######## spi_bus_sched ########
Fig. 1: spi_bus_sched, M1 wires
Scale bar: 20 um.
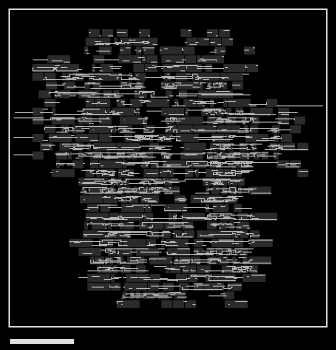
Fig. 2: spi_bus_sched, M2 wires
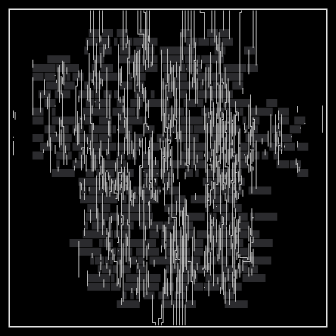
File: config.mk
export PLATFORM = sky130hd
export DESIGN_NAME = spi_bus_sched
export DESIGN_NICKNAME = d
export VERILOG_FILES = /design/src/rtl/spi_bus_pkg.sv /design/src/rtl/spi_byte_shifter.sv /design/src/rtl/spi_bus_sched.sv
export SDC_FILE = /design/constraint.sdc
export NUM_CORES = 1
export LEC_CHECK = 0
export CAP_MARGIN = 20
export CORE_MARGIN = 5
export CORE_UTILIZATION = 40
export CTS_CLUSTER_DIAMETER = 60
export DETAILED_ROUTE_END_ITERATION = 6
export HOLD_SLACK_MARGIN = 0.12
export PLACE_DENSITY = 0.74
export SYNTH_ARGS = -nofsm -noshare
export SYNTH_HDL_FRONTEND = slang
export SYNTH_HIERARCHICAL = 1
export SYNTH_SLANG_ARGS = --single-unit
File: constraint.sdc
create_clock -name FastClk -period 3.2 [get_ports FastClk]
set_input_delay 0.96 -clock FastClk [delete_from_list [all_inputs] [get_ports FastClk]]
set_output_delay 0.96 -clock FastClk [all_outputs]
set_load 0.02 [all_outputs]
File: src/rtl/spi_bus_pkg.sv
// rtl/spi_bus_pkg.sv - shared types and constants for the SPI transfer scheduler
package spi_bus_pkg;

    typedef enum logic [2:0] {
        ST_IDLE,
        ST_SETUP,
        ST_WAIT_BYTE,
        ST_SHIFT,
        ST_RELEASE
    } state_e;

    localparam logic DEV_FLASH = 1'b0;
    localparam logic DEV_TF    = 1'b1;

    localparam logic REQ_CPU   = 1'b0;
    localparam logic REQ_BOOT  = 1'b1;

    function automatic logic [1:0] req_onehot(input logic r);
        return r ? 2'b10 : 2'b01;
    endfunction

endpackage

File: src/rtl/spi_byte_shifter.sv
// rtl/spi_byte_shifter.sv - mode-0 MSB-first byte shifter with SCK divider
module spi_byte_shifter #(
    parameter int DIV_W = 8
) (
    input  logic             clk,
    input  logic             resetn,
    input  logic             start,
    input  logic [7:0]       tx_byte,
    input  logic [DIV_W-1:0] div,
    input  logic             sdi,
    output logic             sck_d,
    output logic             sdo_d,
    output logic             done,
    output logic [7:0]       rx_byte_d
);
    logic             busy_q, busy_d;
    logic [3:0]       half_q, half_d;
    logic [DIV_W-1:0] cnt_q, cnt_d;
    logic [DIV_W-1:0] div_q, div_d;
    logic [7:0]       shreg_q, shreg_d;
    logic             sample_q, sample_d;

    always_comb begin
        busy_d   = busy_q;
        half_d   = half_q;
        cnt_d    = cnt_q;
        div_d    = div_q;
        shreg_d  = shreg_q;
        sample_d = sample_q;
        done     = 1'b0;
        if (start) begin
            busy_d  = 1'b1;
            half_d  = 4'd0;
            cnt_d   = '0;
            div_d   = div;
            shreg_d = tx_byte;
        end else if (busy_q) begin
            if (cnt_q == div_q) begin
                cnt_d = '0;
                // even half ends on the rising SCK edge, odd half on the falling one
                if (!half_q[0]) begin
                    sample_d = sdi;
                end else begin
                    shreg_d = {shreg_q[6:0], sample_q};
                end
                if (half_q == 4'd15) begin
                    busy_d = 1'b0;
                    done   = 1'b1;
                end else begin
                    half_d = half_q + 4'd1;
                end
            end else begin
                cnt_d = cnt_q + 1'b1;
            end
        end
        sck_d     = busy_d & half_d[0];
        sdo_d     = busy_d & shreg_d[7];
        rx_byte_d = shreg_d;
    end

    always_ff @(posedge clk) begin
        if (!resetn) begin
            busy_q   <= 1'b0;
            half_q   <= 4'd0;
            cnt_q    <= '0;
            div_q    <= '0;
            shreg_q  <= 8'h00;
            sample_q <= 1'b0;
        end else begin
            busy_q   <= busy_d;
            half_q   <= half_d;
            cnt_q    <= cnt_d;
            div_q    <= div_d;
            shreg_q  <= shreg_d;
            sample_q <= sample_d;
        end
    end

endmodule

File: src/rtl/spi_bus_sched.sv
// rtl/spi_bus_sched.sv - round-robin scheduler of two byte requesters onto flash/TF SPI ports
module spi_bus_sched
    import spi_bus_pkg::*;
#(
    parameter int DIV_W = 8
) (
    input  logic             FastClk,
    input  logic             nReset,
    input  logic [DIV_W-1:0] ClkDiv,
    input  logic [1:0]       Req,
    input  logic [1:0]       Dev,
    output logic [1:0]       Gnt,
    input  logic [1:0]       TxValid,
    input  logic [15:0]      TxData,
    output logic [1:0]       TxReady,
    output logic [1:0]       RxValid,
    output logic [7:0]       RxData,
    output logic             nFlashSel,
    output logic             SPIClk,
    output logic             SPIDo,
    input  logic             SPIDi,
    output logic             nTFSel,
    output logic             TFClk,
    output logic             TFDo,
    input  logic             TFDi
);
    state_e           state_q, state_d;
    logic             owner_q, owner_d;
    logic             dev_q, dev_d;
    logic             last_q, last_d;
    logic [DIV_W-1:0] cnt_q, cnt_d;

    logic [1:0]       gnt_q, gnt_d;
    logic [1:0]       tx_ready_q, tx_ready_d;
    logic [1:0]       rx_valid_q, rx_valid_d;
    logic [7:0]       rx_data_q, rx_data_d;
    logic             nflash_q, nflash_d;
    logic             ntf_q, ntf_d;
    logic             spi_clk_q, spi_clk_d;
    logic             spi_do_q, spi_do_d;
    logic             tf_clk_q, tf_clk_d;
    logic             tf_do_q, tf_do_d;

    logic             own_req;
    logic             own_tx_valid;
    logic             own_tx_ready;
    logic             start;
    logic             active;
    logic [7:0]       tx_byte;
    logic             sh_sck_d, sh_sdo_d, sh_done, sh_sdi;
    logic [7:0]       sh_rx_byte;

    assign own_req      = owner_q ? Req[1] : Req[0];
    assign own_tx_valid = owner_q ? TxValid[1] : TxValid[0];
    assign own_tx_ready = owner_q ? tx_ready_q[1] : tx_ready_q[0];
    assign tx_byte      = owner_q ? TxData[15:8] : TxData[7:0];
    assign sh_sdi       = (dev_q == DEV_TF) ? TFDi : SPIDi;

    spi_byte_shifter #(.DIV_W(DIV_W)) u_shifter (
        .clk       (FastClk),
        .resetn    (nReset),
        .start     (start),
        .tx_byte   (tx_byte),
        .div       (ClkDiv),
        .sdi       (sh_sdi),
        .sck_d     (sh_sck_d),
        .sdo_d     (sh_sdo_d),
        .done      (sh_done),
        .rx_byte_d (sh_rx_byte)
    );

    always_comb begin
        state_d = state_q;
        owner_d = owner_q;
        dev_d   = dev_q;
        cnt_d   = cnt_q;
        last_d  = last_q;
        start   = 1'b0;
        case (state_q)
            ST_IDLE: begin
                if (|Req) begin
                    // on a tie the requester not granted last wins
                    owner_d = (Req == 2'b11) ? ~last_q : Req[1];
                    dev_d   = owner_d ? Dev[1] : Dev[0];
                    cnt_d   = '0;
                    state_d = ST_SETUP;
                end
            end
            ST_SETUP: begin
                if (cnt_q == ClkDiv) begin
                    cnt_d = '0;
                    if (own_req) begin
                        state_d = ST_WAIT_BYTE;
                    end else begin
                        state_d = ST_RELEASE;
                        last_d  = owner_q;
                    end
                end else begin
                    cnt_d = cnt_q + 1'b1;
                end
            end
            ST_WAIT_BYTE: begin
                if (own_tx_valid && own_tx_ready) begin
                    start   = 1'b1;
                    state_d = ST_SHIFT;
                end else if (!own_req) begin
                    cnt_d   = '0;
                    last_d  = owner_q;
                    state_d = ST_RELEASE;
                end
            end
            ST_SHIFT: begin
                // stay one extra cycle so the RxValid pulse precedes TxReady
                if (|rx_valid_q) begin
                    state_d = ST_WAIT_BYTE;
                end
            end
            ST_RELEASE: begin
                if (cnt_q == ClkDiv) begin
                    state_d = ST_IDLE;
                end else begin
                    cnt_d = cnt_q + 1'b1;
                end
            end
            default: state_d = ST_IDLE;
        endcase
    end

    always_comb begin
        active     = (state_d == ST_SETUP) || (state_d == ST_WAIT_BYTE) || (state_d == ST_SHIFT);
        gnt_d      = active ? req_onehot(owner_d) : 2'b00;
        tx_ready_d = (state_d == ST_WAIT_BYTE && Req[owner_d]) ? req_onehot(owner_d) : 2'b00;
        rx_valid_d = sh_done ? req_onehot(owner_q) : 2'b00;
        rx_data_d  = sh_done ? sh_rx_byte : rx_data_q;
        nflash_d   = !(active && dev_d == DEV_FLASH);
        ntf_d      = !(active && dev_d == DEV_TF);
        spi_clk_d  = active && dev_d == DEV_FLASH && sh_sck_d;
        spi_do_d   = active && dev_d == DEV_FLASH && sh_sdo_d;
        tf_clk_d   = active && dev_d == DEV_TF && sh_sck_d;
        tf_do_d    = active && dev_d == DEV_TF && sh_sdo_d;
    end

    always_ff @(posedge FastClk) begin
        if (!nReset) begin
            state_q    <= ST_IDLE;
            owner_q    <= REQ_CPU;
            dev_q      <= DEV_FLASH;
            last_q     <= REQ_CPU;
            cnt_q      <= '0;
            gnt_q      <= 2'b00;
            tx_ready_q <= 2'b00;
            rx_valid_q <= 2'b00;
            rx_data_q  <= 8'h00;
            nflash_q   <= 1'b1;
            ntf_q      <= 1'b1;
            spi_clk_q  <= 1'b0;
            spi_do_q   <= 1'b0;
            tf_clk_q   <= 1'b0;
            tf_do_q    <= 1'b0;
        end else begin
            state_q    <= state_d;
            owner_q    <= owner_d;
            dev_q      <= dev_d;
            last_q     <= last_d;
            cnt_q      <= cnt_d;
            gnt_q      <= gnt_d;
            tx_ready_q <= tx_ready_d;
            rx_valid_q <= rx_valid_d;
            rx_data_q  <= rx_data_d;
            nflash_q   <= nflash_d;
            ntf_q      <= ntf_d;
            spi_clk_q  <= spi_clk_d;
            spi_do_q   <= spi_do_d;
            tf_clk_q   <= tf_clk_d;
            tf_do_q    <= tf_do_d;
        end
    end

    assign Gnt       = gnt_q;
    assign TxReady   = tx_ready_q;
    assign RxValid   = rx_valid_q;
    assign RxData    = rx_data_q;
    assign nFlashSel = nflash_q;
    assign SPIClk    = spi_clk_q;
    assign SPIDo     = spi_do_q;
    assign nTFSel    = ntf_q;
    assign TFClk     = tf_clk_q;
    assign TFDo      = tf_do_q;

endmodule
==> results.tsv <==
stage	metric	value	unit
layout	lay_top_count	dfxtp_1	
sta	maxSlewHeadroom	49.22	%
power	clkPwrFrac	43.9	%
route	wl_met3	421	um
worst_setup_path	critPathCapture	cnt_q[7]	
power	netSwitchingPower	0.4204	mW
power	finalPower	1.751	mW
logic_synthesis	fp_nets	385	
sta	setup_tns	0	ns
layout	bufAreaShareNonClock	15.23	%
route	drtPass1Iterations	4	
route	final_antenna_net_count	0	
layout	nClkBuffers	9	
global_route	grtUsageMet1	18.03	%
layout	final_cells	516	
route	drt_iter0_drc	96	
logic_synthesis	yosys_warnings	6	
layout	comb_cells	256	
status	status	complete, no violations	
power	p_int	1.331	mW
worst_setup_path	r2r-start	owner_q	
sta	max_freq	0.3598	GHz
placement	dp_cells	500	
route	wirelength	7112	um
hold_path	min_from	last_q	
worst_setup_path	worstSetupEndpointType	flop	
route	viasPerCell	5.087	
## Picture notes: Fig. 1
The wires run mostly horizontal. 407 nets have wire on it. The longest straight run is 25.3 um. The layer carries 3050 um of wire.

## Picture notes: Fig. 2
The longest straight run is 30.1 um. The layer carries 3540 um of wire. The layer holds 50% of the routed length.

==> worst max-delay path, stage by stage <==
cell and delay, ns:
clkdlybuf4s50_1 0.52, xor2_1 0.20, nor4_2 0.11, a2111oi_4 0.49, nor2_2 0.11, or4_4 0.54
a21oi_2 0.13
==> Yosys cell counts (all sizes together), types with 7 or more instances <==
| cell type | number | area [sq um] |
|---|---|---|
| nand3 | 10 | 50.05 |
| a21oi | 17 | 88.84 |
| nor3 | 10 | 61.31 |
| nand2 | 23 | 86.33 |
| mux2i | 25 | 250.2 |
| xor2 | 15 | 131.4 |
| o21ai | 7 | 35.03 |
| and3 | 9 | 56.30 |
| nor2 | 58 | 220.2 |
| a211oi | 11 | 87.58 |
| inv | 12 | 45.04 |
| dfxtp | 64 | 1281 |
| xnor2 | 13 | 113.9 |
| mux2 | 16 | 180.2 |
| clkbuf | 11 | 41.29 |
==> power by group through the flow <==
stage               clock network, mW  registers [mW]  logic, mW
finish                          0.768           0.821      0.161
detailed placement                  0           0.840      0.161
global route                    0.823           0.823      0.177
floorplan                           0           0.837     0.0828
CTS                             0.781           0.822      0.163
global placement                    0           0.839      0.158

######## dma_ipif_axil_bridge ########
Fig. 3: dma_ipif_axil_bridge, M1 wires
Scale bar: 50 um.
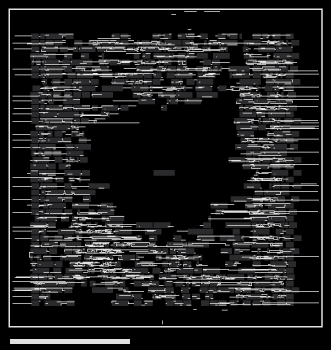
Fig. 4: dma_ipif_axil_bridge, M2 wires
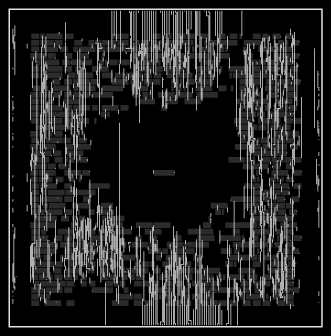
**config.mk**
```make
export PLATFORM = sky130hd
export DESIGN_NAME = dma_ipif_axil_bridge
export DESIGN_NICKNAME = d
export VERILOG_FILES = /design/src/rtl/dma_axil_bridge_pkg.sv /design/src/rtl/dma_axil_timeout_cnt.sv /design/src/rtl/dma_ipif_axil_bridge.sv
export SDC_FILE = /design/constraint.sdc
export NUM_CORES = 1
export LEC_CHECK = 0
export CAP_MARGIN = 0
export CORE_AREA = 8 8 122 124
export CTS_CLUSTER_DIAMETER = 200
export DETAILED_ROUTE_END_ITERATION = 16
export DIE_AREA = 0 0 130 132
export PLACE_DENSITY = 0.83
export SLEW_MARGIN = 5
export SYNTH_ARGS = -nofsm -noshare
export SYNTH_HDL_FRONTEND = slang
export SYNTH_HIERARCHICAL = 1
export SYNTH_SLANG_ARGS = --single-unit
```
**constraint.sdc**
```tcl
create_clock -name axi_clk -period 2.94 [get_ports axi_clk]
set_input_delay 0.882 -clock axi_clk [delete_from_list [all_inputs] [get_ports axi_clk]]
set_output_delay 0.882 -clock axi_clk [all_outputs]
set_load 0.05 [all_outputs]
```
**src/rtl/dma_axil_bridge_pkg.sv**
```systemverilog
// dma_axil_bridge_pkg
// Shared types and constants for the IPIF-master to AXI4-Lite bridge:
// bridge state enum, AXI response codes, default timeout length and a
// helper that classifies a response as an error.
package dma_axil_bridge_pkg;

  typedef enum logic [2:0] {
    S_IDLE,
    S_WR_REQ,
    S_WR_RESP,
    S_RD_REQ,
    S_RD_RESP,
    S_DONE,
    S_DRAIN
  } state_t;

  localparam logic [1:0] AXI_RESP_OKAY   = 2'b00;
  localparam logic [1:0] AXI_RESP_SLVERR = 2'b10;
  localparam logic [1:0] AXI_RESP_DECERR = 2'b11;

  localparam int unsigned TIMEOUT_CYCLES_DEF = 1024;

  function automatic logic resp_is_err(input logic [1:0] resp);
    return (resp == AXI_RESP_SLVERR) || (resp == AXI_RESP_DECERR);
  endfunction

endpackage

```
**src/rtl/dma_axil_timeout_cnt.sv**
```systemverilog
// dma_axil_timeout_cnt
// Cycle counter used for the bridge watchdog.
//   i_clk    : clock (rising edge)
//   i_rstn   : synchronous active-low reset
//   i_clear  : clear count to zero (priority over enable)
//   i_en     : count one cycle
//   o_expire : high while enabled and the count equals COUNT-1
module dma_axil_timeout_cnt #(
  parameter int unsigned COUNT = 15
) (
  input  logic i_clk,
  input  logic i_rstn,
  input  logic i_clear,
  input  logic i_en,
  output logic o_expire
);

  localparam int unsigned W = (COUNT < 2) ? 1 : $clog2(COUNT);

  logic [W-1:0] r_cnt;
  logic         w_at_limit;

  assign w_at_limit = (r_cnt == W'(COUNT - 1));
  assign o_expire   = i_en && w_at_limit;

  always_ff @(posedge i_clk) begin
    if (!i_rstn) begin
      r_cnt <= '0;
    end else if (i_clear) begin
      r_cnt <= '0;
    end else if (i_en && !w_at_limit) begin
      r_cnt <= r_cnt + W'(1);
    end
  end

endmodule

```
**src/rtl/dma_ipif_axil_bridge.sv**
```systemverilog
// dma_ipif_axil_bridge
// Slave end of the DMA engine's IPIF single-beat master port. Accepts one
// read or write command, issues it as an AXI4-Lite transaction and returns
// CmdAck / Cmplt / Error pulses plus read data. All outputs are registered.
//   axi_clk, axi_resetn          : clock, synchronous active-low reset
//   IP2Bus_Mst*                  : command side from the DMA engine
//   Bus2IP_Mst*                  : acknowledge / completion / data back
//   M_AXI_*                      : AXI4-Lite master port
// Optional feature: define DMA_AXIL_BRIDGE_TIMEOUT_EN to enable the
// TIMEOUT_CYCLES watchdog; otherwise the bridge waits indefinitely.
module dma_ipif_axil_bridge
  import dma_axil_bridge_pkg::*;
#(
  parameter int unsigned TIMEOUT_CYCLES = TIMEOUT_CYCLES_DEF,
  parameter int unsigned ADDR_W         = 32
) (
  input  logic              axi_clk,
  input  logic              axi_resetn,
  input  logic              IP2Bus_MstRd_Req,
  input  logic              IP2Bus_MstWr_Req,
  input  logic [ADDR_W-1:0] IP2Bus_Mst_Addr,
  input  logic [3:0]        IP2Bus_Mst_BE,
  input  logic [31:0]       IP2Bus_MstWr_d,
  input  logic              IP2Bus_Mst_Lock,
  input  logic              IP2Bus_Mst_Reset,
  output logic              Bus2IP_Mst_CmdAck,
  output logic              Bus2IP_Mst_Cmplt,
  output logic              Bus2IP_Mst_Error,
  output logic              Bus2IP_Mst_Timeout,
  output logic              Bus2IP_Mst_Rearbitrate,
  output logic [31:0]       Bus2IP_MstRd_d,
  output logic              Bus2IP_MstRd_src_rdy_n,
  output logic              Bus2IP_MstWr_dst_rdy_n,
  output logic [ADDR_W-1:0] M_AXI_AWADDR,
  output logic              M_AXI_AWVALID,
  input  logic              M_AXI_AWREADY,
  output logic [31:0]       M_AXI_WDATA,
  output logic [3:0]        M_AXI_WSTRB,
  output logic              M_AXI_WVALID,
  input  logic              M_AXI_WREADY,
  input  logic [1:0]        M_AXI_BRESP,
  input  logic              M_AXI_BVALID,
  output logic              M_AXI_BREADY,
  output logic [ADDR_W-1:0] M_AXI_ARADDR,
  output logic              M_AXI_ARVALID,
  input  logic              M_AXI_ARREADY,
  input  logic [31:0]       M_AXI_RDATA,
  input  logic [1:0]        M_AXI_RRESP,
  input  logic              M_AXI_RVALID,
  output logic              M_AXI_RREADY
);

  state_t              r_state, w_state_nx;
  logic [ADDR_W-1:0]   r_addr;
  logic [3:0]          r_be;
  logic [31:0]         r_wdata;
  logic                r_is_rd;
  logic                r_awvalid, r_wvalid, r_arvalid, r_bready, r_rready;
  logic                r_cmdack, r_cmplt, r_error, r_timeout;
  logic                r_src_rdy_n, r_dst_rdy_n;
  logic [31:0]         r_rd_d;

  logic                w_awvalid_nx, w_wvalid_nx, w_arvalid_nx;
  logic                w_bready_nx, w_rready_nx;
  logic                w_cmdack_nx, w_cmplt_nx, w_error_nx, w_timeout_nx;
  logic                w_src_rdy_n_nx, w_dst_rdy_n_nx;
  logic [31:0]         w_rd_d_nx;
  logic                w_accept, w_busy, w_expire;
  logic                w_unused;

  assign w_unused = IP2Bus_Mst_Lock;

  assign w_busy = (r_state == S_WR_REQ) || (r_state == S_WR_RESP) ||
                  (r_state == S_RD_REQ) || (r_state == S_RD_RESP);

`ifdef DMA_AXIL_BRIDGE_TIMEOUT_EN
  // Count starts the cycle after accept and the pulse is registered, so the
  // counter fires one step early to land Cmplt on cycle TIMEOUT_CYCLES.
  dma_axil_timeout_cnt #(
    .COUNT (TIMEOUT_CYCLES - 1)
  ) u_timeout (
    .i_clk    (axi_clk),
    .i_rstn   (axi_resetn),
    .i_clear  (r_state == S_IDLE),
    .i_en     (w_busy),
    .o_expire (w_expire)
  );
`else
  localparam int unsigned unused_timeout_cycles = TIMEOUT_CYCLES;
  assign w_expire = 1'b0;
`endif

  always_comb begin
    w_state_nx     = r_state;
    w_awvalid_nx   = r_awvalid & ~M_AXI_AWREADY;
    w_wvalid_nx    = r_wvalid  & ~M_AXI_WREADY;
    w_arvalid_nx   = r_arvalid & ~M_AXI_ARREADY;
    w_bready_nx    = 1'b0;
    w_rready_nx    = 1'b0;
    w_cmdack_nx    = 1'b0;
    w_cmplt_nx     = 1'b0;
    w_error_nx     = 1'b0;
    w_timeout_nx   = 1'b0;
    w_src_rdy_n_nx = 1'b1;
    w_dst_rdy_n_nx = 1'b1;
    w_rd_d_nx      = '0;
    w_accept       = 1'b0;

    unique case (r_state)
      S_IDLE: begin
        if (!IP2Bus_Mst_Reset && (IP2Bus_MstRd_Req || IP2Bus_MstWr_Req)) begin
          w_accept    = 1'b1;
          w_cmdack_nx = 1'b1;
          if (IP2Bus_MstRd_Req) begin
            w_arvalid_nx = 1'b1;
            w_state_nx   = S_RD_REQ;
          end else begin
            w_awvalid_nx   = 1'b1;
            w_wvalid_nx    = 1'b1;
            w_dst_rdy_n_nx = 1'b0;
            w_state_nx     = S_WR_REQ;
          end
        end
      end
      S_WR_REQ: begin
        // AW and W retire independently; a low next-VALID means that beat is done.
        if (!w_awvalid_nx && !w_wvalid_nx) begin
          w_state_nx  = S_WR_RESP;
          w_bready_nx = 1'b1;
        end
      end
      S_WR_RESP: begin
        if (r_bready && M_AXI_BVALID) begin
          w_state_nx = S_DONE;
          w_cmplt_nx = 1'b1;
          w_error_nx = resp_is_err(M_AXI_BRESP);
        end else begin
          w_bready_nx = 1'b1;
        end
      end
      S_RD_REQ: begin
        if (!w_arvalid_nx) begin
          w_state_nx  = S_RD_RESP;
          w_rready_nx = 1'b1;
        end
      end
      S_RD_RESP: begin
        if (r_rready && M_AXI_RVALID) begin
          w_state_nx     = S_DONE;
          w_cmplt_nx     = 1'b1;
          w_error_nx     = resp_is_err(M_AXI_RRESP);
          w_src_rdy_n_nx = 1'b0;
          w_rd_d_nx      = M_AXI_RDATA;
        end else begin
          w_rready_nx = 1'b1;
        end
      end
      S_DONE: begin
        w_state_nx = S_IDLE;
      end
      S_DRAIN: begin
        if (r_is_rd ? (r_rready && M_AXI_RVALID) : (r_bready && M_AXI_BVALID)) begin
          w_state_nx = S_IDLE;
        end else begin
          w_bready_nx = !r_is_rd;
          w_rready_nx = r_is_rd;
        end
      end
      default: begin
        w_state_nx = S_IDLE;
      end
    endcase

    // Abort/timeout override the busy-state result. A response consumed in
    // the same cycle as a soft abort leaves nothing to drain, so go idle.
    if (w_busy && (w_state_nx != S_DONE) && (IP2Bus_Mst_Reset || w_expire)) begin
      w_state_nx  = S_DRAIN;
      w_bready_nx = !r_is_rd;
      w_rready_nx = r_is_rd;
      if (!IP2Bus_Mst_Reset) begin
        w_cmplt_nx   = 1'b1;
        w_error_nx   = 1'b1;
        w_timeout_nx = 1'b1;
      end
    end else if (w_busy && (w_state_nx == S_DONE) && IP2Bus_Mst_Reset) begin
      w_state_nx     = S_IDLE;
      w_cmplt_nx     = 1'b0;
      w_error_nx     = 1'b0;
      w_src_rdy_n_nx = 1'b1;
      w_rd_d_nx      = '0;
    end
  end

  always_ff @(posedge axi_clk) begin
    if (!axi_resetn) begin
      r_state     <= S_IDLE;
      r_addr      <= '0;
      r_be        <= '0;
      r_wdata     <= '0;
      r_is_rd     <= 1'b0;
      r_awvalid   <= 1'b0;
      r_wvalid    <= 1'b0;
      r_arvalid   <= 1'b0;
      r_bready    <= 1'b0;
      r_rready    <= 1'b0;
      r_cmdack    <= 1'b0;
      r_cmplt     <= 1'b0;
      r_error     <= 1'b0;
      r_timeout   <= 1'b0;
      r_src_rdy_n <= 1'b1;
      r_dst_rdy_n <= 1'b1;
      r_rd_d      <= '0;
    end else begin
      r_state     <= w_state_nx;
      r_awvalid   <= w_awvalid_nx;
      r_wvalid    <= w_wvalid_nx;
      r_arvalid   <= w_arvalid_nx;
      r_bready    <= w_bready_nx;
      r_rready    <= w_rready_nx;
      r_cmdack    <= w_cmdack_nx;
      r_cmplt     <= w_cmplt_nx;
      r_error     <= w_error_nx;
      r_timeout   <= w_timeout_nx;
      r_src_rdy_n <= w_src_rdy_n_nx;
      r_dst_rdy_n <= w_dst_rdy_n_nx;
      r_rd_d      <= w_rd_d_nx;
      if (w_accept) begin
        r_addr  <= IP2Bus_Mst_Addr;
        r_be    <= IP2Bus_Mst_BE;
        r_wdata <= IP2Bus_MstWr_d;
        r_is_rd <= IP2Bus_MstRd_Req;
      end
    end
  end

  assign Bus2IP_Mst_CmdAck      = r_cmdack;
  assign Bus2IP_Mst_Cmplt       = r_cmplt;
  assign Bus2IP_Mst_Error       = r_error;
  assign Bus2IP_Mst_Timeout     = r_timeout;
  assign Bus2IP_Mst_Rearbitrate = 1'b0;
  assign Bus2IP_MstRd_d         = r_rd_d;
  assign Bus2IP_MstRd_src_rdy_n = r_src_rdy_n;
  assign Bus2IP_MstWr_dst_rdy_n = r_dst_rdy_n;
  assign M_AXI_AWADDR           = r_addr;
  assign M_AXI_AWVALID          = r_awvalid;
  assign M_AXI_WDATA            = r_wdata;
  assign M_AXI_WSTRB            = r_be;
  assign M_AXI_WVALID           = r_wvalid;
  assign M_AXI_BREADY           = r_bready;
  assign M_AXI_ARADDR           = r_addr;
  assign M_AXI_ARVALID          = r_arvalid;
  assign M_AXI_RREADY           = r_rready;

endmodule

```
==> results.tsv <==
stage	metric	value	unit
worst_setup_path	cp_cell_sequence	clkdlybuf4s50_1	
power	peakVddDrop	441.7	uV
clock_network	htreeDepth	4	
route	met1_length	4925	um
placement	dp_hpwl	10480	um
power	clkPwrFrac	34.8	%
worst_setup_path	critPathLaunchType	flop	
clock_network	path_clk_slew	0.05	ns
clock_network	cts-root-buf	clkbuf_16	
status	status	complete, no violations	
power	netSwitchingPower	2.240	mW
sta	setup_ws	0.4324	ns
logic_synthesis	synthCells	484	
logic_synthesis	yosys-stat-area	4398	sq um
floorplanning	coreArea	12980	sq um
clock_network	post_cts_hold_buffer_count	0	
logic_synthesis	ff_type	dfxtp_1	
logic_synthesis	ys_sh_aoi	16.36	%
About Fig. 3:
The wires run mostly horizontal. The longest straight run is 45.1 um. 696 nets have wire on it. The layer holds 36% of the routed length.
Vias: 3903
DRT Wirelength: 13540 um

About Fig. 4:
The wires run mostly vertical. The longest straight run is 64.3 um. The layer holds 46% of the routed length. The layer carries 6220 um of wire. 670 nets have wire on it.

==> final timing paths <==
kind	start	to	slack, ns	depth (start not counted)
hold reg to reg	M_AXI_WDATA[10]	M_AXI_WDATA[10]	0.45	2
setup reg to reg	r_state[0]	M_AXI_ARADDR[6]	1.13	5
hold / removal	M_AXI_WDATA[10]	M_AXI_WDATA[10]	0.45	2
setup / recovery	M_AXI_ARADDR[9]	M_AXI_ARADDR[9]	0.43	1
==> cell type report <==
cell class	count	share of cell area, %
Tap cell	176	2.961
Clock buffer	21	6.327
Timing Repair Buffer	262	35.27
Clock inverter	9	2.070
Multi-Input combinational cell	303	22.26
Inverter	3	0.1514
Sequential cell	115	30.96
==> cell usage in the layout (no fill, tap or decap), drive strengths merged, types with 3 or more instances in the layout <==
cell           netlist  routed
and2                34      34
clkinv               0       3
clkdlybuf4s50        0     253
dfxtp              115     115
nor2                 6       6
clkbuf              16      21
bufinv               0       4
nor2b                3       3
nand2              142     142
o21ai                5       5
inv                  3       3
buf                 48       9
or3                  3       3
a21oi                8       8
a21boi              70      70
a31oi                3       3
o21a                 4       4

######## counter_sequencer ########
Fig. 5: counter_sequencer, M1 wires
Scale bar: 10 um.
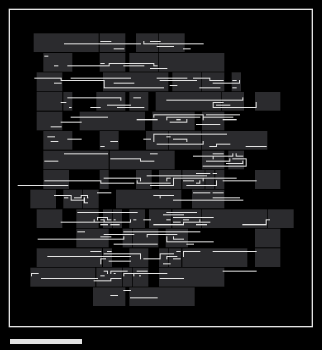
[src/rtl/counter_seq_pkg.sv]
// Shared types for counter_sequencer: FSM state enum and default counter width.
// COUNTER_SEQUENCER_PAUSE_EN adds the PAUSE state.
package counter_seq_pkg;

  localparam int unsigned DEFAULT_WIDTH = 4;

`ifdef COUNTER_SEQUENCER_PAUSE_EN
  typedef enum logic [1:0] {
    ST_IDLE  = 2'd0,
    ST_RUN   = 2'd1,
    ST_PAUSE = 2'd2,
    ST_DONE  = 2'd3
  } seq_state_t;
`else
  typedef enum logic [1:0] {
    ST_IDLE  = 2'd0,
    ST_RUN   = 2'd1,
    ST_DONE  = 2'd3
  } seq_state_t;
`endif

endpackage

[src/rtl/count_core.sv]
// WIDTH-bit count register: clear has priority over increment, otherwise holds.
module count_core #(
  parameter int unsigned WIDTH = counter_seq_pkg::DEFAULT_WIDTH
) (
  input  logic             clk,
  input  logic             rst,
  input  logic             i_clr,
  input  logic             i_en,
  output logic [WIDTH-1:0] o_count
);

  logic [WIDTH-1:0] r_count;

  always_ff @(posedge clk or posedge rst) begin
    if (rst)        r_count <= '0;
    else if (i_clr) r_count <= '0;
    else if (i_en)  r_count <= r_count + 1'b1;
  end

  assign o_count = r_count;

endmodule

[src/rtl/counter_sequencer.sv]
// Start/stop counter sequencer with one-shot or periodic terminal count.
// Define COUNTER_SEQUENCER_PAUSE_EN to add the pause input and PAUSE state.
module counter_sequencer
  import counter_seq_pkg::*;
#(
  parameter int unsigned WIDTH = counter_seq_pkg::DEFAULT_WIDTH
) (
  input  logic             clk,
  input  logic             rst,
  input  logic             start,
  input  logic             stop,
  input  logic [WIDTH-1:0] limit,
  input  logic             periodic,
`ifdef COUNTER_SEQUENCER_PAUSE_EN
  input  logic             pause,
`endif
  output logic [WIDTH-1:0] count,
  output logic             busy,
  output logic             done
);

  seq_state_t       r_state;
  seq_state_t       w_state_next;
  logic [WIDTH-1:0] r_limit_q;
  logic             r_periodic_q;
  logic             r_done;
  logic             w_done_next;
  logic             w_latch;
  logic             w_clr;
  logic             w_inc;
  logic             w_at_limit;
  logic [WIDTH-1:0] w_count;

  count_core #(.WIDTH(WIDTH)) u_core (
    .clk     (clk),
    .rst     (rst),
    .i_clr   (w_clr),
    .i_en    (w_inc),
    .o_count (w_count)
  );

  assign w_at_limit = (w_count == r_limit_q);

  always_ff @(posedge clk or posedge rst) begin
    if (rst) begin
      r_state      <= ST_IDLE;
      r_limit_q    <= '0;
      r_periodic_q <= 1'b0;
      r_done       <= 1'b0;
    end else begin
      r_state <= w_state_next;
      r_done  <= w_done_next;
      if (w_latch) begin
        r_limit_q    <= limit;
        r_periodic_q <= periodic;
      end
    end
  end

  // Stop overrides everything; in RUN, pause outranks terminal-count detection.
  always_comb begin
    w_state_next = r_state;
    w_done_next  = 1'b0;
    w_latch      = 1'b0;
    w_clr        = 1'b0;
    w_inc        = 1'b0;
    if (stop) begin
      w_state_next = ST_IDLE;
      w_clr        = 1'b1;
    end else begin
      case (r_state)
        ST_IDLE, ST_DONE: begin
          if (start) begin
            w_state_next = ST_RUN;
            w_latch      = 1'b1;
            w_clr        = 1'b1;
          end
        end
        ST_RUN: begin
`ifdef COUNTER_SEQUENCER_PAUSE_EN
          if (pause) begin
            w_state_next = ST_PAUSE;
          end else
`endif
          if (w_at_limit) begin
            w_done_next = 1'b1;
            if (r_periodic_q) w_clr = 1'b1;
            else              w_state_next = ST_DONE;
          end else begin
            w_inc = 1'b1;
          end
        end
`ifdef COUNTER_SEQUENCER_PAUSE_EN
        ST_PAUSE: begin
          if (!pause) w_state_next = ST_RUN;
        end
`endif
        default: begin
          w_state_next = ST_IDLE;
          w_clr        = 1'b1;
        end
      endcase
    end
  end

`ifdef COUNTER_SEQUENCER_PAUSE_EN
  assign busy = (r_state == ST_RUN) || (r_state == ST_PAUSE);
`else
  assign busy = (r_state == ST_RUN);
`endif
  assign count = w_count;
  assign done  = r_done;

endmodule

[config.mk]
export PLATFORM = sky130hd
export DESIGN_NAME = counter_sequencer
export DESIGN_NICKNAME = d
export VERILOG_FILES = /design/src/rtl/counter_seq_pkg.sv /design/src/rtl/count_core.sv /design/src/rtl/counter_sequencer.sv
export SDC_FILE = /design/constraint.sdc
export NUM_CORES = 1
export LEC_CHECK = 0
export CORE_AREA = 2 2 40 42
export CTS_BUF_LIST = sky130_fd_sc_hd__clkbuf_16
export CTS_CLUSTER_SIZE = 8
export DETAILED_ROUTE_END_ITERATION = 10
export DIE_AREA = 0 0 42 44
export GPL_TIMING_DRIVEN = 0
export PLACE_DENSITY_LB_ADDON = 0.1
export REMOVE_ABC_BUFFERS = 1
export SLEW_MARGIN = 30
export SYNTH_ARGS = -nofsm -noshare
export SYNTH_HDL_FRONTEND = slang
export SYNTH_SLANG_ARGS = --single-unit
[constraint.sdc]
create_clock -name clk -period 3.2 [get_ports clk]
set_input_delay 0.8 -clock clk [delete_from_list [all_inputs] [get_ports clk]]
set_output_delay 0.8 -clock clk [all_outputs]
set_load 0.01 [all_outputs]
==> results.tsv <==
stage	metric	value	unit
layout	drive_above_1_share	14.86	%
status	status	complete, no violations	
layout	postLayoutCellArea	893.4	sq um
sta	final-setup-viol-count	0	
logic_synthesis	yosysTopAreaCell	dfrtp_1	
route	final_antenna_net_count	0	
flow_run	warning_count	26	
worst_setup_path	r2r_cells	6	
layout	bufAreaShareNonClock	15.69	%
hold_path	min_from	r_periodic_q	
power	p_per_area	811.1	nW/um^2
logic_synthesis	ys_seq_elements	12	
route	remaining_drc_errors	0	
worst_setup_path	r2r-start	r_state[0]	
route	drtPass1Iterations	3	
layout	area_delta_synth_final	36.52	%
logic_synthesis	synth.top_cells.by_area	dfrtp_1 (46%), mux2_2 (8.6%), ha_1 (5.7%), xnor2_1 (5.4%), a22o_1 (4.0%)	
clock_network	clkLatencyLatePin	0.24	ns
power	pg_seq	0.232	mW
placement	dp_hpwl	836.6	um
global_route	grt_pass1_wl	2056	um
clock_network	cts_tree	built	
logic_synthesis	yosys.cell_types.count	22	
About Fig. 5:
The wires run mostly horizontal. The longest straight run is 12.0 um. The layer holds 45% of the routed length.

[cell families after synthesis]
kind of cell    after synthesis
mux                           5
xor+xnor                      4
flops                        12
compound gates               13
simple gates                 16
fa+ha+maj                     3
buf+inv                       3
[metrics by stage]
| stage | setup WS, ns | cells |
|---|---|---|
| finish | 0.9187 | 90 |
| global route | 0.8372 | 90 |
| CTS | 0.8970 | 90 |
| detailed placement | 0.8964 | 86 |
| global placement | 0.8705 | 86 |
| floorplan | 1.505 | 56 |
[placed cells by master, fill, tap and decap left out, drive strengths merged]
cell type      instances
a211o                  1
a21bo                  1
a21o                   1
a22o                   3
a22oi                  1
a32o                   2
a41oi                  1
and2b                  1
clkbuf                 3
clkdlybuf4s50         14
clkinv                 1
dfrtp                 12
ha                     3
inv                    3
mux2                   5
nand2                  3
nand2b                 4
nand3b                 1
nand4                  2
nor2                   4
nor3                   1
o2bb2ai                3
xnor2                  4
[registers in the layout, indices dropped and copies added (netlist names)]
name / flops
r_periodic_q: 1
u_core.o_count: 4
done: 1
r_state: 2
r_limit_q: 4
[layer usage]
layer	up-vias	track usage (%)	share of wire [%]
li1	244	-	-
met1	237	18.40	45
met2	12	25.31	49
met3	2	3.750	4.2
met4	0	9.677	1.3
met5	-	0	0

######## tone_step_sequencer ########
Fig. 6: tone_step_sequencer, sequential cells coloured by netlist name
Other sequential cells in the stronger grey, the rest of the logic in the fainter grey.
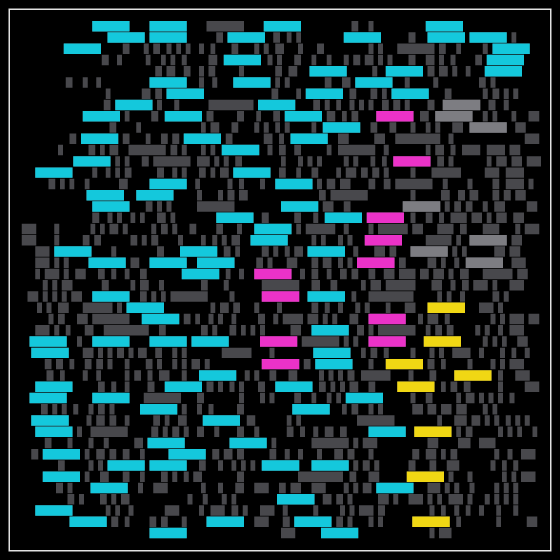
`src/rtl/tone_step_sequencer.sv`:
```
// tone_step_sequencer
//   Programmable step sequencer that feeds the clock divider stage. A table of
//   STEPS 12-bit entries (bit 11 = rest, bits 10:0 = divider scale factor) is
//   played one entry per step. Each step lasts dur_ticks+1 ticks. After step
//   seq_last the sequence wraps to step 0 (loop=1) or stops and pulses done.
//
//   Optional feature macro: TONE_SEQ_GAP_EN
//     Inserts a one-tick silent GAP between consecutive steps.
//
// Ports
//   clk, rst_n          clock (rising edge), asynchronous active-low reset
//   wr_en/addr/data     table write port, accepted in every state
//   seq_last, loop      last played index, wrap enable (sampled at step end)
//   dur_ticks, tick     step length minus one, duration time-base strobe
//   start, stop         begin sequence (IDLE only), abort (any state, wins)
//   scale_factor        divider scale factor
//   scale_en            divider enable (0 in IDLE, during rests and GAP)
//   scale_rst           divider reset, one-cycle pulse per step load
//   step_idx            current step
//   busy                high outside IDLE
//   done                one-cycle pulse at non-loop sequence end
module tone_step_sequencer #(
    parameter int unsigned STEPS = 8,
    parameter int unsigned IDX_W = 3,
    parameter int unsigned DUR_W = 8
) (
    input  logic             clk,
    input  logic             rst_n,
    input  logic             wr_en,
    input  logic [IDX_W-1:0] wr_addr,
    input  logic [11:0]      wr_data,
    input  logic [IDX_W-1:0] seq_last,
    input  logic             loop,
    input  logic [DUR_W-1:0] dur_ticks,
    input  logic             tick,
    input  logic             start,
    input  logic             stop,
    output logic [10:0]      scale_factor,
    output logic             scale_en,
    output logic             scale_rst,
    output logic [IDX_W-1:0] step_idx,
    output logic             busy,
    output logic             done
);

`ifdef TONE_SEQ_GAP_EN
    typedef enum logic [1:0] {IDLE, PLAY, GAP} state_t;
`else
    typedef enum logic [1:0] {IDLE, PLAY} state_t;
`endif

    state_t           state, state_d;
    logic [DUR_W-1:0] cnt, cnt_d;
    logic [11:0]      tbl [STEPS];

    logic [10:0]      sf_d;
    logic             en_d;
    logic             srst_d;
    logic [IDX_W-1:0] idx_d;
    logic             done_d;

    logic             load;
    logic [IDX_W-1:0] load_idx;
    logic [IDX_W-1:0] nxt_idx;
    logic             last_step;
    logic [11:0]      entry;

`ifdef TONE_SEQ_GAP_EN
    // Step to load when the GAP ends; captured at the step end so seq_last
    // and loop are sampled at the same point as in the gap-less build.
    logic [IDX_W-1:0] pend_idx, pend_d;
`endif

    assign busy = (state != IDLE);

    always_comb begin
        state_d   = state;
        cnt_d     = cnt;
        sf_d      = scale_factor;
        en_d      = scale_en;
        srst_d    = 1'b0;
        idx_d     = step_idx;
        done_d    = 1'b0;
        load      = 1'b0;
        load_idx  = '0;
`ifdef TONE_SEQ_GAP_EN
        pend_d    = pend_idx;
`endif
        // ">=" so an index already beyond seq_last also ends the sequence.
        last_step = (step_idx >= seq_last);
        nxt_idx   = last_step ? '0 : step_idx + IDX_W'(1);

        case (state)
            IDLE: begin
                if (start) begin
                    load = 1'b1;
                end
            end
            PLAY: begin
                if (tick) begin
                    if (cnt != dur_ticks) begin
                        cnt_d = cnt + DUR_W'(1);
                    end else if (last_step && !loop) begin
                        state_d = IDLE;
                        en_d    = 1'b0;
                        done_d  = 1'b1;
                    end else begin
`ifdef TONE_SEQ_GAP_EN
                        state_d = GAP;
                        en_d    = 1'b0;
                        pend_d  = nxt_idx;
`else
                        load     = 1'b1;
                        load_idx = nxt_idx;
`endif
                    end
                end
            end
`ifdef TONE_SEQ_GAP_EN
            GAP: begin
                if (tick) begin
                    load     = 1'b1;
                    load_idx = pend_idx;
                end
            end
`endif
            default: state_d = IDLE;
        endcase

        // Table is read before this edge's write lands, so a write to the
        // step being loaded only shows at that step's next load.
        entry = tbl[load_idx];
        if (load) begin
            state_d = PLAY;
            sf_d    = entry[10:0];
            en_d    = ~entry[11];
            srst_d  = 1'b1;
            cnt_d   = '0;
            idx_d   = load_idx;
        end

        // Abort overrides everything, including a same-cycle start.
        if (stop) begin
            state_d = IDLE;
            en_d    = 1'b0;
            srst_d  = 1'b0;
            done_d  = 1'b0;
            sf_d    = scale_factor;
            idx_d   = step_idx;
            cnt_d   = cnt;
        end
    end

    always_ff @(posedge clk or negedge rst_n) begin
        if (!rst_n) begin
            state        <= IDLE;
            cnt          <= '0;
            scale_factor <= '0;
            scale_en     <= 1'b0;
            scale_rst    <= 1'b0;
            step_idx     <= '0;
            done         <= 1'b0;
            tbl          <= '{default: '0};
`ifdef TONE_SEQ_GAP_EN
            pend_idx     <= '0;
`endif
        end else begin
            state        <= state_d;
            cnt          <= cnt_d;
            scale_factor <= sf_d;
            scale_en     <= en_d;
            scale_rst    <= srst_d;
            step_idx     <= idx_d;
            done         <= done_d;
`ifdef TONE_SEQ_GAP_EN
            pend_idx     <= pend_d;
`endif
            if (wr_en) begin
                tbl[wr_addr] <= wr_data;
            end
        end
    end

endmodule

```
`config.mk`:
```
export PLATFORM = sky130hd
export DESIGN_NAME = tone_step_sequencer
export DESIGN_NICKNAME = d
export VERILOG_FILES = /design/src/rtl/tone_step_sequencer.sv
export SDC_FILE = /design/constraint.sdc
export NUM_CORES = 1
export LEC_CHECK = 0
export ABC_AREA = 1
export CAP_MARGIN = 20
export CELL_PAD_IN_SITES_DETAIL_PLACEMENT = 1
export CELL_PAD_IN_SITES_GLOBAL_PLACEMENT = 1
export CORE_MARGIN = 2
export CORE_UTILIZATION = 40
export CTS_CLUSTER_DIAMETER = 40
export DETAILED_ROUTE_END_ITERATION = 6
export PLACE_DENSITY_LB_ADDON = 0.1
export SYNTH_ARGS = -nofsm -noshare
export SYNTH_HDL_FRONTEND = slang
export SYNTH_SLANG_ARGS = --single-unit
```
`constraint.sdc`:
```
create_clock -name clk -period 2.75 [get_ports clk]
set_input_delay 0.55 -clock clk [delete_from_list [all_inputs] [get_ports clk]]
set_output_delay 0.55 -clock clk [all_outputs]
set_load 0.1 [all_outputs]
```
==> results.tsv <==
stage	metric	value	unit
layout	drive_above_1_share	11.27	%
sta	setup_ws	0.3075	ns
logic_synthesis	ys_sh_aoi	8.537	%
logic_synthesis	synth.cellmix.simpleShare	29.80	%
flow_run	cap_viol_max_count	0	
sta	fin_crit	2.443	ns
power	power.leakage	4.054	nW
layout	area_delta_synth_final	23.01	%
layout	mostFrequentLayoutCells	nand2_1 (264), inv_1 (137), dfrtp_1 (122)	
worst_setup_path	path_max_fanout	8	
placement	dp_hpwl	13560	um
route	remaining_drc_errors	0	
status	status	complete, no violations	
layout	inverters	146	
sta	final-setup-viol-count	0	
layout	seq_share	38.84	%
power	finalPower	6.219	mW
layout	postLayoutCellArea	7860	sq um
logic_synthesis	yosys_warnings	0	
sta	max_freq	0.4094	GHz
About Fig. 6:
Key: `cnt` = yellow [sequential cells 8]; `scale_factor` = magenta [sequential cells 11]; `tbl` = cyan [sequential cells 96]
Another 7 sequential cells are not coloured.

## power by group
group / total [mW] / leakage [nW] / switching [mW] / internal [mW]
Clock: 2.45 / 0.312 / 0.823 / 1.62
Combinational: 1.44 / 2.20 / 1.02 / 0.419
Sequential: 2.33 / 1.55 / 0.201 / 2.13
## Yosys cell counts
library cell	number	area share (%)
nand2_1	264	16
inv_1	137	8.0
dfrtp_1	122	48
o21ai_0	103	8.1
nand3_1	72	5.6
nand4_1	50	4.9
clkbuf_1	26	1.5
nor2_1	15	0.88
buf_2	12	0.94
inv_2	8	0.47
ha_1	5	0.98
nand3b_1	5	0.59
buf_4	4	0.47
buf_6	4	0.70
nor3_1	4	0.31
xor2_1	4	0.55
a21oi_1	3	0.23
nor2_2	3	0.29
nor2_4	3	0.53
nand2_2	2	0.20
nand3_2	2	0.31
clkinv_1	1	0.059
nand3_4	1	0.27
nand3b_2	1	0.18
nor4_1	1	0.098
o211ai_1	1	0.12
o21a_1	1	0.12
or2_2	1	0.098
xnor2_1	1	0.14
## layer usage
layer,part of all wire (%),global-route usage [%],vias up
li1,-,-,2817
met1,45,33.13,3007
met2,49,45.43,140
met3,4.3,4.682,28
met4,2.1,8.511,0
met5,0,0,-

######## sim_time_gate_mux ########
==> src/rtl/sim_time_gate_mux_pkg.sv <==
// Shared definitions for the multi-channel sim-time hold/release gate.
// Holds the channel state encoding, config select codes and reset defaults.
package sim_time_gate_mux_pkg;

    typedef enum logic {
        CH_HOLD = 1'b0,
        CH_LIVE = 1'b1
    } ch_state_e;

    typedef enum logic {
        CFG_SEL_INIT = 1'b0,
        CFG_SEL_REL  = 1'b1
    } cfg_sel_e;

    localparam int unsigned NUM_CH_DEFAULT = 4;
    localparam int unsigned DATA_W_DEFAULT = 64;
    localparam int unsigned TIME_W_DEFAULT = 32;

    localparam logic [63:0] INIT_DEFAULT_C = 64'h3FE000346DC5D639;
    localparam logic [31:0] REL_DEFAULT_C  = 32'd10000;

    // Channel-select width; a single channel still gets a 1-bit select.
    function automatic int unsigned ch_idx_w(input int unsigned n);
        return (n > 1) ? $clog2(n) : 1;
    endfunction

endpackage

==> src/rtl/sim_gate_channel.sv <==
// One gate channel: initial-value and release-time registers, HOLD/LIVE
// state and the registered output word.
module sim_gate_channel
    import sim_time_gate_mux_pkg::*;
#(
    parameter int unsigned       DATA_W       = DATA_W_DEFAULT,
    parameter int unsigned       TIME_W       = TIME_W_DEFAULT,
    parameter logic [DATA_W-1:0] INIT_DEFAULT = DATA_W'(INIT_DEFAULT_C),
    parameter logic [TIME_W-1:0] REL_DEFAULT  = TIME_W'(REL_DEFAULT_C)
) (
    input  logic              clk,
    input  logic              rst_n,
    input  logic              sample_i,
    input  logic              restart_i,
    input  logic              freeze_i,
    input  logic [TIME_W-1:0] sim_time_i,
    input  logic [DATA_W-1:0] din_i,
    input  logic              cfg_wr_i,
    input  logic              cfg_sel_i,
    input  logic [DATA_W-1:0] cfg_data_i,
    output logic [DATA_W-1:0] dout_o,
    output logic              live_o
);

    ch_state_e         state_q, state_d;
    logic [DATA_W-1:0] init_q,  init_d;
    logic [TIME_W-1:0] rel_q,   rel_d;
    logic [DATA_W-1:0] dout_q,  dout_d;

    always_ff @(posedge clk or negedge rst_n) begin
        if (!rst_n) begin
            state_q <= CH_HOLD;
            init_q  <= INIT_DEFAULT;
            rel_q   <= REL_DEFAULT;
            dout_q  <= INIT_DEFAULT;
        end else begin
            state_q <= state_d;
            init_q  <= init_d;
            rel_q   <= rel_d;
            dout_q  <= dout_d;
        end
    end

    always_comb begin
        state_d = state_q;
        init_d  = init_q;
        rel_d   = rel_q;
        dout_d  = dout_q;

        if (sample_i) begin
            // A write or restart on a sample cycle still emits the old init word.
            if (cfg_wr_i || restart_i) begin
                state_d = CH_HOLD;
                dout_d  = init_q;
            end else if (state_q == CH_LIVE) begin
                if (!freeze_i) begin
                    dout_d = din_i;
                end
            end else if (!freeze_i && (sim_time_i > rel_q)) begin
                state_d = CH_LIVE;
                dout_d  = din_i;
            end else begin
                dout_d = init_q;
            end
        end else if (cfg_wr_i) begin
            state_d = CH_HOLD;
        end

        if (cfg_wr_i) begin
            if (cfg_sel_i == CFG_SEL_REL) begin
                rel_d = cfg_data_i[TIME_W-1:0];
            end else begin
                init_d = cfg_data_i;
            end
        end
    end

    assign dout_o = dout_q;
    assign live_o = (state_q == CH_LIVE);

endmodule

==> src/rtl/sim_time_gate_mux.sv <==
// Multi-channel sim-time gate: restart detection, config decode, out_valid.
// Optional freeze input is enabled by defining SIM_GATE_FREEZE_EN.
module sim_time_gate_mux
    import sim_time_gate_mux_pkg::*;
#(
    parameter int unsigned       NUM_CH       = NUM_CH_DEFAULT,
    parameter int unsigned       DATA_W       = DATA_W_DEFAULT,
    parameter int unsigned       TIME_W       = TIME_W_DEFAULT,
    parameter logic [DATA_W-1:0] INIT_DEFAULT = DATA_W'(INIT_DEFAULT_C),
    parameter logic [TIME_W-1:0] REL_DEFAULT  = TIME_W'(REL_DEFAULT_C)
) (
    input  logic                       clk,
    input  logic                       rst_n,
    input  logic                       in_valid,
    input  logic [TIME_W-1:0]          sim_time,
    input  logic [NUM_CH*DATA_W-1:0]   din,
    input  logic                       cfg_we,
    input  logic [ch_idx_w(NUM_CH)-1:0] cfg_ch,
    input  logic                       cfg_sel,
    input  logic [DATA_W-1:0]          cfg_data,
`ifdef SIM_GATE_FREEZE_EN
    input  logic                       freeze,
`endif
    output logic                       out_valid,
    output logic [NUM_CH*DATA_W-1:0]   dout,
    output logic [NUM_CH-1:0]          live_mask,
    output logic                       restart
);

    localparam int unsigned CH_W = ch_idx_w(NUM_CH);

    logic [TIME_W-1:0] last_time_q;
    logic              first_seen_q;
    logic              out_valid_q;
    logic              restart_q;
    logic              restart_hit;
    logic              freeze_w;
    logic [NUM_CH-1:0] cfg_wr;

`ifdef SIM_GATE_FREEZE_EN
    assign freeze_w = freeze;
`else
    assign freeze_w = 1'b0;
`endif

    // Time running backwards (including wrap to 0) means the solver restarted.
    assign restart_hit = in_valid && first_seen_q && (sim_time < last_time_q);

    always_ff @(posedge clk or negedge rst_n) begin
        if (!rst_n) begin
            last_time_q  <= '0;
            first_seen_q <= 1'b0;
            out_valid_q  <= 1'b0;
            restart_q    <= 1'b0;
        end else begin
            out_valid_q <= in_valid;
            restart_q   <= restart_hit;
            if (in_valid) begin
                last_time_q  <= sim_time;
                first_seen_q <= 1'b1;
            end
        end
    end

    genvar gi;
    generate
        for (gi = 0; gi < NUM_CH; gi++) begin : g_ch
            // Select values with no matching channel simply decode to nothing.
            assign cfg_wr[gi] = cfg_we && (cfg_ch == CH_W'(gi));

            sim_gate_channel #(
                .DATA_W       (DATA_W),
                .TIME_W       (TIME_W),
                .INIT_DEFAULT (INIT_DEFAULT),
                .REL_DEFAULT  (REL_DEFAULT)
            ) u_ch (
                .clk        (clk),
                .rst_n      (rst_n),
                .sample_i   (in_valid),
                .restart_i  (restart_hit),
                .freeze_i   (freeze_w),
                .sim_time_i (sim_time),
                .din_i      (din[gi*DATA_W +: DATA_W]),
                .cfg_wr_i   (cfg_wr[gi]),
                .cfg_sel_i  (cfg_sel),
                .cfg_data_i (cfg_data),
                .dout_o     (dout[gi*DATA_W +: DATA_W]),
                .live_o     (live_mask[gi])
            );
        end
    endgenerate

    assign out_valid = out_valid_q;
    assign restart   = restart_q;

endmodule

==> config.mk <==
export PLATFORM = sky130hd
export DESIGN_NAME = sim_time_gate_mux
export DESIGN_NICKNAME = d
export VERILOG_FILES = /design/src/rtl/sim_time_gate_mux_pkg.sv /design/src/rtl/sim_gate_channel.sv /design/src/rtl/sim_time_gate_mux.sv
export SDC_FILE = /design/constraint.sdc
export NUM_CORES = 1
export LEC_CHECK = 0
export ABC_AREA = 1
export ABC_CLOCK_PERIOD_IN_PS = 3080
export CELL_PAD_IN_SITES_DETAIL_PLACEMENT = 0
export CELL_PAD_IN_SITES_GLOBAL_PLACEMENT = 1
export CORE_MARGIN = 2
export CORE_UTILIZATION = 40
export DETAILED_ROUTE_END_ITERATION = 8
export GPL_TIMING_DRIVEN = 1
export PLACE_DENSITY = 0.9
export SLEW_MARGIN = 20
export SYNTH_ARGS = -nofsm -noshare
export SYNTH_HDL_FRONTEND = slang
export SYNTH_HIERARCHICAL = 1
export SYNTH_SLANG_ARGS = --single-unit
==> constraint.sdc <==
create_clock -name clk -period 3.08 [get_ports clk]
set_input_delay 0.924 -clock clk [delete_from_list [all_inputs] [get_ports clk]]
set_output_delay 0.924 -clock clk [all_outputs]
set_load 0.005 [all_outputs]
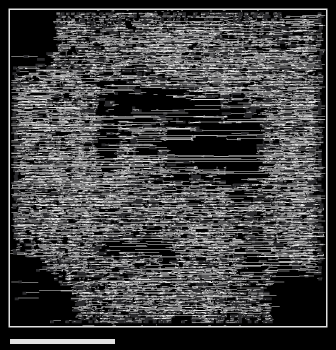
Fig. 7. M1 wires (sim_time_gate_mux).
Scale bar: 100 um.
5112 nets have wire on it. The layer carries 51.5 mm of wire.

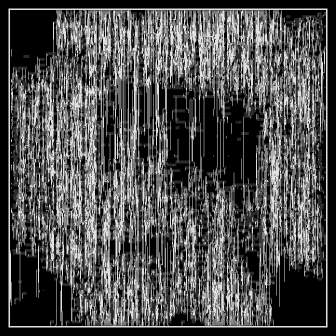
Fig. 8. M2 wires (sim_time_gate_mux).
The wires run mostly vertical. The longest straight run is 127 um. The layer carries 60.7 mm of wire. 4439 nets have wire on it.

==> results.tsv <==
stage	metric	value	unit
power	clkPwrFrac	29.8	%
route	final_antenna_net_count	0	
sta	skew	0.03816	ns
layout	postLayoutCellArea	46670	sq um
flow_run	cap_viol_max_count	0	
power	power.leakage	23.87	nW
sta	setup_tns	0	ns
logic_synthesis	ys_cells	4425	
layout	drive_above_1_share	16.11	%
layout	seq_cells	679	
power	combPwrFrac	30.6	%
logic_synthesis	yosysTopAreaCell	dfrtp_1	
status	status	complete, no violations	
logic_synthesis	ys_sh_adder	5.622	%
logic_synthesis	ys_seq_elements	679	
power	clock_power	9.38	mW
worst_setup_path	cp_common_cell	nand2_1	
power	power-top-group	registers	
floorplanning	chipArea	90870	sq um
worst_setup_path	cp_cell_sequence	clkdlybuf4s50_1 -> buf_4 -> ha_1 -> nand2_1 -> nor2_2 -> nand2_1 -> a21oi_1 -> nor2_1 -> nand2_1 -> nand2_4 -> buf_12 -> buf_12 -> buf_12 -> nand3_1 -> nand3_2 -> nand2_1	
worst_setup_path	worstSetupEndpointType	flop	
clock_network	cts_tree	built	
placement	dp_hpwl	89840	um
logic_synthesis	synth.most_common_cell	nand2_1	
logic_synthesis	edf_count	0	
layout	comb_area	13780	sq um
layout	clkCellAreaFrac	5.533	%
worst_setup_path	crit_slowest_cell	clkdlybuf4s50_1	
-- placed cells by master (no fill, tap or decap), types with 3 or more instances in the layout --
cell             synthesis  final
nand2_1               1063   1048
inv_1                  844    844
clkdlybuf4s50_1          0    605
nand3_1                520    518
dfrtp_1                419    419
o21ai_0                302    297
dfstp_2                260    260
nand2_2                200    203
a21oi_1                199    190
nor2_1                 174    166
ha_1                   159    148
buf_4                    1     97
clkbuf_16                0     82
buf_12                  24     57
clkbuf_1               102     25
nor2_2                  16     21
clkbuf_8                 0     18
clkinv_2                 0     12
dlymetal6s2s_1           0     12
nand2_4                  4     11
ha_4                     0     10
a21oi_2                  1      9
o21a_1                   9      9
nand4_1                  9      9
diode_2                  0      7
inv_2                    9      6
nand2_8                  0      5
nor3_1                   4      4
clkinv_4                 0      4
a21o_1                   4      4
conb_1                   1      4
o21ai_4                  0      4
nor2_4                   0      3
buf_16                   0      3
buf_6                   28      3
-- flip-flops by register name, indices dropped and copies added (netlist names) --
name              flops
first_seen_q          1
g_ch.u_ch/dout_o    256
last_time_q          32
out_valid             1
restart               1
g_ch.u_ch/init_q    256
g_ch.u_ch/rel_q     128
g_ch.u_ch/live_o      4

######## seq_comparator_flat ########
[src/rtl/cmp_pkg.sv]
// cmp_pkg: shared state and result encodings for the sequential comparator
package cmp_pkg;
  typedef enum logic [1:0] {IDLE = 2'd0, RUN = 2'd1, DONE = 2'd2} state_t;
  typedef enum logic [2:0] {RES_NONE = 3'b000, RES_GT = 3'b100, RES_EQ = 3'b010, RES_LT = 3'b001} res_t;
endpackage

[src/rtl/seq_comparator_if.sv]
// seq_comparator_if: launch handshake, operands and registered result flags
interface seq_comparator_if #(parameter int WIDTH = 8);
  logic start;
  logic [WIDTH-1:0] a;
  logic [WIDTH-1:0] b;
  logic signed_mode;
  logic busy;
  logic done;
  logic gt;
  logic eq;
  logic lt;
  modport master (output start, a, b, signed_mode, input busy, done, gt, eq, lt);
  modport slave (input start, a, b, signed_mode, output busy, done, gt, eq, lt);
endinterface

[src/rtl/cmp_bit_cell.sv]
// cmp_bit_cell: one-bit magnitude slice; invert flips the sense for a sign bit
module cmp_bit_cell (
  input  logic a_bit,
  input  logic b_bit,
  input  logic invert,
  output logic bit_gt,
  output logic bit_lt
);
  assign bit_gt = (a_bit ^ b_bit) & (a_bit ^ invert);
  assign bit_lt = (a_bit ^ b_bit) & ~(a_bit ^ invert);
endmodule

[src/rtl/seq_comparator.sv]
// seq_comparator: bit-serial MSB-first magnitude compare with start/busy/done handshake
module seq_comparator
  import cmp_pkg::*;
#(
  parameter int WIDTH = 8,
  parameter bit EARLY_EXIT = 1'b1
) (
  input logic clk,
  input logic rst,
  seq_comparator_if.slave bus
);
  localparam int IW = $clog2(WIDTH);
  state_t state, next;
  logic [WIDTH-1:0] a_q, b_q;
  logic sm_q;
  logic [IW-1:0] idx;
  res_t dec, dec_now, res;
  logic bit_gt, bit_lt, last;
  cmp_bit_cell u_cell (
    .a_bit (a_q[idx]),
    .b_bit (b_q[idx]),
    .invert(sm_q && idx == IW'(WIDTH - 1)),
    .bit_gt(bit_gt),
    .bit_lt(bit_lt)
  );
  // RES_EQ doubles as "undecided" while scanning; the first difference sticks
  always_comb begin
    dec_now = dec != RES_EQ ? dec : bit_gt ? RES_GT : bit_lt ? RES_LT : RES_EQ;
    last = (EARLY_EXIT && dec_now != RES_EQ) || idx == '0;
    next = state == IDLE ? (bus.start ? RUN : IDLE) : state == RUN ? (last ? DONE : RUN) : IDLE;
  end
  always_ff @(posedge clk) begin
    if (rst) begin
      state <= IDLE;
      res <= RES_NONE;
    end else begin
      state <= next;
      if (state == IDLE && bus.start) begin
        a_q <= bus.a;
        b_q <= bus.b;
        sm_q <= bus.signed_mode;
        idx <= IW'(WIDTH - 1);
        dec <= RES_EQ;
      end
      if (state == RUN) begin
        idx <= idx - 1'b1;
        dec <= dec_now;
        if (last) res <= dec_now;
      end
    end
  end
  assign bus.busy = state == RUN;
  assign bus.done = state == DONE;
  assign {bus.gt, bus.eq, bus.lt} = res;
endmodule

[src/flat_wrapper.sv]
// flat-port wrapper written by rule: the top's interface ports become plain ports
module seq_comparator_flat import cmp_pkg::*;
#(
  parameter int WIDTH = 8,
  parameter bit EARLY_EXIT = 1'b1
)
  (clk, rst, bus_start, bus_a, bus_b, bus_signed_mode, bus_busy, bus_done, bus_gt, bus_eq, bus_lt);
  seq_comparator_if #(.WIDTH(WIDTH)) bus_i ();
  input logic clk;
  input logic rst;
  input wire logic [$bits(bus_i.start)-1:0] bus_start;
  input wire logic [$bits(bus_i.a)-1:0] bus_a;
  input wire logic [$bits(bus_i.b)-1:0] bus_b;
  input wire logic [$bits(bus_i.signed_mode)-1:0] bus_signed_mode;
  output wire logic [$bits(bus_i.busy)-1:0] bus_busy;
  output wire logic [$bits(bus_i.done)-1:0] bus_done;
  output wire logic [$bits(bus_i.gt)-1:0] bus_gt;
  output wire logic [$bits(bus_i.eq)-1:0] bus_eq;
  output wire logic [$bits(bus_i.lt)-1:0] bus_lt;
  assign bus_i.start = bus_start;
  assign bus_i.a = bus_a;
  assign bus_i.b = bus_b;
  assign bus_i.signed_mode = bus_signed_mode;
  assign bus_busy = bus_i.busy;
  assign bus_done = bus_i.done;
  assign bus_gt = bus_i.gt;
  assign bus_eq = bus_i.eq;
  assign bus_lt = bus_i.lt;
  seq_comparator #(.WIDTH(WIDTH), .EARLY_EXIT(EARLY_EXIT)) u_core (.clk(clk), .rst(rst), .bus(bus_i));
endmodule
[config.mk]
export PLATFORM = sky130hd
export DESIGN_NAME = seq_comparator_flat
export DESIGN_NICKNAME = d
export VERILOG_FILES = /design/src/rtl/cmp_pkg.sv /design/src/rtl/seq_comparator_if.sv /design/src/rtl/cmp_bit_cell.sv /design/src/rtl/seq_comparator.sv /design/src/flat_wrapper.sv
export SDC_FILE = /design/constraint.sdc
export NUM_CORES = 1
export LEC_CHECK = 0
export CORE_ASPECT_RATIO = 0.8
export CORE_UTILIZATION = 50
export CTS_BUF_LIST = sky130_fd_sc_hd__clkbuf_16
export DETAILED_ROUTE_END_ITERATION = 6
export GPL_ROUTABILITY_DRIVEN = 0
export PLACE_DENSITY = 0.81
export SYNTH_ARGS = -nofsm -noshare
export SYNTH_HDL_FRONTEND = slang
export SYNTH_SLANG_ARGS = --single-unit
export TNS_END_PERCENT = 30
[constraint.sdc]
create_clock -name clk -period 3.84 [get_ports clk]
set_clock_uncertainty 0.05 [all_clocks]
set_input_delay 0.768 -clock clk [delete_from_list [all_inputs] [get_ports clk]]
set_output_delay 0.768 -clock clk [all_outputs]
set_load 0.03 [all_outputs]
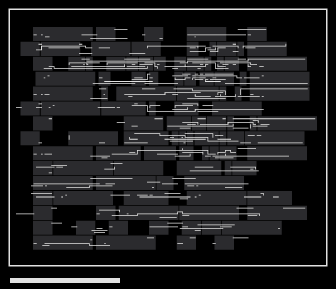
Fig. 9. M1 wires (seq_comparator_flat).
Scale bar: 20 um.
117 nets have wire on it. The longest straight run is 17.9 um.

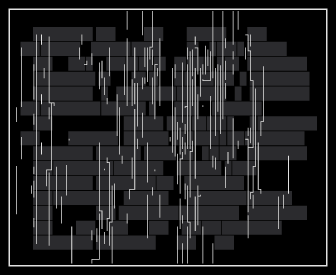
Fig. 10. M2 wires (seq_comparator_flat).
109 nets have wire on it. The layer carries 873 um of wire. The layer holds 48% of the routed length. The longest straight run is 38.1 um.

==> results.tsv <==
stage	metric	value	unit
flow_run	cap_viol_max_count	0	
floorplanning	coreArea	2252	sq um
logic_synthesis	yosys.cell_types.count	30	
global_route	busiest_layer	met2	
route	drt-wirelength-per-cell	13.70	um
layout	nFillCells	158	
worst_setup_path	cp_cell_sequence	nand2b_1 -> clkinv_1 -> clkdlybuf4s50_1	
clock_network	ctsResizeCount	0	
logic_synthesis	synth.cellmix.simpleShare	8.375	%
status	status	complete, no violations	
layout	postLayoutCellArea	1614	sq um
floorplanning	io_pins	25	
global_route	met2_usage	26.98	%
clock_network	clkLatencyLatePin	0.26	ns
floorplanning	fp.dieW	57.68	um
floorplanning	die-height	46.54	um
route	vias	702	
layout	utilization	71.67	%
global_route	grt_pass1_wl	3029	um
placement	dp_cells	128	
cell type report:
type	count	area (sq um)	share of cell area, %
clock inverters	1	30.03	1.860
clock buffers	3	75.07	4.651
multi-input cells	44	416.7	25.81
flip-flops and latches	28	790.8	48.99
repair buffers	25	247.7	15.35
inverters	6	22.52	1.395
well taps	25	31.28	1.938
state kept, by name, summed over array words and instances (netlist names):
signal / flops
u_core.idx: 3
u_core.state: 2
u_core.dec: 3
u_core.sm_q: 1
u_core.res: 3
u_core.b_q: 8
u_core.a_q: 8
metrics by stage:
step	setup WS (ns)	hold WS [ns]
finish	1.248	0.4071
global route	1.179	0.4424
CTS	1.249	0.4103
detailed placement	1.378	0.4024
global placement	1.413	0.3898
floorplan	0.6978	0.4088
cell usage in the layout (no fill, tap or decap), types with 2 or more instances in the layout:
master / n
clkdlybuf4s50_1: 24
edfxtp_1: 23
nand2_1: 8
inv_1: 5
dfxtp_1: 5
nor2_1: 4
mux4_2: 4
ha_1: 3
clkbuf_16: 3
nor2b_1: 2
mux2i_4: 2
a211oi_1: 2
xor2_1: 2
a31oi_1: 2

######## multi_core_sim_hub ########
<file path="config.mk">
export PLATFORM = sky130hd
export DESIGN_NAME = multi_core_sim_hub
export DESIGN_NICKNAME = d
export VERILOG_FILES = /design/src/rtl/multi_core_sim_hub_pkg.sv /design/src/rtl/multi_core_sim_hub_rr_arbiter.sv /design/src/rtl/multi_core_sim_hub.sv
export SDC_FILE = /design/constraint.sdc
export NUM_CORES = 1
export LEC_CHECK = 0
export CORE_AREA = 5 5 177 179
export CTS_CLUSTER_DIAMETER = 40
export DETAILED_ROUTE_END_ITERATION = 8
export DIE_AREA = 0 0 182 184
export PLACE_DENSITY = 0.72
export SLEW_MARGIN = 5
export SYNTH_ARGS = -nofsm -noshare
export SYNTH_HDL_FRONTEND = slang
export SYNTH_SLANG_ARGS = --single-unit
</file>
<file path="constraint.sdc">
create_clock -name clk -period 3.1 [get_ports clk]
set_input_delay 0.465 -clock clk [delete_from_list [all_inputs] [get_ports clk]]
set_output_delay 0.465 -clock clk [all_outputs]
set_load 0.01 [all_outputs]
</file>
<file path="src/rtl/multi_core_sim_hub_pkg.sv">
// Shared types and helpers for the multi-core simulation hub.
// Latency: n/a (declarations only).
// Backpressure: n/a.
package multi_core_sim_hub_pkg;

  // Each command word is split across 32-bit memory banks in every core.
  localparam int WORD_BITS  = 32;
  localparam int MEM_TO_CMD = 128 / WORD_BITS;

  typedef enum logic [1:0] {
    IDLE  = 2'd0,
    ISSUE = 2'd1,
    WAIT  = 2'd2
  } fproc_state_t;

  // The core-select field is never narrower than one bit, even for a single core.
  function automatic int csw_of(input int n);
    return (n > 1) ? $clog2(n) : 1;
  endfunction

  function automatic int mem_to_cmd(input int cmd_width);
    return cmd_width / WORD_BITS;
  endfunction

endpackage

</file>
<file path="src/rtl/multi_core_sim_hub_rr_arbiter.sv">
// Round-robin pick over a request vector, searching upward from ptr with wrap.
// Latency: combinational.
// Backpressure: none; caller decides when to consume the grant.
module rr_arbiter
  import multi_core_sim_hub_pkg::*;
#(
  parameter int N  = 4,
  parameter int IW = 2
) (
  input  logic [N-1:0]  req,
  input  logic [IW-1:0] ptr,
  output logic [N-1:0]  grant,
  output logic [IW-1:0] grant_idx,
  output logic          grant_any
);

  int            j;
  logic [IW-1:0] jj;

  // First requester at or after ptr wins; ptr is always kept below N.
  always_comb begin
    grant     = '0;
    grant_idx = '0;
    grant_any = 1'b0;
    j         = 0;
    jj        = '0;
    for (int k = 0; k < N; k++) begin
      j = int'(ptr) + k;
      if (j >= N) j = j - N;
      jj = IW'(j);
      if (!grant_any && req[jj]) begin
        grant_any = 1'b1;
        grant[jj] = 1'b1;
        grant_idx = jj;
      end
    end
  end

endmodule

</file>
<file path="src/rtl/multi_core_sim_hub.sv">
// Shared hub for N sim cores: time reference, command-memory write fan-out, sync barrier, fproc arbiter.
// Latency: cmd write 1 cycle; barrier release 1 cycle after completion; fproc request->result >= 3 cycles.
// Backpressure: none on cmd/sync; fproc requests are latched and served one at a time round-robin.
module multi_core_sim_hub
  import multi_core_sim_hub_pkg::*;
#(
  parameter int NUM_CORES          = 4,
  parameter int DATA_WIDTH         = 32,
  parameter int CMD_WIDTH          = 128,
  parameter int CMD_ADDR_WIDTH     = 8,
  parameter int SYNC_BARRIER_WIDTH = 8,
  parameter int TREF_WIDTH         = 24,
  localparam int CSW               = csw_of(NUM_CORES),
  localparam int SBW               = SYNC_BARRIER_WIDTH
) (
  input  logic                          clk,
  input  logic                          reset,
  input  logic [CSW+CMD_ADDR_WIDTH-1:0] cmd_write_addr,
  input  logic [CMD_WIDTH-1:0]          cmd_write,
  input  logic                          cmd_write_enable,
  input  logic                          cmd_write_bcast,
  output logic [NUM_CORES-1:0]          core_mem_we,
  output logic [CMD_ADDR_WIDTH-1:0]     core_mem_addr,
  output logic [CMD_WIDTH-1:0]          core_mem_data,
  output logic [TREF_WIDTH-1:0]         phase_tref,
  input  logic [NUM_CORES-1:0]          sync_mask,
  input  logic                          ext_sync_enable,
  input  logic [NUM_CORES-1:0]          core_sync_en,
  input  logic [NUM_CORES*SBW-1:0]      core_sync_id,
  output logic [NUM_CORES-1:0]          core_sync_ready,
  output logic                          sync_error,
  input  logic [NUM_CORES-1:0]          core_fproc_en,
  input  logic [NUM_CORES*SBW-1:0]      core_fproc_id,
  output logic [NUM_CORES-1:0]          core_fproc_ready,
  output logic [DATA_WIDTH-1:0]         core_fproc_data,
  output logic                          fproc_en_out,
  output logic [SBW-1:0]                fproc_id,
  input  logic                          fproc_ready,
  input  logic [DATA_WIDTH-1:0]         fproc_data
);

  // ---------------- time reference ----------------
  // Free-running counter, wraps naturally at its width.
  always_ff @(posedge clk) begin
    if (reset) phase_tref <= '0;
    else       phase_tref <= phase_tref + TREF_WIDTH'(1);
  end

  // ---------------- command write fan-out ----------------
  logic [CSW-1:0]       cmd_sel;
  logic [NUM_CORES-1:0] cmd_we;

  assign cmd_sel = cmd_write_addr[CSW+CMD_ADDR_WIDTH-1 -: CSW];

  // Decode target cores; an out-of-range select writes nobody.
  always_comb begin
    cmd_we = '0;
    if (cmd_write_bcast)                 cmd_we = '1;
    else if (int'(cmd_sel) < NUM_CORES)  cmd_we = NUM_CORES'(1) << cmd_sel;
  end

  // Register the write; addr/data follow the inputs even when no strobe is issued.
  always_ff @(posedge clk) begin
    if (reset) begin
      core_mem_we   <= '0;
      core_mem_addr <= '0;
      core_mem_data <= '0;
    end else begin
      core_mem_we   <= cmd_write_enable ? cmd_we : '0;
      core_mem_addr <= cmd_write_addr[CMD_ADDR_WIDTH-1:0];
      core_mem_data <= cmd_write;
    end
  end

  // ---------------- sync barrier ----------------
  logic [NUM_CORES-1:0] arrived, arrived_nxt, sync_new;
  logic [SBW-1:0]       ref_id, ref_nxt;
  logic                 ref_seen, sync_err_nxt, release_go;

  // Fold this cycle's fresh arrivals in; the lowest-index first arrival sets the reference id.
  always_comb begin
    sync_new     = core_sync_en & ~arrived;
    arrived_nxt  = arrived | sync_new;
    ref_seen     = |arrived;
    ref_nxt      = ref_id;
    sync_err_nxt = 1'b0;
    for (int i = 0; i < NUM_CORES; i++) begin
      if (sync_new[i]) begin
        if (!sync_mask[i]) sync_err_nxt = 1'b1;
        if (ref_seen && (core_sync_id[i*SBW +: SBW] != ref_nxt)) sync_err_nxt = 1'b1;
        if (!ref_seen) begin
          ref_nxt  = core_sync_id[i*SBW +: SBW];
          ref_seen = 1'b1;
        end
      end
    end
    release_go = ext_sync_enable && (sync_mask != '0) &&
                 ((arrived_nxt & sync_mask) == sync_mask);
  end

  // Release pulses every arrived core for one cycle and restarts the barrier.
  always_ff @(posedge clk) begin
    if (reset) begin
      arrived         <= '0;
      ref_id          <= '0;
      core_sync_ready <= '0;
      sync_error      <= 1'b0;
    end else begin
      sync_error <= sync_error | sync_err_nxt;
      ref_id     <= ref_nxt;
      if (release_go) begin
        core_sync_ready <= arrived_nxt;
        arrived         <= '0;
      end else begin
        core_sync_ready <= '0;
        arrived         <= arrived_nxt;
      end
    end
  end

  // ---------------- fproc arbitration ----------------
  fproc_state_t             state;
  logic [NUM_CORES-1:0]     pending, grant;
  logic [NUM_CORES*SBW-1:0] req_id;
  logic [CSW-1:0]           rr_ptr, grant_idx;
  logic [NUM_CORES-1:0]     arb_grant;
  logic [CSW-1:0]           arb_idx;
  logic                     arb_any;

  rr_arbiter #(.N(NUM_CORES), .IW(CSW)) u_arb (
    .req       (pending),
    .ptr       (rr_ptr),
    .grant     (arb_grant),
    .grant_idx (arb_idx),
    .grant_any (arb_any)
  );

  // Latch requests in any state, then issue/wait/return one request at a time.
  always_ff @(posedge clk) begin
    if (reset) begin
      state            <= IDLE;
      pending          <= '0;
      req_id           <= '0;
      rr_ptr           <= '0;
      grant            <= '0;
      grant_idx        <= '0;
      core_fproc_ready <= '0;
      core_fproc_data  <= '0;
      fproc_en_out     <= 1'b0;
      fproc_id         <= '0;
    end else begin
      core_fproc_ready <= '0;
      fproc_en_out     <= 1'b0;
      for (int i = 0; i < NUM_CORES; i++) begin
        if (core_fproc_en[i] && !pending[i]) begin
          pending[i]             <= 1'b1;
          req_id[i*SBW +: SBW]   <= core_fproc_id[i*SBW +: SBW];
        end
      end
      case (state)
        IDLE: begin
          if (arb_any) begin
            grant        <= arb_grant;
            grant_idx    <= arb_idx;
            fproc_id     <= req_id[int'(arb_idx)*SBW +: SBW];
            fproc_en_out <= 1'b1;
            state        <= ISSUE;
          end
        end
        ISSUE: state <= WAIT;
        WAIT: begin
          if (fproc_ready) begin
            core_fproc_data    <= fproc_data;
            core_fproc_ready   <= grant;
            pending[grant_idx] <= 1'b0;
            rr_ptr             <= (int'(grant_idx) == NUM_CORES - 1) ? '0 : grant_idx + CSW'(1);
            state              <= IDLE;
          end
        end
        default: state <= IDLE;
      endcase
    end
  end

endmodule

</file>
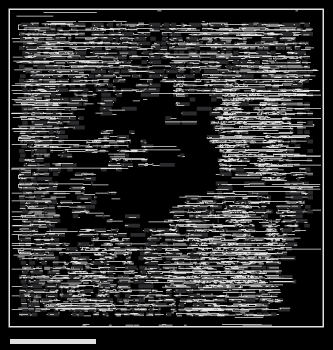
Fig. 11. M1 wires (multi_core_sim_hub).
Scale bar: 50 um.
1667 nets have wire on it. The wires run mostly horizontal.
met1 global-route usage: 25.17%
Vias: 9591
DRT Wirelength: 37550 um

==> results.tsv <==
stage	metric	value	unit
logic_synthesis	synth.cellmix.simpleShare	22.67	%
logic_synthesis	yosys-stat-area	10390	sq um
global_route	busiest_layer	met2	
clock_network	cts-root-buf	clkbuf_16	
worst_setup_path	cpPeakStageDelay	0.45	ns
power	p_per_area	613.7	nW/um^2
layout	seq_cells	272	
logic_synthesis	top_area_share	52.43	%
worst_setup_path	arrival	3.22	ns
sta	hold_slack	0.4530	ns
layout	lay_top_count	clkdlybuf4s50_1	
logic_synthesis	synth-xor-area-share	4.638	%
logic_synthesis	ys_sh_mux	4.289	%
layout	sh_comb_area	26.96	%
global_route	met2_usage	36.26	%
worst_setup_path	cp_top_family	AND-OR/OR-AND gates	
worst_setup_path	crit_slowest_cell	or3b_4	
route	remaining_drc_errors	0	
sta	skew	0.01421	ns
logic_synthesis	yosysTopAreaCell	dfxtp_1	
logic_synthesis	synthCells	1105	
route	met1_length	14610	um
route	wl_met3	3175	um
status	status	complete, no violations	
layout	bufAreaShareNonClock	28.59	%
placement	portBuffers	465	
layout	utilization	57.89	%
clock_network	cts_buffers	42	
-- flip-flops by register name (all words and copies together) (netlist names), 4 cells and up --
| register | flops |
|---|---|
| arrived | 4 |
| core_fproc_data | 32 |
| core_fproc_ready | 4 |
| core_mem_addr | 8 |
| core_mem_data | 128 |
| core_mem_we | 4 |
| core_sync_ready | 4 |
| fproc_id | 8 |
| grant | 4 |
| pending | 4 |
| phase_tref | 24 |
| ref_id | 8 |
| req_id | 32 |
-- where the power goes --
part	switching [mW]	internal [mW]	leakage [nW]
logic	0.676	0.848	3.43
registers	0.129	3.70	2.24
clock network	1.71	3.39	0.748
total	2.51	7.93	6.42
-- worst reg2reg max path, cell delays in order, from the launching register on --
cell	delay (ns)
dfxtp_1	0.32
clkinv_1	0.08
ha_1	0.42
or3b_4	0.45
a2111oi_4	0.32
nor3_2	0.08
o21ai_2	0.30
o21ai_2	0.17
a211o_1	0.33
a311oi_1	0.25
-- final timing paths --
kind | from | end | slack (ns)
worst max-delay path | rr_ptr[0] | fproc_id[7] | 0.29
worst min register to register | core_fproc_data[19] | core_fproc_data[19] | 0.45
worst max register to register | rr_ptr[0] | fproc_id[7] | 0.29
worst min-delay path | core_fproc_data[19] | core_fproc_data[19] | 0.45

######## mse_loss_backward ########
Fig. 12: mse_loss_backward, M1 wires
Scale bar: 100 um.
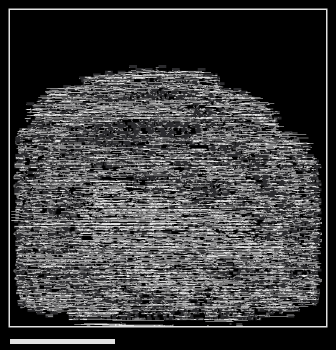
$ cat src/rtl/mse_loss_backward_pkg.sv
// Shared types, Q16.16 limits and the saturation helper for the MSE backward path.
package mse_bwd_pkg;

    // Fractional bits of the signed Q16.16 data format.
    localparam int FRAC_BITS = 16;

    // Q16.16 extremes used when a result does not fit in 32 bits.
    localparam logic [31:0] Q_MAX = 32'h7FFF_FFFF;
    localparam logic [31:0] Q_MIN = 32'h8000_0000;

    typedef enum logic [1:0] {
        IDLE   = 2'd0,
        STREAM = 2'd1,
        DRAIN  = 2'd2
    } state_e;

    // Clamp a 65-bit signed value into the 32-bit signed range.
    function automatic logic [31:0] sat32(input logic [64:0] x);
        logic [31:0] r;
        if (x[64:31] == {34{x[64]}}) begin
            r = x[31:0];
        end else if (x[64]) begin
            r = Q_MIN;
        end else begin
            r = Q_MAX;
        end
        return r;
    endfunction

endpackage

$ cat src/rtl/fxp_mul_sat.sv
// Registered signed 33x32 fixed-point multiply with arithmetic shift and
// saturation to 32 bits. Holds its output while en_i is low.
module fxp_mul_sat
    import mse_bwd_pkg::*;
#(
    parameter int FRAC = FRAC_BITS
) (
    input  logic        clk,
    input  logic        rst_n,
    input  logic        en_i,
    input  logic        valid_i,
    input  logic [32:0] a_i,
    input  logic [31:0] b_i,
    output logic        valid_o,
    output logic [31:0] y_o
);

    logic signed [64:0] a_ext_s;
    logic signed [64:0] b_ext_s;
    logic signed [64:0] prod_s;
    logic signed [64:0] shifted_s;
    logic               valid_q;
    logic               valid_d;
    logic [31:0]        y_q;
    logic [31:0]        y_d;

    // Full-precision product; the shift floors toward minus infinity.
    always_comb begin
        a_ext_s   = {{32{a_i[32]}}, a_i};
        b_ext_s   = {{33{b_i[31]}}, b_i};
        prod_s    = a_ext_s * b_ext_s;
        shifted_s = prod_s >>> FRAC;
    end

    // Next-state for the output register: advance only when the pipe moves.
    always_comb begin
        valid_d = valid_q;
        y_d     = y_q;
        if (en_i) begin
            valid_d = valid_i;
            if (valid_i) begin
                y_d = sat32(shifted_s);
            end else begin
                y_d = y_q;
            end
        end else begin
            valid_d = valid_q;
        end
    end

    // Output stage register with synchronous active-low reset.
    always_ff @(posedge clk) begin
        if (!rst_n) begin
            valid_q <= 1'b0;
            y_q     <= 32'd0;
        end else begin
            valid_q <= valid_d;
            y_q     <= y_d;
        end
    end

    assign valid_o = valid_q;
    assign y_o     = y_q;

endmodule

$ cat src/rtl/mse_loss_backward.sv
// Streaming MSE loss backward: grad_i = (2*g/N) * (pred_i - target_i), Q16.16.
// Stage 1 registers the 33-bit difference, stage 2 (fxp_mul_sat) scales and
// saturates. A single enable stalls both stages under output backpressure.
module mse_loss_backward
    import mse_bwd_pkg::*;
#(
    parameter int LOG2_N = 4,
    parameter int FRAC   = 16
) (
    input  logic        clk,
    input  logic        rst_n,
    input  logic        start,
    input  logic [31:0] grad_scale_in,
    input  logic        valid_in,
    output logic        ready_in,
    input  logic [31:0] pred_in,
    input  logic [31:0] target_in,
    output logic        valid_out,
    input  logic        ready_out,
    output logic [31:0] grad_out,
    output logic        last_out,
    output logic        busy,
    output logic        done
);

    localparam logic [LOG2_N:0] N_VAL = {1'b1, {LOG2_N{1'b0}}};
    localparam logic [LOG2_N:0] N_M1  = {1'b0, {LOG2_N{1'b1}}};

    state_e             state_q;
    state_e             state_d;
    logic [LOG2_N:0]    in_cnt_q;
    logic [LOG2_N:0]    in_cnt_d;
    logic [LOG2_N:0]    out_cnt_q;
    logic [LOG2_N:0]    out_cnt_d;
    logic [31:0]        scale_q;
    logic [31:0]        scale_d;
    logic [32:0]        diff_q;
    logic [32:0]        diff_d;
    logic               valid_s1_q;
    logic               valid_s1_d;
    logic               busy_q;
    logic               busy_d;
    logic               done_q;
    logic               done_d;

    logic signed [31:0] g_s;
    logic               en_s;
    logic               in_hs_s;
    logic               out_hs_s;
    logic               last_hs_s;
    logic               valid_s2_s;
    logic [31:0]        grad_s;

    // 2*g/N == g >>> (LOG2_N - 1); LOG2_N == 1 leaves g unshifted.
    assign g_s       = grad_scale_in;
    assign en_s      = !valid_s2_s || ready_out;
    assign ready_in  = (state_q == STREAM) && en_s && (in_cnt_q < N_VAL);
    assign in_hs_s   = valid_in && ready_in;
    assign out_hs_s  = valid_s2_s && ready_out;
    assign last_hs_s = out_hs_s && (out_cnt_q == N_M1);

    // Job FSM, element counters, captured scale and busy/done flags.
    always_comb begin
        state_d   = state_q;
        in_cnt_d  = in_cnt_q;
        out_cnt_d = out_cnt_q;
        scale_d   = scale_q;
        busy_d    = busy_q;
        done_d    = 1'b0;
        if (out_hs_s) begin
            out_cnt_d = out_cnt_q + {{LOG2_N{1'b0}}, 1'b1};
        end else begin
            out_cnt_d = out_cnt_q;
        end
        case (state_q)
            IDLE: begin
                if (start) begin
                    state_d   = STREAM;
                    scale_d   = 32'(g_s >>> (LOG2_N - 1));
                    in_cnt_d  = {(LOG2_N + 1){1'b0}};
                    out_cnt_d = {(LOG2_N + 1){1'b0}};
                    busy_d    = 1'b1;
                end else begin
                    state_d = IDLE;
                end
            end
            STREAM: begin
                if (in_hs_s) begin
                    in_cnt_d = in_cnt_q + {{LOG2_N{1'b0}}, 1'b1};
                end else begin
                    in_cnt_d = in_cnt_q;
                end
                if (in_cnt_q == N_VAL) begin
                    state_d = DRAIN;
                end else begin
                    state_d = STREAM;
                end
            end
            DRAIN: begin
                if (last_hs_s) begin
                    state_d = IDLE;
                    busy_d  = 1'b0;
                    done_d  = 1'b1;
                end else begin
                    state_d = DRAIN;
                end
            end
            default: begin
                state_d = IDLE;
                busy_d  = 1'b0;
            end
        endcase
    end

    // Stage 1: capture the exact 33-bit difference of each accepted pair.
    always_comb begin
        valid_s1_d = valid_s1_q;
        diff_d     = diff_q;
        if (en_s) begin
            valid_s1_d = in_hs_s;
            if (in_hs_s) begin
                diff_d = {pred_in[31], pred_in} - {target_in[31], target_in};
            end else begin
                diff_d = diff_q;
            end
        end else begin
            valid_s1_d = valid_s1_q;
        end
    end

    // Control and stage-1 registers; reset aborts any job in flight.
    always_ff @(posedge clk) begin
        if (!rst_n) begin
            state_q    <= IDLE;
            in_cnt_q   <= {(LOG2_N + 1){1'b0}};
            out_cnt_q  <= {(LOG2_N + 1){1'b0}};
            scale_q    <= 32'd0;
            diff_q     <= 33'd0;
            valid_s1_q <= 1'b0;
            busy_q     <= 1'b0;
            done_q     <= 1'b0;
        end else begin
            state_q    <= state_d;
            in_cnt_q   <= in_cnt_d;
            out_cnt_q  <= out_cnt_d;
            scale_q    <= scale_d;
            diff_q     <= diff_d;
            valid_s1_q <= valid_s1_d;
            busy_q     <= busy_d;
            done_q     <= done_d;
        end
    end

    fxp_mul_sat #(
        .FRAC (FRAC)
    ) u_mul (
        .clk     (clk),
        .rst_n   (rst_n),
        .en_i    (en_s),
        .valid_i (valid_s1_q),
        .a_i     (diff_q),
        .b_i     (scale_q),
        .valid_o (valid_s2_s),
        .y_o     (grad_s)
    );

    assign valid_out = valid_s2_s;
    assign grad_out  = grad_s;
    assign last_out  = valid_s2_s && (out_cnt_q == N_M1);
    assign busy      = busy_q;
    assign done      = done_q;

endmodule
$ cat config.mk
export PLATFORM = sky130hd
export DESIGN_NAME = mse_loss_backward
export DESIGN_NICKNAME = d
export VERILOG_FILES = /design/src/rtl/mse_loss_backward_pkg.sv /design/src/rtl/fxp_mul_sat.sv /design/src/rtl/mse_loss_backward.sv
export SDC_FILE = /design/constraint.sdc
export NUM_CORES = 2
export LEC_CHECK = 0
export CORE_MARGIN = 4
export CORE_UTILIZATION = 51
export CTS_CLUSTER_DIAMETER = 30
export DETAILED_ROUTE_END_ITERATION = 8
export PLACE_DENSITY = 0.76
export SYNTH_ARGS = -nofsm -noshare
export SYNTH_HDL_FRONTEND = slang
export SYNTH_HIERARCHICAL = 1
export SYNTH_SLANG_ARGS = --single-unit
$ cat constraint.sdc
create_clock -name clk -period 16.35 [get_ports clk]
set_input_delay 4.905 -clock clk [delete_from_list [all_inputs] [get_ports clk]]
set_output_delay 4.905 -clock clk [all_outputs]
set_load 0.1 [all_outputs]
==> results.tsv <==
stage	metric	value	unit
worst_setup_path	crit_type	in2out	
floorplanning	chipArea	89810	sq um
status	status	complete, no violations	
layout	sh_comb_area	79.27	%
worst_setup_path	critPathRequiredTime	11.44	ns
worst_setup_path	worstSetupEndpointType	output pin	
worst_setup_path	cp_top_family	buffers and inverters	
route	drt-wirelength-per-cell	20.29	um
power	clkPwrFrac	13.8	%
layout	utilization	54.66	%
logic_synthesis	ys_sh_adder	57.59	%
logic_synthesis	synthCells	4777	
floorplanning	rows	106	
logic_synthesis	top_area_share	51.30	%
worst_setup_path	cpPeakStageDelay	1.24	ns
worst_setup_path	worst-path-buf-inv	2	
logic_synthesis	yosys-stat-area	43390	sq um
power	seq_power_share	21.0	%
power	p_per_area	37.14	nW/um^2
## Picture notes: Fig. 12
The wires run mostly horizontal. 5721 nets have wire on it.
DRT Wirelength: 118800 um
met1 global-route usage: 35.38%
Vias: 32680

[routing by layer]
| layer | vias to the layer above | share of wire, % | routed length [um] | track usage [%] |
|---|---|---|---|---|
| met5 | - | 0.10 | 122 | 0.5411 |
| met4 | 10 | 4.4 | 5281 | 10.42 |
| met3 | 323 | 7.4 | 8803 | 4.275 |
| met2 | 1369 | 49 | 58540 | 46.10 |
| met1 | 16920 | 39 | 46030 | 35.38 |
| li1 | 14060 | - | - | - |
[worst max-delay path by stage]
| stage | slack (ns) | start | cells after the start | end |
|---|---|---|---|---|
| after floorplan | 4.31 | ready_out | 2 | ready_in |
| after global placement | 4.39 | ready_out | 4 | ready_in |
| after detailed placement | 4.35 | ready_out | 4 | ready_in |
| after CTS | 4.35 | ready_out | 4 | ready_in |
| after global routing | 4.22 | ready_out | 4 | ready_in |
| final | 4.29 | ready_out | 4 | ready_in |
[power by group through the flow]
| stage | logic [mW] | clock network, mW | registers [mW] |
|---|---|---|---|
| floorplan | 0.763 | 0 | 0.338 |
| global placement | 1.07 | 0 | 0.359 |
| detailed placement | 1.09 | 0 | 0.361 |
| CTS | 1.10 | 0.236 | 0.355 |
| global route | 1.22 | 0.246 | 0.360 |
| finish | 1.11 | 0.236 | 0.358 |

######## alu_sequencer ########
## config.mk

```make
export PLATFORM = sky130hd
export DESIGN_NAME = alu_sequencer
export DESIGN_NICKNAME = d
export VERILOG_FILES = /design/src/rtl/alu_sequencer_pkg.sv /design/src/rtl/alu_sequencer_lat_cnt.sv /design/src/rtl/alu_sequencer.sv
export SDC_FILE = /design/constraint.sdc
export NUM_CORES = 1
export LEC_CHECK = 0
export CORE_AREA = 2 2 136 112
export DETAILED_ROUTE_END_ITERATION = 12
export DIE_AREA = 0 0 138 114
export GPL_TIMING_DRIVEN = 0
export PLACE_DENSITY = 0.7
export SYNTH_ARGS = -nofsm -noshare
export SYNTH_HDL_FRONTEND = slang
export SYNTH_SLANG_ARGS = --single-unit
```

## constraint.sdc

```tcl
create_clock -name clk -period 2.09 [get_ports clk]
set_clock_uncertainty 0.1 [all_clocks]
set_input_delay 0.418 -clock clk [delete_from_list [all_inputs] [get_ports clk]]
set_output_delay 0.418 -clock clk [all_outputs]
set_load 0.05 [all_outputs]
```

## src/rtl/alu_sequencer_pkg.sv

```systemverilog
// rtl/alu_sequencer_pkg.sv - opcodes, instruction fields, state encoding and error codes for alu_sequencer
package alu_sequencer_pkg;

    localparam logic [5:0] OP_MOVI = 6'b000000;
    localparam logic [5:0] OP_MOV  = 6'b000001;
    localparam logic [5:0] OP_ADD  = 6'b000100;
    localparam logic [5:0] OP_SUB  = 6'b000101;
    localparam logic [5:0] OP_NEG  = 6'b000110;
    localparam logic [5:0] OP_MUL  = 6'b000111;
    localparam logic [5:0] OP_DIV  = 6'b001000;
    localparam logic [5:0] OP_NOT  = 6'b001110;
    localparam logic [5:0] OP_LRSH = 6'b010000;

    localparam int OP_LSB    = 26;
    localparam int RDST2_LSB = 21;
    localparam int RDST1_LSB = 16;
    localparam int RSRC2_LSB = 11;
    localparam int RSRC1_LSB = 6;
    localparam int IMM_LSB   = 0;

    localparam logic [1:0] ERR_NONE    = 2'b00;
    localparam logic [1:0] ERR_ILLEGAL = 2'b01;
    localparam logic [1:0] ERR_DIV0    = 2'b10;

    typedef enum logic [2:0] {
        ST_IDLE  = 3'd0,
        ST_RD_A  = 3'd1,
        ST_RD_B  = 3'd2,
        ST_EXEC  = 3'd3,
        ST_WB_LO = 3'd4,
        ST_WB_HI = 3'd5
    } state_t;

    // MOVI, MOV and the contiguous ALU block ADD..LRSH are the only decodable ops
    function automatic logic op_legal(input logic [5:0] op);
        return (op == OP_MOVI) || (op == OP_MOV) || ((op >= OP_ADD) && (op <= OP_LRSH));
    endfunction

    function automatic logic op_unary(input logic [5:0] op);
        return (op == OP_NEG) || (op == OP_NOT);
    endfunction

endpackage

```

## src/rtl/alu_sequencer_lat_cnt.sv

```systemverilog
// rtl/alu_sequencer_lat_cnt.sv - EXEC latency down-counter; last marks the final EXEC cycle
module alu_seq_lat_cnt
    import alu_sequencer_pkg::*;
#(
    parameter int ALU_LAT = 1,
    parameter int MUL_LAT = 4,
    parameter int DIV_LAT = 8
) (
    input  logic       clk,
    input  logic       rst_n,
    input  logic       load,
    input  logic [5:0] op,
    output logic       last
);

    logic [15:0] cnt;
    logic [15:0] lat_sel;

    // A latency below one would never produce last, so clamp it
    function automatic logic [15:0] clamp_lat(input int lat);
        return (lat < 1) ? 16'd1 : 16'(lat);
    endfunction

    // Pick the latency for the opcode being loaded
    always_comb begin
        lat_sel = clamp_lat(ALU_LAT);
        if (op == OP_MUL) begin
            lat_sel = clamp_lat(MUL_LAT);
        end else if (op == OP_DIV) begin
            lat_sel = clamp_lat(DIV_LAT);
        end
    end

    // Load on entry to EXEC, then count down and park at one
    always_ff @(posedge clk or negedge rst_n) begin
        if (!rst_n) begin
            cnt <= '0;
        end else if (load) begin
            cnt <= lat_sel;
        end else if (cnt > 16'd1) begin
            cnt <= cnt - 16'd1;
        end
    end

    assign last = (cnt == 16'd1);

endmodule

```

## src/rtl/alu_sequencer.sv

```systemverilog
// rtl/alu_sequencer.sv - multi-cycle ALU instruction sequencer; optional ALU_SEQ_STATS_EN adds retired/stall counters
module alu_sequencer
    import alu_sequencer_pkg::*;
#(
    parameter int ALU_LAT = 1,
    parameter int MUL_LAT = 4,
    parameter int DIV_LAT = 8
) (
    input  logic        clk,
    input  logic        rst_n,
    input  logic        instr_valid,
    output logic        instr_ready,
    input  logic [31:0] instr,
    output logic [4:0]  rf_raddr,
    input  logic [15:0] rf_rdata,
    output logic        rf_we,
    output logic [4:0]  rf_waddr,
    output logic [15:0] rf_wdata,
    output logic [5:0]  alu_op,
    output logic [15:0] alu_a,
    output logic [15:0] alu_b,
    input  logic [31:0] alu_result,
    output logic        busy,
    output logic        done,
    output logic        err,
    output logic [1:0]  err_code
`ifdef ALU_SEQ_STATS_EN
    ,
    output logic [15:0] retired_cnt,
    output logic [15:0] stall_cnt
`endif
);

    state_t      state_q, state_d;
    logic [31:0] instr_q;
    logic [15:0] alu_a_q, alu_b_q;
    logic [31:0] result_q;
    logic [1:0]  err_code_q, err_code_d;
    logic        exec_load;
    logic        lat_last;

    logic [5:0]  op_q, op_in;
    logic [4:0]  rd2_q, rd1_q, rs2_q, rs1_q;
    logic [15:0] imm_q;

    assign op_in = instr[OP_LSB +: 6];
    assign op_q  = instr_q[OP_LSB +: 6];
    assign rd2_q = instr_q[RDST2_LSB +: 5];
    assign rd1_q = instr_q[RDST1_LSB +: 5];
    assign rs2_q = instr_q[RSRC2_LSB +: 5];
    assign rs1_q = instr_q[RSRC1_LSB +: 5];
    assign imm_q = instr_q[IMM_LSB +: 16];

    alu_seq_lat_cnt #(
        .ALU_LAT (ALU_LAT),
        .MUL_LAT (MUL_LAT),
        .DIV_LAT (DIV_LAT)
    ) u_lat_cnt (
        .clk   (clk),
        .rst_n (rst_n),
        .load  (exec_load),
        .op    (op_q),
        .last  (lat_last)
    );

    // Next state; err_code is rewritten on entry to each instruction's done cycle
    always_comb begin
        state_d    = state_q;
        err_code_d = err_code_q;
        exec_load  = 1'b0;
        case (state_q)
            ST_IDLE: begin
                if (instr_valid) begin
                    if (op_in == OP_MOVI) begin
                        state_d    = ST_WB_LO;
                        err_code_d = ERR_NONE;
                    end else if (!op_legal(op_in)) begin
                        state_d    = ST_WB_LO;
                        err_code_d = ERR_ILLEGAL;
                    end else begin
                        state_d = ST_RD_A;
                    end
                end
            end
            ST_RD_A: begin
                if (op_q == OP_MOV) begin
                    state_d    = ST_WB_LO;
                    err_code_d = ERR_NONE;
                end else if (op_unary(op_q)) begin
                    state_d   = ST_EXEC;
                    exec_load = 1'b1;
                end else begin
                    state_d = ST_RD_B;
                end
            end
            ST_RD_B: begin
                if ((op_q == OP_DIV) && (alu_a_q == 16'h0000)) begin
                    state_d    = ST_WB_LO;
                    err_code_d = ERR_DIV0;
                end else begin
                    state_d   = ST_EXEC;
                    exec_load = 1'b1;
                end
            end
            ST_EXEC: begin
                if (lat_last) begin
                    state_d = ST_WB_LO;
                    if (op_q != OP_MUL) begin
                        err_code_d = ERR_NONE;
                    end
                end
            end
            ST_WB_LO: begin
                if (op_q == OP_MUL) begin
                    state_d    = ST_WB_HI;
                    err_code_d = ERR_NONE;
                end else begin
                    state_d = ST_IDLE;
                end
            end
            ST_WB_HI: state_d = ST_IDLE;
            default:  state_d = ST_IDLE;
        endcase
    end

    // Register-file port and completion outputs decoded from the current state
    always_comb begin
        rf_raddr = '0;
        rf_we    = 1'b0;
        rf_waddr = '0;
        rf_wdata = '0;
        done     = 1'b0;
        case (state_q)
            ST_RD_A: rf_raddr = rs1_q;
            ST_RD_B: rf_raddr = rs2_q;
            ST_WB_LO: begin
                rf_we    = (err_code_q == ERR_NONE);
                rf_waddr = rd1_q;
                if (op_q == OP_MOVI) begin
                    rf_wdata = imm_q;
                end else if (op_q == OP_MOV) begin
                    rf_wdata = alu_a_q;
                end else begin
                    rf_wdata = result_q[15:0];
                end
                done = (op_q != OP_MUL);
            end
            ST_WB_HI: begin
                rf_we    = 1'b1;
                rf_waddr = rd2_q;
                rf_wdata = result_q[31:16];
                done     = 1'b1;
            end
            default: ;
        endcase
    end

    // State, latched instruction, captured operands and result
    always_ff @(posedge clk or negedge rst_n) begin
        if (!rst_n) begin
            state_q    <= ST_IDLE;
            instr_q    <= '0;
            alu_a_q    <= '0;
            alu_b_q    <= '0;
            result_q   <= '0;
            err_code_q <= ERR_NONE;
        end else begin
            state_q    <= state_d;
            err_code_q <= err_code_d;
            if ((state_q == ST_IDLE) && instr_valid) begin
                instr_q <= instr;
            end
            if (state_q == ST_RD_A) begin
                alu_a_q <= rf_rdata;
                if (op_unary(op_q)) begin
                    alu_b_q <= '0;
                end
            end
            if (state_q == ST_RD_B) begin
                alu_b_q <= rf_rdata;
            end
            if ((state_q == ST_EXEC) && lat_last) begin
                result_q <= alu_result;
            end
        end
    end

    assign instr_ready = (state_q == ST_IDLE);
    assign busy        = (state_q != ST_IDLE);
    assign alu_op      = op_q;
    assign alu_a       = alu_a_q;
    assign alu_b       = alu_b_q;
    assign err         = done && (err_code_q != ERR_NONE);
    assign err_code    = err_code_q;

`ifdef ALU_SEQ_STATS_EN
    logic exec_prev_q;

    // Retired/stall counters; exec_prev_q marks EXEC cycles after the first
    always_ff @(posedge clk or negedge rst_n) begin
        if (!rst_n) begin
            retired_cnt <= '0;
            stall_cnt   <= '0;
            exec_prev_q <= 1'b0;
        end else begin
            exec_prev_q <= (state_q == ST_EXEC);
            if (done && !err) begin
                retired_cnt <= retired_cnt + 16'd1;
            end
            if ((state_q == ST_EXEC) && exec_prev_q) begin
                stall_cnt <= stall_cnt + 16'd1;
            end
        end
    end
`endif

endmodule

```

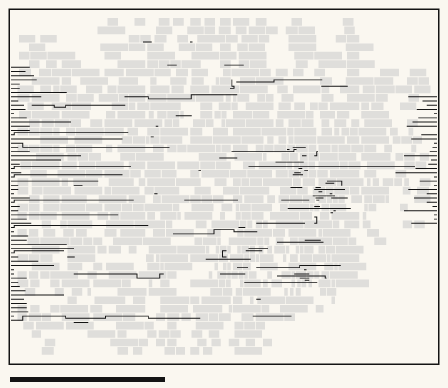
Fig. 13. Signal wires on met3 (alu_sequencer).
Scale bar: 50 um.
The longest straight run is 53.4 um. 131 nets have wire on it. The layer carries 1440 um of wire.

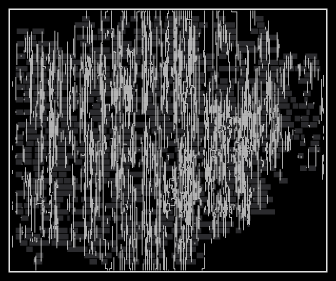
Fig. 14. M2 wires (alu_sequencer).
The layer carries 9040 um of wire. The wires run mostly vertical. The layer holds 48% of the routed length. The longest straight run is 44.9 um.
M2 GR Usage: 39.47%
DRT Wirelength: 19030 um
Vias: 4870

==> results.tsv <==
stage	metric	value	unit
sta	hold_slack	0.3319	ns
logic_synthesis	ff_type	dfrtp_1	
layout	sh_comb_area	33.10	%
logic_synthesis	fp_nets	542	
worst_setup_path	worst-path-buf-inv	3	
logic_synthesis	ys_cells	457	
logic_synthesis	synth.avg_cell_area	12.38	sq um
logic_synthesis	ys_async_sr_fraction	100.0	%
layout	seq_cells	117	
layout	mostFrequentLayoutCells	dfrtp_1 (103), clkdlybuf4s50_1 (81), mux2_2 (50)	
sta	setup_ws	-0.6565	ns
global_route	antenna_found_initial	0	
floorplanning	io_pins	154	
layout	diodes	0	
status	violations	setup timing	
logic_synthesis	ys_sh_mux	21.45	%
worst_setup_path	critPathLaunchType	flop	
sta	final-setup-viol-count	89	
placement	gp_congestion	0.8731	
status	status	finished, violations left	
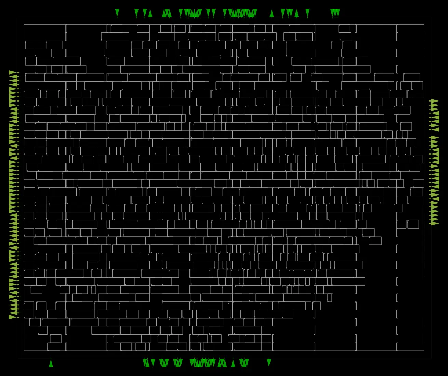
Fig. 15. Placement view (alu_sequencer).
Row Count: 40
Layout Cells excl Fill: 889

==> registers in the layout (all words and copies together) (netlist names) <==
register,flops
instr_q,32
result_q,32
alu_a,16
alu_b,16
u_lat_cnt.cnt,16
state_q,3
err_code,2
==> worst max-delay path by stage <==
| stage | from | end | slack (ns) |
|---|---|---|---|
| 2_1_floorplan | instr_q[29] | rf_wdata[3] | -0.08 |
| 3_3_place_gp | rst_n | alu_a[12] | -4.41 |
| 3_5_place_dp | state_q[2] | rf_raddr[2] | -1.29 |
| 4_1_cts | instr_q[31] | rf_wdata[6] | -0.66 |
| 5_1_grt | instr_q[30] | rf_wdata[1] | -0.71 |
| 6_report | instr_q[30] | rf_wdata[11] | -0.66 |
==> report_power, final <==
group	internal, mW	leakage (nW)	switching (mW)
clock network	1.93	0.291	0.999
registers	3.24	1.40	1.11
logic	3.75	2.56	4.52
==> metal layers <==
layer | track usage [%] | wire, um
met1 | 30.32 | 8156
met2 | 39.47 | 9042
met3 | 8.774 | 1440
met4 | 6.803 | 387
met5 | 0 | 0

######## trng_pll_lock_ctrl ########
Fig. 16: trng_pll_lock_ctrl, M1 wires
Scale bar: 20 um.
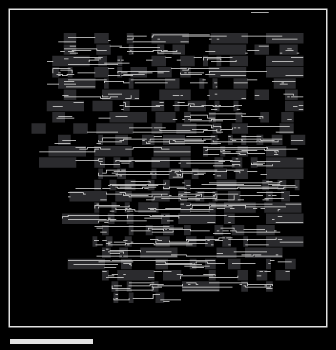
Fig. 17: trng_pll_lock_ctrl, M2 wires
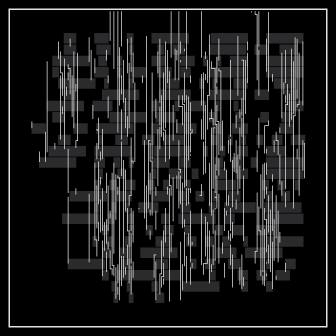
`src/rtl/trng_pll_lock_ctrl.sv`:
```
// trng_pll_lock_ctrl
// Sequences and supervises the 12->96 MHz PLL that clocks the TRNG sampling core.
// Holds the PLL in reset for a fixed window, waits (bounded) for LOCK, requires LOCK
// to stay high for a stability window, then releases the TRNG core reset. Failed
// attempts are retried up to RETRY_MAX times before latching FAIL; lock losses while
// running are counted (saturating) for health logging.
//
// Ports
//   REFERENCECLK  in   12 MHz reference clock, sole clock
//   RESET         in   async active-low block reset
//   PLL_LOCK      in   PLL LOCK, asynchronous (2-flop synchronised)
//   REARM         in   sync pulse, restarts the sequence from FAIL only
//   PLL_RESETB    out  PLL RESETB, active low
//   CORE_RESETN   out  TRNG core reset, active low (mirrors READY)
//   READY         out  PLL locked and stable, core released
//   FAIL          out  retries exhausted, sticky until REARM or RESET
//   LOSS_COUNT    out  lock losses seen while running, saturating at 255
module trng_pll_lock_ctrl #(
    parameter int unsigned RESET_CYCLES  = 16,
    parameter int unsigned LOCK_TIMEOUT  = 4096,
    parameter int unsigned STABLE_CYCLES = 256,
    parameter int unsigned RETRY_MAX     = 7
) (
    input  logic       REFERENCECLK,
    input  logic       RESET,
    input  logic       PLL_LOCK,
    input  logic       REARM,
    output logic       PLL_RESETB,
    output logic       CORE_RESETN,
    output logic       READY,
    output logic       FAIL,
    output logic [7:0] LOSS_COUNT
);

    // One shared counter serves all timed states; size it for the longest window.
    localparam int unsigned MAX_AB  = (RESET_CYCLES > LOCK_TIMEOUT) ? RESET_CYCLES : LOCK_TIMEOUT;
    localparam int unsigned MAX_CNT = (MAX_AB > STABLE_CYCLES) ? MAX_AB : STABLE_CYCLES;
    localparam int unsigned CNT_W   = (MAX_CNT > 2) ? $clog2(MAX_CNT) : 1;
    localparam int unsigned RETRY_W = (RETRY_MAX > 1) ? $clog2(RETRY_MAX + 1) : 1;

    localparam logic [CNT_W-1:0]   RST_LAST   = CNT_W'(RESET_CYCLES - 1);
    localparam logic [CNT_W-1:0]   TMO_LAST   = CNT_W'(LOCK_TIMEOUT - 1);
    localparam logic [CNT_W-1:0]   STB_LAST   = CNT_W'(STABLE_CYCLES - 1);
    localparam logic [RETRY_W-1:0] RETRY_LAST = RETRY_W'(RETRY_MAX);

    typedef enum logic [2:0] {
        S_RST    = 3'd0,
        S_WAIT   = 3'd1,
        S_STABLE = 3'd2,
        S_RUN    = 3'd3,
        S_FAIL   = 3'd4
    } state_e;

    state_e             state_q, state_d;
    logic [CNT_W-1:0]   cnt_q, cnt_d;
    logic [RETRY_W-1:0] retry_q, retry_d;
    logic [7:0]         loss_d;
    logic               lock_meta, lock_s;
    logic               pll_resetb_d, ready_d, fail_d;

    // Two-flop synchroniser for the asynchronous PLL LOCK output.
    always_ff @(posedge REFERENCECLK or negedge RESET) begin
        if (!RESET) begin
            lock_meta <= 1'b0;
            lock_s    <= 1'b0;
        end else begin
            lock_meta <= PLL_LOCK;
            lock_s    <= lock_meta;
        end
    end

    // Next-state, counter, retry and loss-count logic.
    always_comb begin
        state_d = state_q;
        cnt_d   = cnt_q;
        retry_d = retry_q;
        loss_d  = LOSS_COUNT;
        case (state_q)
            S_RST: begin
                if (cnt_q == RST_LAST) begin
                    state_d = S_WAIT;
                    cnt_d   = '0;
                end else begin
                    cnt_d = cnt_q + CNT_W'(1);
                end
            end
            S_WAIT: begin
                // Lock seen on the timeout cycle still wins; no retry is spent.
                if (lock_s) begin
                    state_d = S_STABLE;
                    cnt_d   = '0;
                end else if (cnt_q == TMO_LAST) begin
                    cnt_d = '0;
                    if (retry_q == RETRY_LAST) begin
                        state_d = S_FAIL;
                    end else begin
                        retry_d = retry_q + RETRY_W'(1);
                        state_d = S_RST;
                    end
                end else begin
                    cnt_d = cnt_q + CNT_W'(1);
                end
            end
            S_STABLE: begin
                // A lock glitch restarts the wait with a fresh timeout but keeps retry.
                if (!lock_s) begin
                    state_d = S_WAIT;
                    cnt_d   = '0;
                end else if (cnt_q == STB_LAST) begin
                    state_d = S_RUN;
                    cnt_d   = '0;
                    retry_d = '0;
                end else begin
                    cnt_d = cnt_q + CNT_W'(1);
                end
            end
            S_RUN: begin
                if (!lock_s) begin
                    state_d = S_RST;
                    cnt_d   = '0;
                    retry_d = '0;
                    if (LOSS_COUNT != 8'hFF) begin
                        loss_d = LOSS_COUNT + 8'd1;
                    end
                end
            end
            S_FAIL: begin
                if (REARM) begin
                    state_d = S_RST;
                    cnt_d   = '0;
                    retry_d = '0;
                end
            end
            default: begin
                state_d = S_RST;
                cnt_d   = '0;
            end
        endcase
    end

    // Outputs decoded from the next state so they change on the transition edge.
    always_comb begin
        pll_resetb_d = 1'b0;
        ready_d      = 1'b0;
        fail_d       = 1'b0;
        case (state_d)
            S_WAIT, S_STABLE: pll_resetb_d = 1'b1;
            S_RUN: begin
                pll_resetb_d = 1'b1;
                ready_d      = 1'b1;
            end
            S_FAIL:  fail_d = 1'b1;
            default: pll_resetb_d = 1'b0;
        endcase
    end

    // State and registered outputs.
    always_ff @(posedge REFERENCECLK or negedge RESET) begin
        if (!RESET) begin
            state_q     <= S_RST;
            cnt_q       <= '0;
            retry_q     <= '0;
            LOSS_COUNT  <= 8'd0;
            PLL_RESETB  <= 1'b0;
            CORE_RESETN <= 1'b0;
            READY       <= 1'b0;
            FAIL        <= 1'b0;
        end else begin
            state_q     <= state_d;
            cnt_q       <= cnt_d;
            retry_q     <= retry_d;
            LOSS_COUNT  <= loss_d;
            PLL_RESETB  <= pll_resetb_d;
            CORE_RESETN <= ready_d;
            READY       <= ready_d;
            FAIL        <= fail_d;
        end
    end

endmodule

```
`config.mk`:
```
export PLATFORM = sky130hd
export DESIGN_NAME = trng_pll_lock_ctrl
export DESIGN_NICKNAME = d
export VERILOG_FILES = /design/src/rtl/trng_pll_lock_ctrl.sv
export SDC_FILE = /design/constraint.sdc
export NUM_CORES = 1
export LEC_CHECK = 0
export CAP_MARGIN = 20
export CELL_PAD_IN_SITES_DETAIL_PLACEMENT = 2
export CELL_PAD_IN_SITES_GLOBAL_PLACEMENT = 2
export CORE_MARGIN = 4
export CORE_UTILIZATION = 36
export DETAILED_ROUTE_END_ITERATION = 16
export GPL_ROUTABILITY_DRIVEN = 1
export PLACE_DENSITY = 0.88
export SLEW_MARGIN = 20
export SYNTH_ARGS = -nofsm -noshare
export SYNTH_HDL_FRONTEND = slang
export SYNTH_SLANG_ARGS = --single-unit
export TNS_END_PERCENT = 20
```
`constraint.sdc`:
```
create_clock -name REFERENCECLK -period 2.35 [get_ports REFERENCECLK]
set_input_delay 0.705 -clock REFERENCECLK [delete_from_list [all_inputs] [get_ports REFERENCECLK]]
set_output_delay 0.705 -clock REFERENCECLK [all_outputs]
set_load 0.03 [all_outputs]
```
==> results.tsv <==
stage	metric	value	unit
worst_setup_path	cpPeakStageDelay	0.71	ns
logic_synthesis	yosys_warnings	0	
layout	diodes	0	
logic_synthesis	synthCells	165	
status	status	complete, no violations	
global_route	grt_pass1_vias	1619	
logic_synthesis	ys_seq_share	46.34	%
flow_run	cap_viol_max_count	0	
logic_synthesis	synth.avg_cell_area	10.15	sq um
worst_setup_path	critPathRequiredTime	1.64	ns
route	final_antenna_net_count	0	
worst_setup_path	arrival	1.44	ns
clock_network	cts_tree	built	
layout	inverters	8	
layout	clkCellAreaFrac	4.414	%
sta	hold_viol	0	
power	power.share.switching	37.50	%
layout	nClkBuffers	6	
worst_setup_path	critPathCapture	LOSS_COUNT[2]	
worst_setup_path	startpoint	LOSS_COUNT[2]	
hold_path	hp-class	reg2reg	
logic_synthesis	ys_async_sr_fraction	100.0	%
About Fig. 16:
The longest straight run is 28.1 um. The layer carries 1970 um of wire. The wires run mostly horizontal. 178 nets have wire on it. The layer holds 42% of the routed length.
met1 global-route usage: 20.59%
DRT Wirelength: 4691 um
Vias: 1376

About Fig. 17:
The layer carries 2470 um of wire. The longest straight run is 29.4 um. The wires run mostly vertical. The layer holds 53% of the routed length.
M2 GR Usage: 30.14%

==> power by group through the flow <==
stage	clock network, mW	registers, mW	logic [mW]
final	0.418	0.735	0.506
after global routing	0.465	0.755	0.575
after CTS	0.432	0.732	0.517
after detailed placement	0	0.739	0.510
after global placement	0	0.724	0.471
after floorplan	0	0.710	0.356
==> kinds of logic (layout without fill, tap and decap cells) <==
kind of cell / Yosys count / in the layout / share of synthesized area, %
flops: 31 / 31 / 46.34
xor+xnor: 9 / 9 / 4.709
compound gates: 39 / 39 / 15.77
buf+inv: 13 / 35 / 3.587
mux: 2 / 2 / 1.569
simple gates: 67 / 67 / 25.04
fa+ha+maj: 4 / 4 / 2.990
==> synthesized netlist by cell type (2+ instances only) <==
library cell and instances:
buf_4 2, o21ai_0 7, ha_1 4, dfrtp_1 31, and4_1 2, o22ai_1 2
and3_1 2, xnor2_1 3, nand4_1 6, o211ai_1 5, nor3_1 6, a21oi_1 9
nor2_1 10, nand2_1 15, o31ai_1 3, a22o_1 3, buf_2 3, xor2_1 6
nand3_1 8, inv_1 8, nor2_2 2, nand4_2 2, o21ai_1 3

######## trig_gen_flat ########
Fig. 18: trig_gen_flat, M1 wires
Scale bar: 20 um.
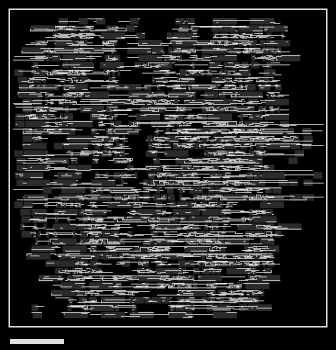
Fig. 19: trig_gen_flat, M2 wires
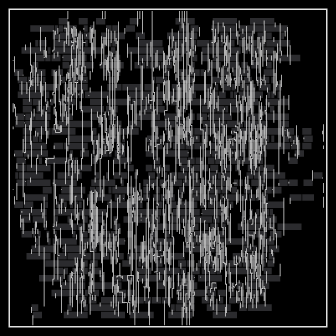
[config.mk]
export PLATFORM = sky130hd
export DESIGN_NAME = trig_gen_flat
export DESIGN_NICKNAME = d
export VERILOG_FILES = /design/src/rtl/trig_pkg.sv /design/src/rtl/trig_gen_if.sv /design/src/rtl/edge_sync.sv /design/src/rtl/trig_gen.sv /design/src/flat_wrapper.sv
export SDC_FILE = /design/constraint.sdc
export NUM_CORES = 1
export LEC_CHECK = 0
export CAP_MARGIN = 20
export CORE_UTILIZATION = 45
export CTS_BUF_LIST = sky130_fd_sc_hd__clkbuf_4 sky130_fd_sc_hd__clkbuf_8 sky130_fd_sc_hd__clkbuf_16
export DETAILED_ROUTE_END_ITERATION = 10
export GPL_ROUTABILITY_DRIVEN = 1
export HOLD_SLACK_MARGIN = 0.08
export PLACE_DENSITY = 0.66
export SLEW_MARGIN = 10
export SYNTH_ARGS = -nofsm -noshare
export SYNTH_HDL_FRONTEND = slang
export SYNTH_SLANG_ARGS = --single-unit
[constraint.sdc]
create_clock -name i_clk -period 3.45 [get_ports i_clk]
set_clock_uncertainty 0.05 [all_clocks]
set_input_delay 0.345 -clock i_clk [delete_from_list [all_inputs] [get_ports i_clk]]
set_output_delay 0.345 -clock i_clk [all_outputs]
set_load 0.02 [all_outputs]
[src/rtl/trig_pkg.sv]
// trig_pkg: shared state encoding, timing and width constants for the trigger generator
package trig_pkg;
  localparam int CLK_NS = 10;
  localparam int CYCLE_W = 20;
  localparam int PULSE_W = 12;
  localparam int CNT_W = 16;
  typedef enum logic [3:0] {
    S_IDLE     = 4'b0001,
    S_PULSE    = 4'b0010,
    S_GAP      = 4'b0100,
    S_WAIT_EXT = 4'b1000
  } state_t;
  function automatic logic [CYCLE_W-1:0] eff_cycle(input logic [CYCLE_W-1:0] c, input logic [CYCLE_W-1:0] m);
    return (c < m) ? m : c;
  endfunction
  // Width is capped one below the period so every frame keeps at least one GAP cycle.
  function automatic logic [PULSE_W-1:0] eff_pulse(input logic [CYCLE_W-1:0] ce, input logic [PULSE_W-1:0] p);
    logic [CYCLE_W-1:0] lim;
    lim = ce - CYCLE_W'(1);
    return (CYCLE_W'(p) > lim) ? lim[PULSE_W-1:0] : p;
  endfunction
endpackage

[src/rtl/trig_gen_if.sv]
// trig_gen_if: command/acquisition bundle of the trigger generator
//   master: drives i_run, i_outmode, i_outnegedge, i_cycle, i_pulse, i_ext_trig; reads o_*
//   slave : trig_gen side
interface trig_gen_if;
  import trig_pkg::*;
  logic i_run;
  logic i_outmode;
  logic i_outnegedge;
  logic [CYCLE_W-1:0] i_cycle;
  logic [PULSE_W-1:0] i_pulse;
  logic i_ext_trig;
  logic o_trig;
  logic o_frame_start;
  logic [CNT_W-1:0] o_frame_cnt;
  logic o_busy;
  modport master(
    output i_run, i_outmode, i_outnegedge, i_cycle, i_pulse, i_ext_trig,
    input  o_trig, o_frame_start, o_frame_cnt, o_busy
  );
  modport slave(
    input  i_run, i_outmode, i_outnegedge, i_cycle, i_pulse, i_ext_trig,
    output o_trig, o_frame_start, o_frame_cnt, o_busy
  );
endinterface

[src/rtl/edge_sync.sv]
// edge_sync: synchronizer chain plus registered rise/fall strobes for an async input
//   i_clk, i_rst_n : clock, async active-low reset
//   i_d            : asynchronous input
//   o_rise, o_fall : one-clock strobes, suppressed for SYNC_STAGES+1 clocks after reset
module edge_sync #(
  parameter int SYNC_STAGES = 2
) (
  input  logic i_clk,
  input  logic i_rst_n,
  input  logic i_d,
  output logic o_rise,
  output logic o_fall
);
  logic [SYNC_STAGES-1:0] sync;
  logic prev;
  logic [SYNC_STAGES:0] arm;
  always_ff @(posedge i_clk or negedge i_rst_n)
    if (!i_rst_n) begin
      sync <= '0;
      prev <= 1'b0;
      arm <= '0;
      o_rise <= 1'b0;
      o_fall <= 1'b0;
    end else begin
      sync <= {sync[SYNC_STAGES-2:0], i_d};
      prev <= sync[SYNC_STAGES-1];
      arm <= {arm[SYNC_STAGES-1:0], 1'b1};
      // arm blocks the spurious edge seen while the chain fills after reset
      o_rise <= arm[SYNC_STAGES] & sync[SYNC_STAGES-1] & ~prev;
      o_fall <= arm[SYNC_STAGES] & ~sync[SYNC_STAGES-1] & prev;
    end
endmodule

[src/rtl/trig_gen.sv]
// trig_gen: periodic or externally triggered transducer fire pulse generator
//   i_clk, i_rst_n : 100 MHz clock, async active-low reset
//   bus (slave)    : run/mode/edge/period/width/ext trigger in; trig, frame strobe, frame count, busy out
module trig_gen
  import trig_pkg::*;
#(
  parameter int SYNC_STAGES = 2,
  parameter int MIN_CYCLE = 2
) (
  input logic i_clk,
  input logic i_rst_n,
  trig_gen_if.slave bus
);
  localparam logic [CYCLE_W-1:0] MIN_C = CYCLE_W'(MIN_CYCLE < 2 ? 2 : MIN_CYCLE);
  state_t state, state_n;
  logic sh_mode;
  logic [CYCLE_W-1:0] sh_ce, pcnt, ce_in;
  logic [PULSE_W-1:0] sh_pe, wcnt, pe_in;
  logic [CNT_W-1:0] frame_cnt;
  logic trig_q, fs_q, busy_q;
  logic rise, fall, edge_hit, pulse_done, period_done, start;
  edge_sync #(.SYNC_STAGES(SYNC_STAGES)) u_sync (
    .i_clk(i_clk),
    .i_rst_n(i_rst_n),
    .i_d(bus.i_ext_trig),
    .o_rise(rise),
    .o_fall(fall)
  );
  assign bus.o_trig = trig_q;
  assign bus.o_frame_start = fs_q;
  assign bus.o_frame_cnt = frame_cnt;
  assign bus.o_busy = busy_q;
  always_comb begin
    ce_in = eff_cycle(bus.i_cycle, MIN_C);
    pe_in = eff_pulse(ce_in, bus.i_pulse);
    edge_hit = bus.i_outnegedge ? fall : rise;
    // a zero width still spends one PULSE cycle so the frame strobe fires
    pulse_done = (wcnt + PULSE_W'(1)) >= sh_pe;
    period_done = pcnt == (sh_ce - CYCLE_W'(1));
    state_n = state;
    if (!bus.i_run) state_n = S_IDLE;
    else
      unique case (state)
        S_IDLE:     state_n = bus.i_outmode ? S_WAIT_EXT : S_PULSE;
        S_PULSE:    state_n = pulse_done ? (sh_mode ? S_WAIT_EXT : S_GAP) : S_PULSE;
        S_GAP:      state_n = period_done ? S_PULSE : S_GAP;
        S_WAIT_EXT: state_n = edge_hit ? S_PULSE : S_WAIT_EXT;
        default:    state_n = S_IDLE;
      endcase
    start = (state_n == S_PULSE) && (state != S_PULSE);
  end
  always_ff @(posedge i_clk or negedge i_rst_n)
    if (!i_rst_n) begin
      state <= S_IDLE;
      sh_mode <= 1'b0;
      sh_ce <= '0;
      sh_pe <= '0;
      pcnt <= '0;
      wcnt <= '0;
      frame_cnt <= '0;
      trig_q <= 1'b0;
      fs_q <= 1'b0;
      busy_q <= 1'b0;
    end else begin
      state <= state_n;
      fs_q <= start;
      busy_q <= state_n != S_IDLE;
      // staying in PULSE already implies remaining width, so only entry needs the Pe=0 test
      trig_q <= start ? (pe_in != '0) : (state_n == S_PULSE);
      if (start) begin
        sh_mode <= bus.i_outmode;
        sh_ce <= ce_in;
        sh_pe <= pe_in;
        pcnt <= '0;
        wcnt <= '0;
      end else begin
        pcnt <= (state_n == S_PULSE || state_n == S_GAP) ? pcnt + CYCLE_W'(1) : '0;
        wcnt <= (state_n == S_PULSE) ? wcnt + PULSE_W'(1) : '0;
      end
      if (state == S_IDLE && state_n != S_IDLE) frame_cnt <= start ? CNT_W'(1) : '0;
      else if (start) frame_cnt <= frame_cnt + CNT_W'(1);
    end
endmodule

[src/flat_wrapper.sv]
// flat-port wrapper written by rule: the top's interface ports become plain ports
module trig_gen_flat import trig_pkg::*;
#(
  parameter int SYNC_STAGES = 2,
  parameter int MIN_CYCLE = 2
)
  (i_clk, i_rst_n, bus_i_run, bus_i_outmode, bus_i_outnegedge, bus_i_cycle, bus_i_pulse, bus_i_ext_trig, bus_o_trig, bus_o_frame_start, bus_o_frame_cnt, bus_o_busy);
  trig_gen_if bus_i ();
  input logic i_clk;
  input logic i_rst_n;
  input wire logic [$bits(bus_i.i_run)-1:0] bus_i_run;
  input wire logic [$bits(bus_i.i_outmode)-1:0] bus_i_outmode;
  input wire logic [$bits(bus_i.i_outnegedge)-1:0] bus_i_outnegedge;
  input wire logic [$bits(bus_i.i_cycle)-1:0] bus_i_cycle;
  input wire logic [$bits(bus_i.i_pulse)-1:0] bus_i_pulse;
  input wire logic [$bits(bus_i.i_ext_trig)-1:0] bus_i_ext_trig;
  output wire logic [$bits(bus_i.o_trig)-1:0] bus_o_trig;
  output wire logic [$bits(bus_i.o_frame_start)-1:0] bus_o_frame_start;
  output wire logic [$bits(bus_i.o_frame_cnt)-1:0] bus_o_frame_cnt;
  output wire logic [$bits(bus_i.o_busy)-1:0] bus_o_busy;
  assign bus_i.i_run = bus_i_run;
  assign bus_i.i_outmode = bus_i_outmode;
  assign bus_i.i_outnegedge = bus_i_outnegedge;
  assign bus_i.i_cycle = bus_i_cycle;
  assign bus_i.i_pulse = bus_i_pulse;
  assign bus_i.i_ext_trig = bus_i_ext_trig;
  assign bus_o_trig = bus_i.o_trig;
  assign bus_o_frame_start = bus_i.o_frame_start;
  assign bus_o_frame_cnt = bus_i.o_frame_cnt;
  assign bus_o_busy = bus_i.o_busy;
  trig_gen #(.SYNC_STAGES(SYNC_STAGES), .MIN_CYCLE(MIN_CYCLE)) u_core (.i_clk(i_clk), .i_rst_n(i_rst_n), .bus(bus_i));
endmodule
==> results.tsv <==
stage	metric	value	unit
sta	final-setup-viol-count	13	
logic_synthesis	yosys.cell_types.count	61	
status	violations	setup timing	
flow_run	cap_viol_max_count	0	
layout	lay_top_count	nand2_1	
sta	setup_ws	-0.3101	ns
status	status	finished, violations left	
logic_synthesis	yosys_warnings	0	
worst_setup_path	crit_type	in2reg	
power	power-top-group	registers	
power	combPwrFrac	35.1	%
logic_synthesis	ys_seq_share	40.37	%
worst_setup_path	critPathRequiredTime	3.63	ns
logic_synthesis	yosysTopAreaCell	dfrtp_1	
clock_network	clockBufferDepth	2	
route	viasPerCell	5.455	
layout	drive_above_1_share	17.89	%
logic_synthesis	ys_seq_elements	96	
logic_synthesis	synthCells	659	
clock_network	post-cts-setup-buffer-count	5	
logic_synthesis	logic_family	simple AND/OR/NAND/NOR gates	
power	p_int	2.589	mW
placement	portBuffers	56	
About Fig. 18:
The longest straight run is 30.8 um. 766 nets have wire on it. The layer holds 48% of the routed length. The layer carries 7110 um of wire. The wires run mostly horizontal.
Vias: 5177
met1 global-route usage: 32.21%
DRT Wirelength: 14820 um

About Fig. 19:
The longest straight run is 51.0 um. 712 nets have wire on it.
M2 GR Usage: 34.48%

## kinds of logic (layout without fill, tap and decap cells)
logic type | after synthesis | in the layout
simple gates | 274 | 274
xor+xnor | 63 | 63
fa+ha+maj | 29 | 29
compound gates | 111 | 111
flops | 96 | 96
other cells | 1 | 1
buf+inv | 61 | 179
mux | 24 | 24
## flip-flops by register name, summed over array words and instances (netlist names)
name                      flops
u_core.sh_pe                 12
u_core.sh_ce                 20
u_core.bus.o_frame_start      1
u_core.sh_mode                1
u_core.bus.o_trig             1
u_core.bus.o_frame_cnt       16
u_core.u_sync.prev            1
u_core.u_sync.sync            2
u_core.u_sync.o_rise          1
u_core.pcnt                  20
u_core.u_sync.o_fall          1
u_core.bus.o_busy             1
u_core.u_sync.arm             3
u_core.state                  4
u_core.wcnt                  12
## area by class of cell
class	count	share of cell area, %
Clock buffer	11	3.278
Inverter	35	1.704
Multi-Input combinational cell	502	45.62
Timing Repair Buffer	128	14.72
Sequential cell	96	31.18
Tap cell	172	2.791
Clock inverter	5	0.7141
## layer usage
metal	global-route usage, %	vias up	part of all wire, %
met3	3.656	25	4.5
met4	9.536	0	2.1
met2	34.48	135	45
met5	0	-	0
met1	32.21	2497	48
li1	-	2520	-


==> screenshots <==
Signal wires on met3.
picture 1
Scale bar: 20 um.
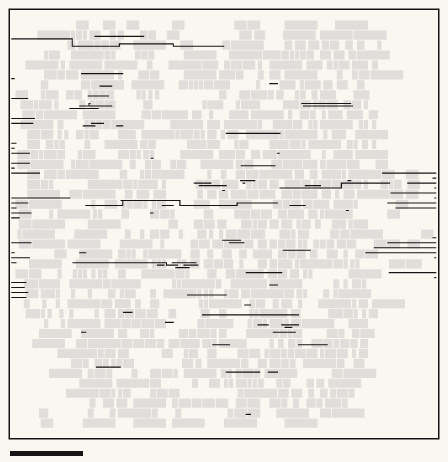
picture 2
Scale bar: 10 um.
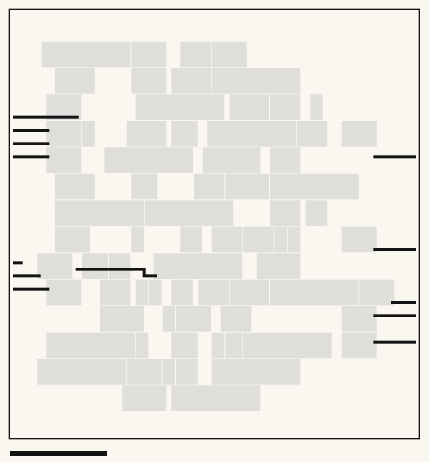
picture 3
Scale bar: 100 um.
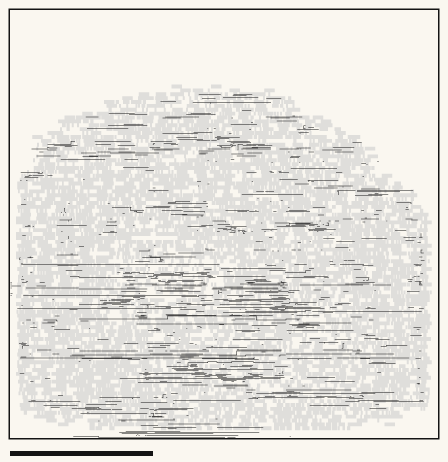
picture 4
Scale bar: 20 um.
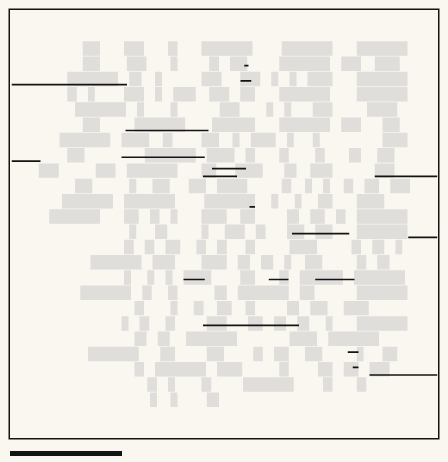
picture 5
Scale bar: 100 um.
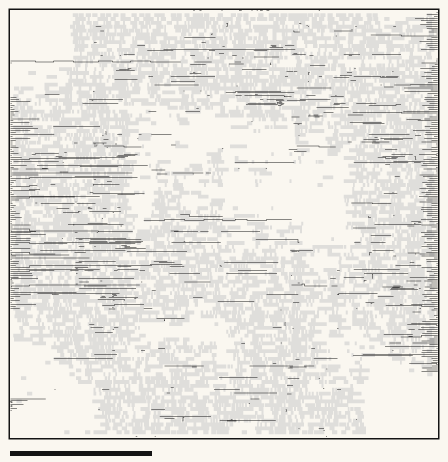
picture 6
Scale bar: 50 um.
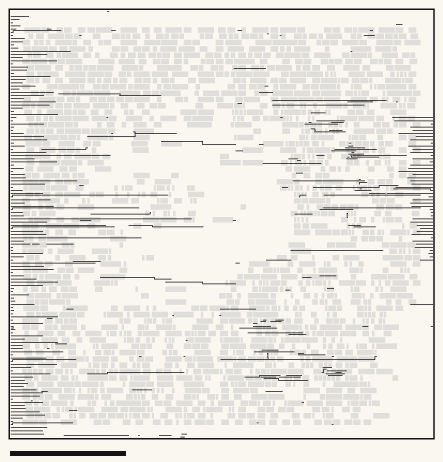
| from | picture |
|---|---|
| trig_gen_flat | picture 1 |
| mse_loss_backward | picture 3 |
| sim_time_gate_mux | picture 5 |
| multi_core_sim_hub | picture 6 |
| trng_pll_lock_ctrl | picture 4 |
| counter_sequencer | picture 2 |
The one with the smallest die is picture 2.

Key to picture 6:
The wires run mostly horizontal. 264 nets have wire on it. The layer holds 8.5% of the routed length. The longest straight run is 77.5 um. The layer carries 3180 um of wire.


## Gallery

Signal wires on met3.
image #1
Scale bar: 20 um.
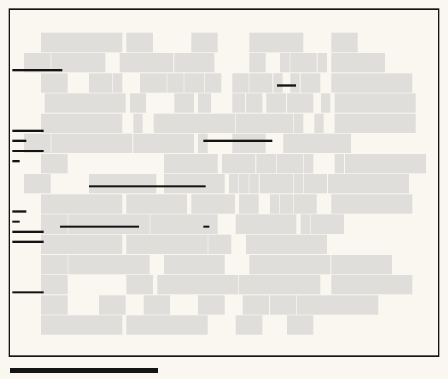
image #2
Scale bar: 50 um.
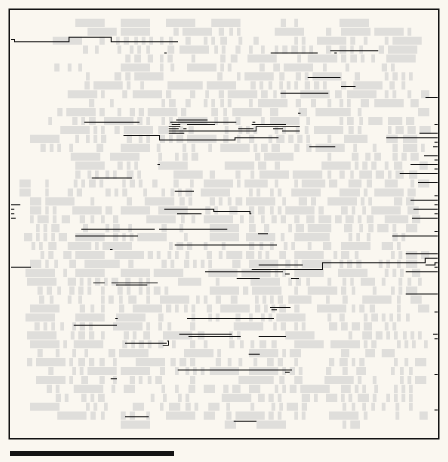
image #3
Scale bar: 50 um.
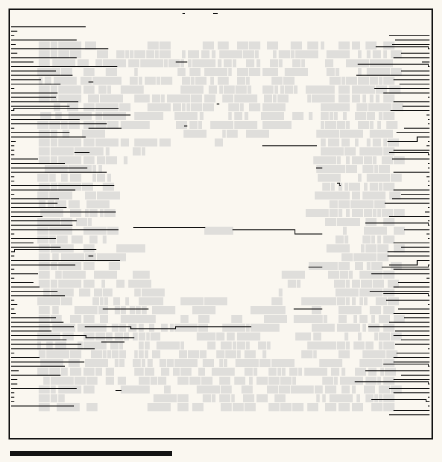
image #4
Scale bar: 20 um.
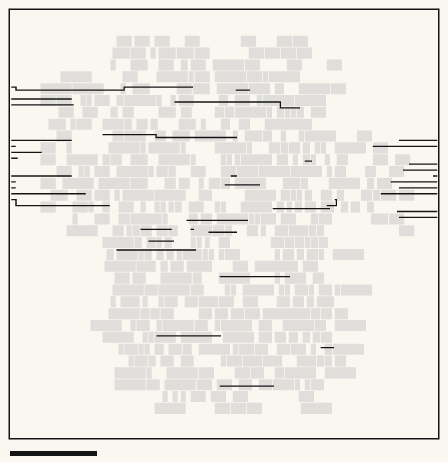
- image #1 = seq_comparator_flat
- image #3 = dma_ipif_axil_bridge
- image #2 = tone_step_sequencer
- image #4 = spi_bus_sched
- smallest die: image #1

Power figures rest on the tool's default switching activity, not on a simulated workload.
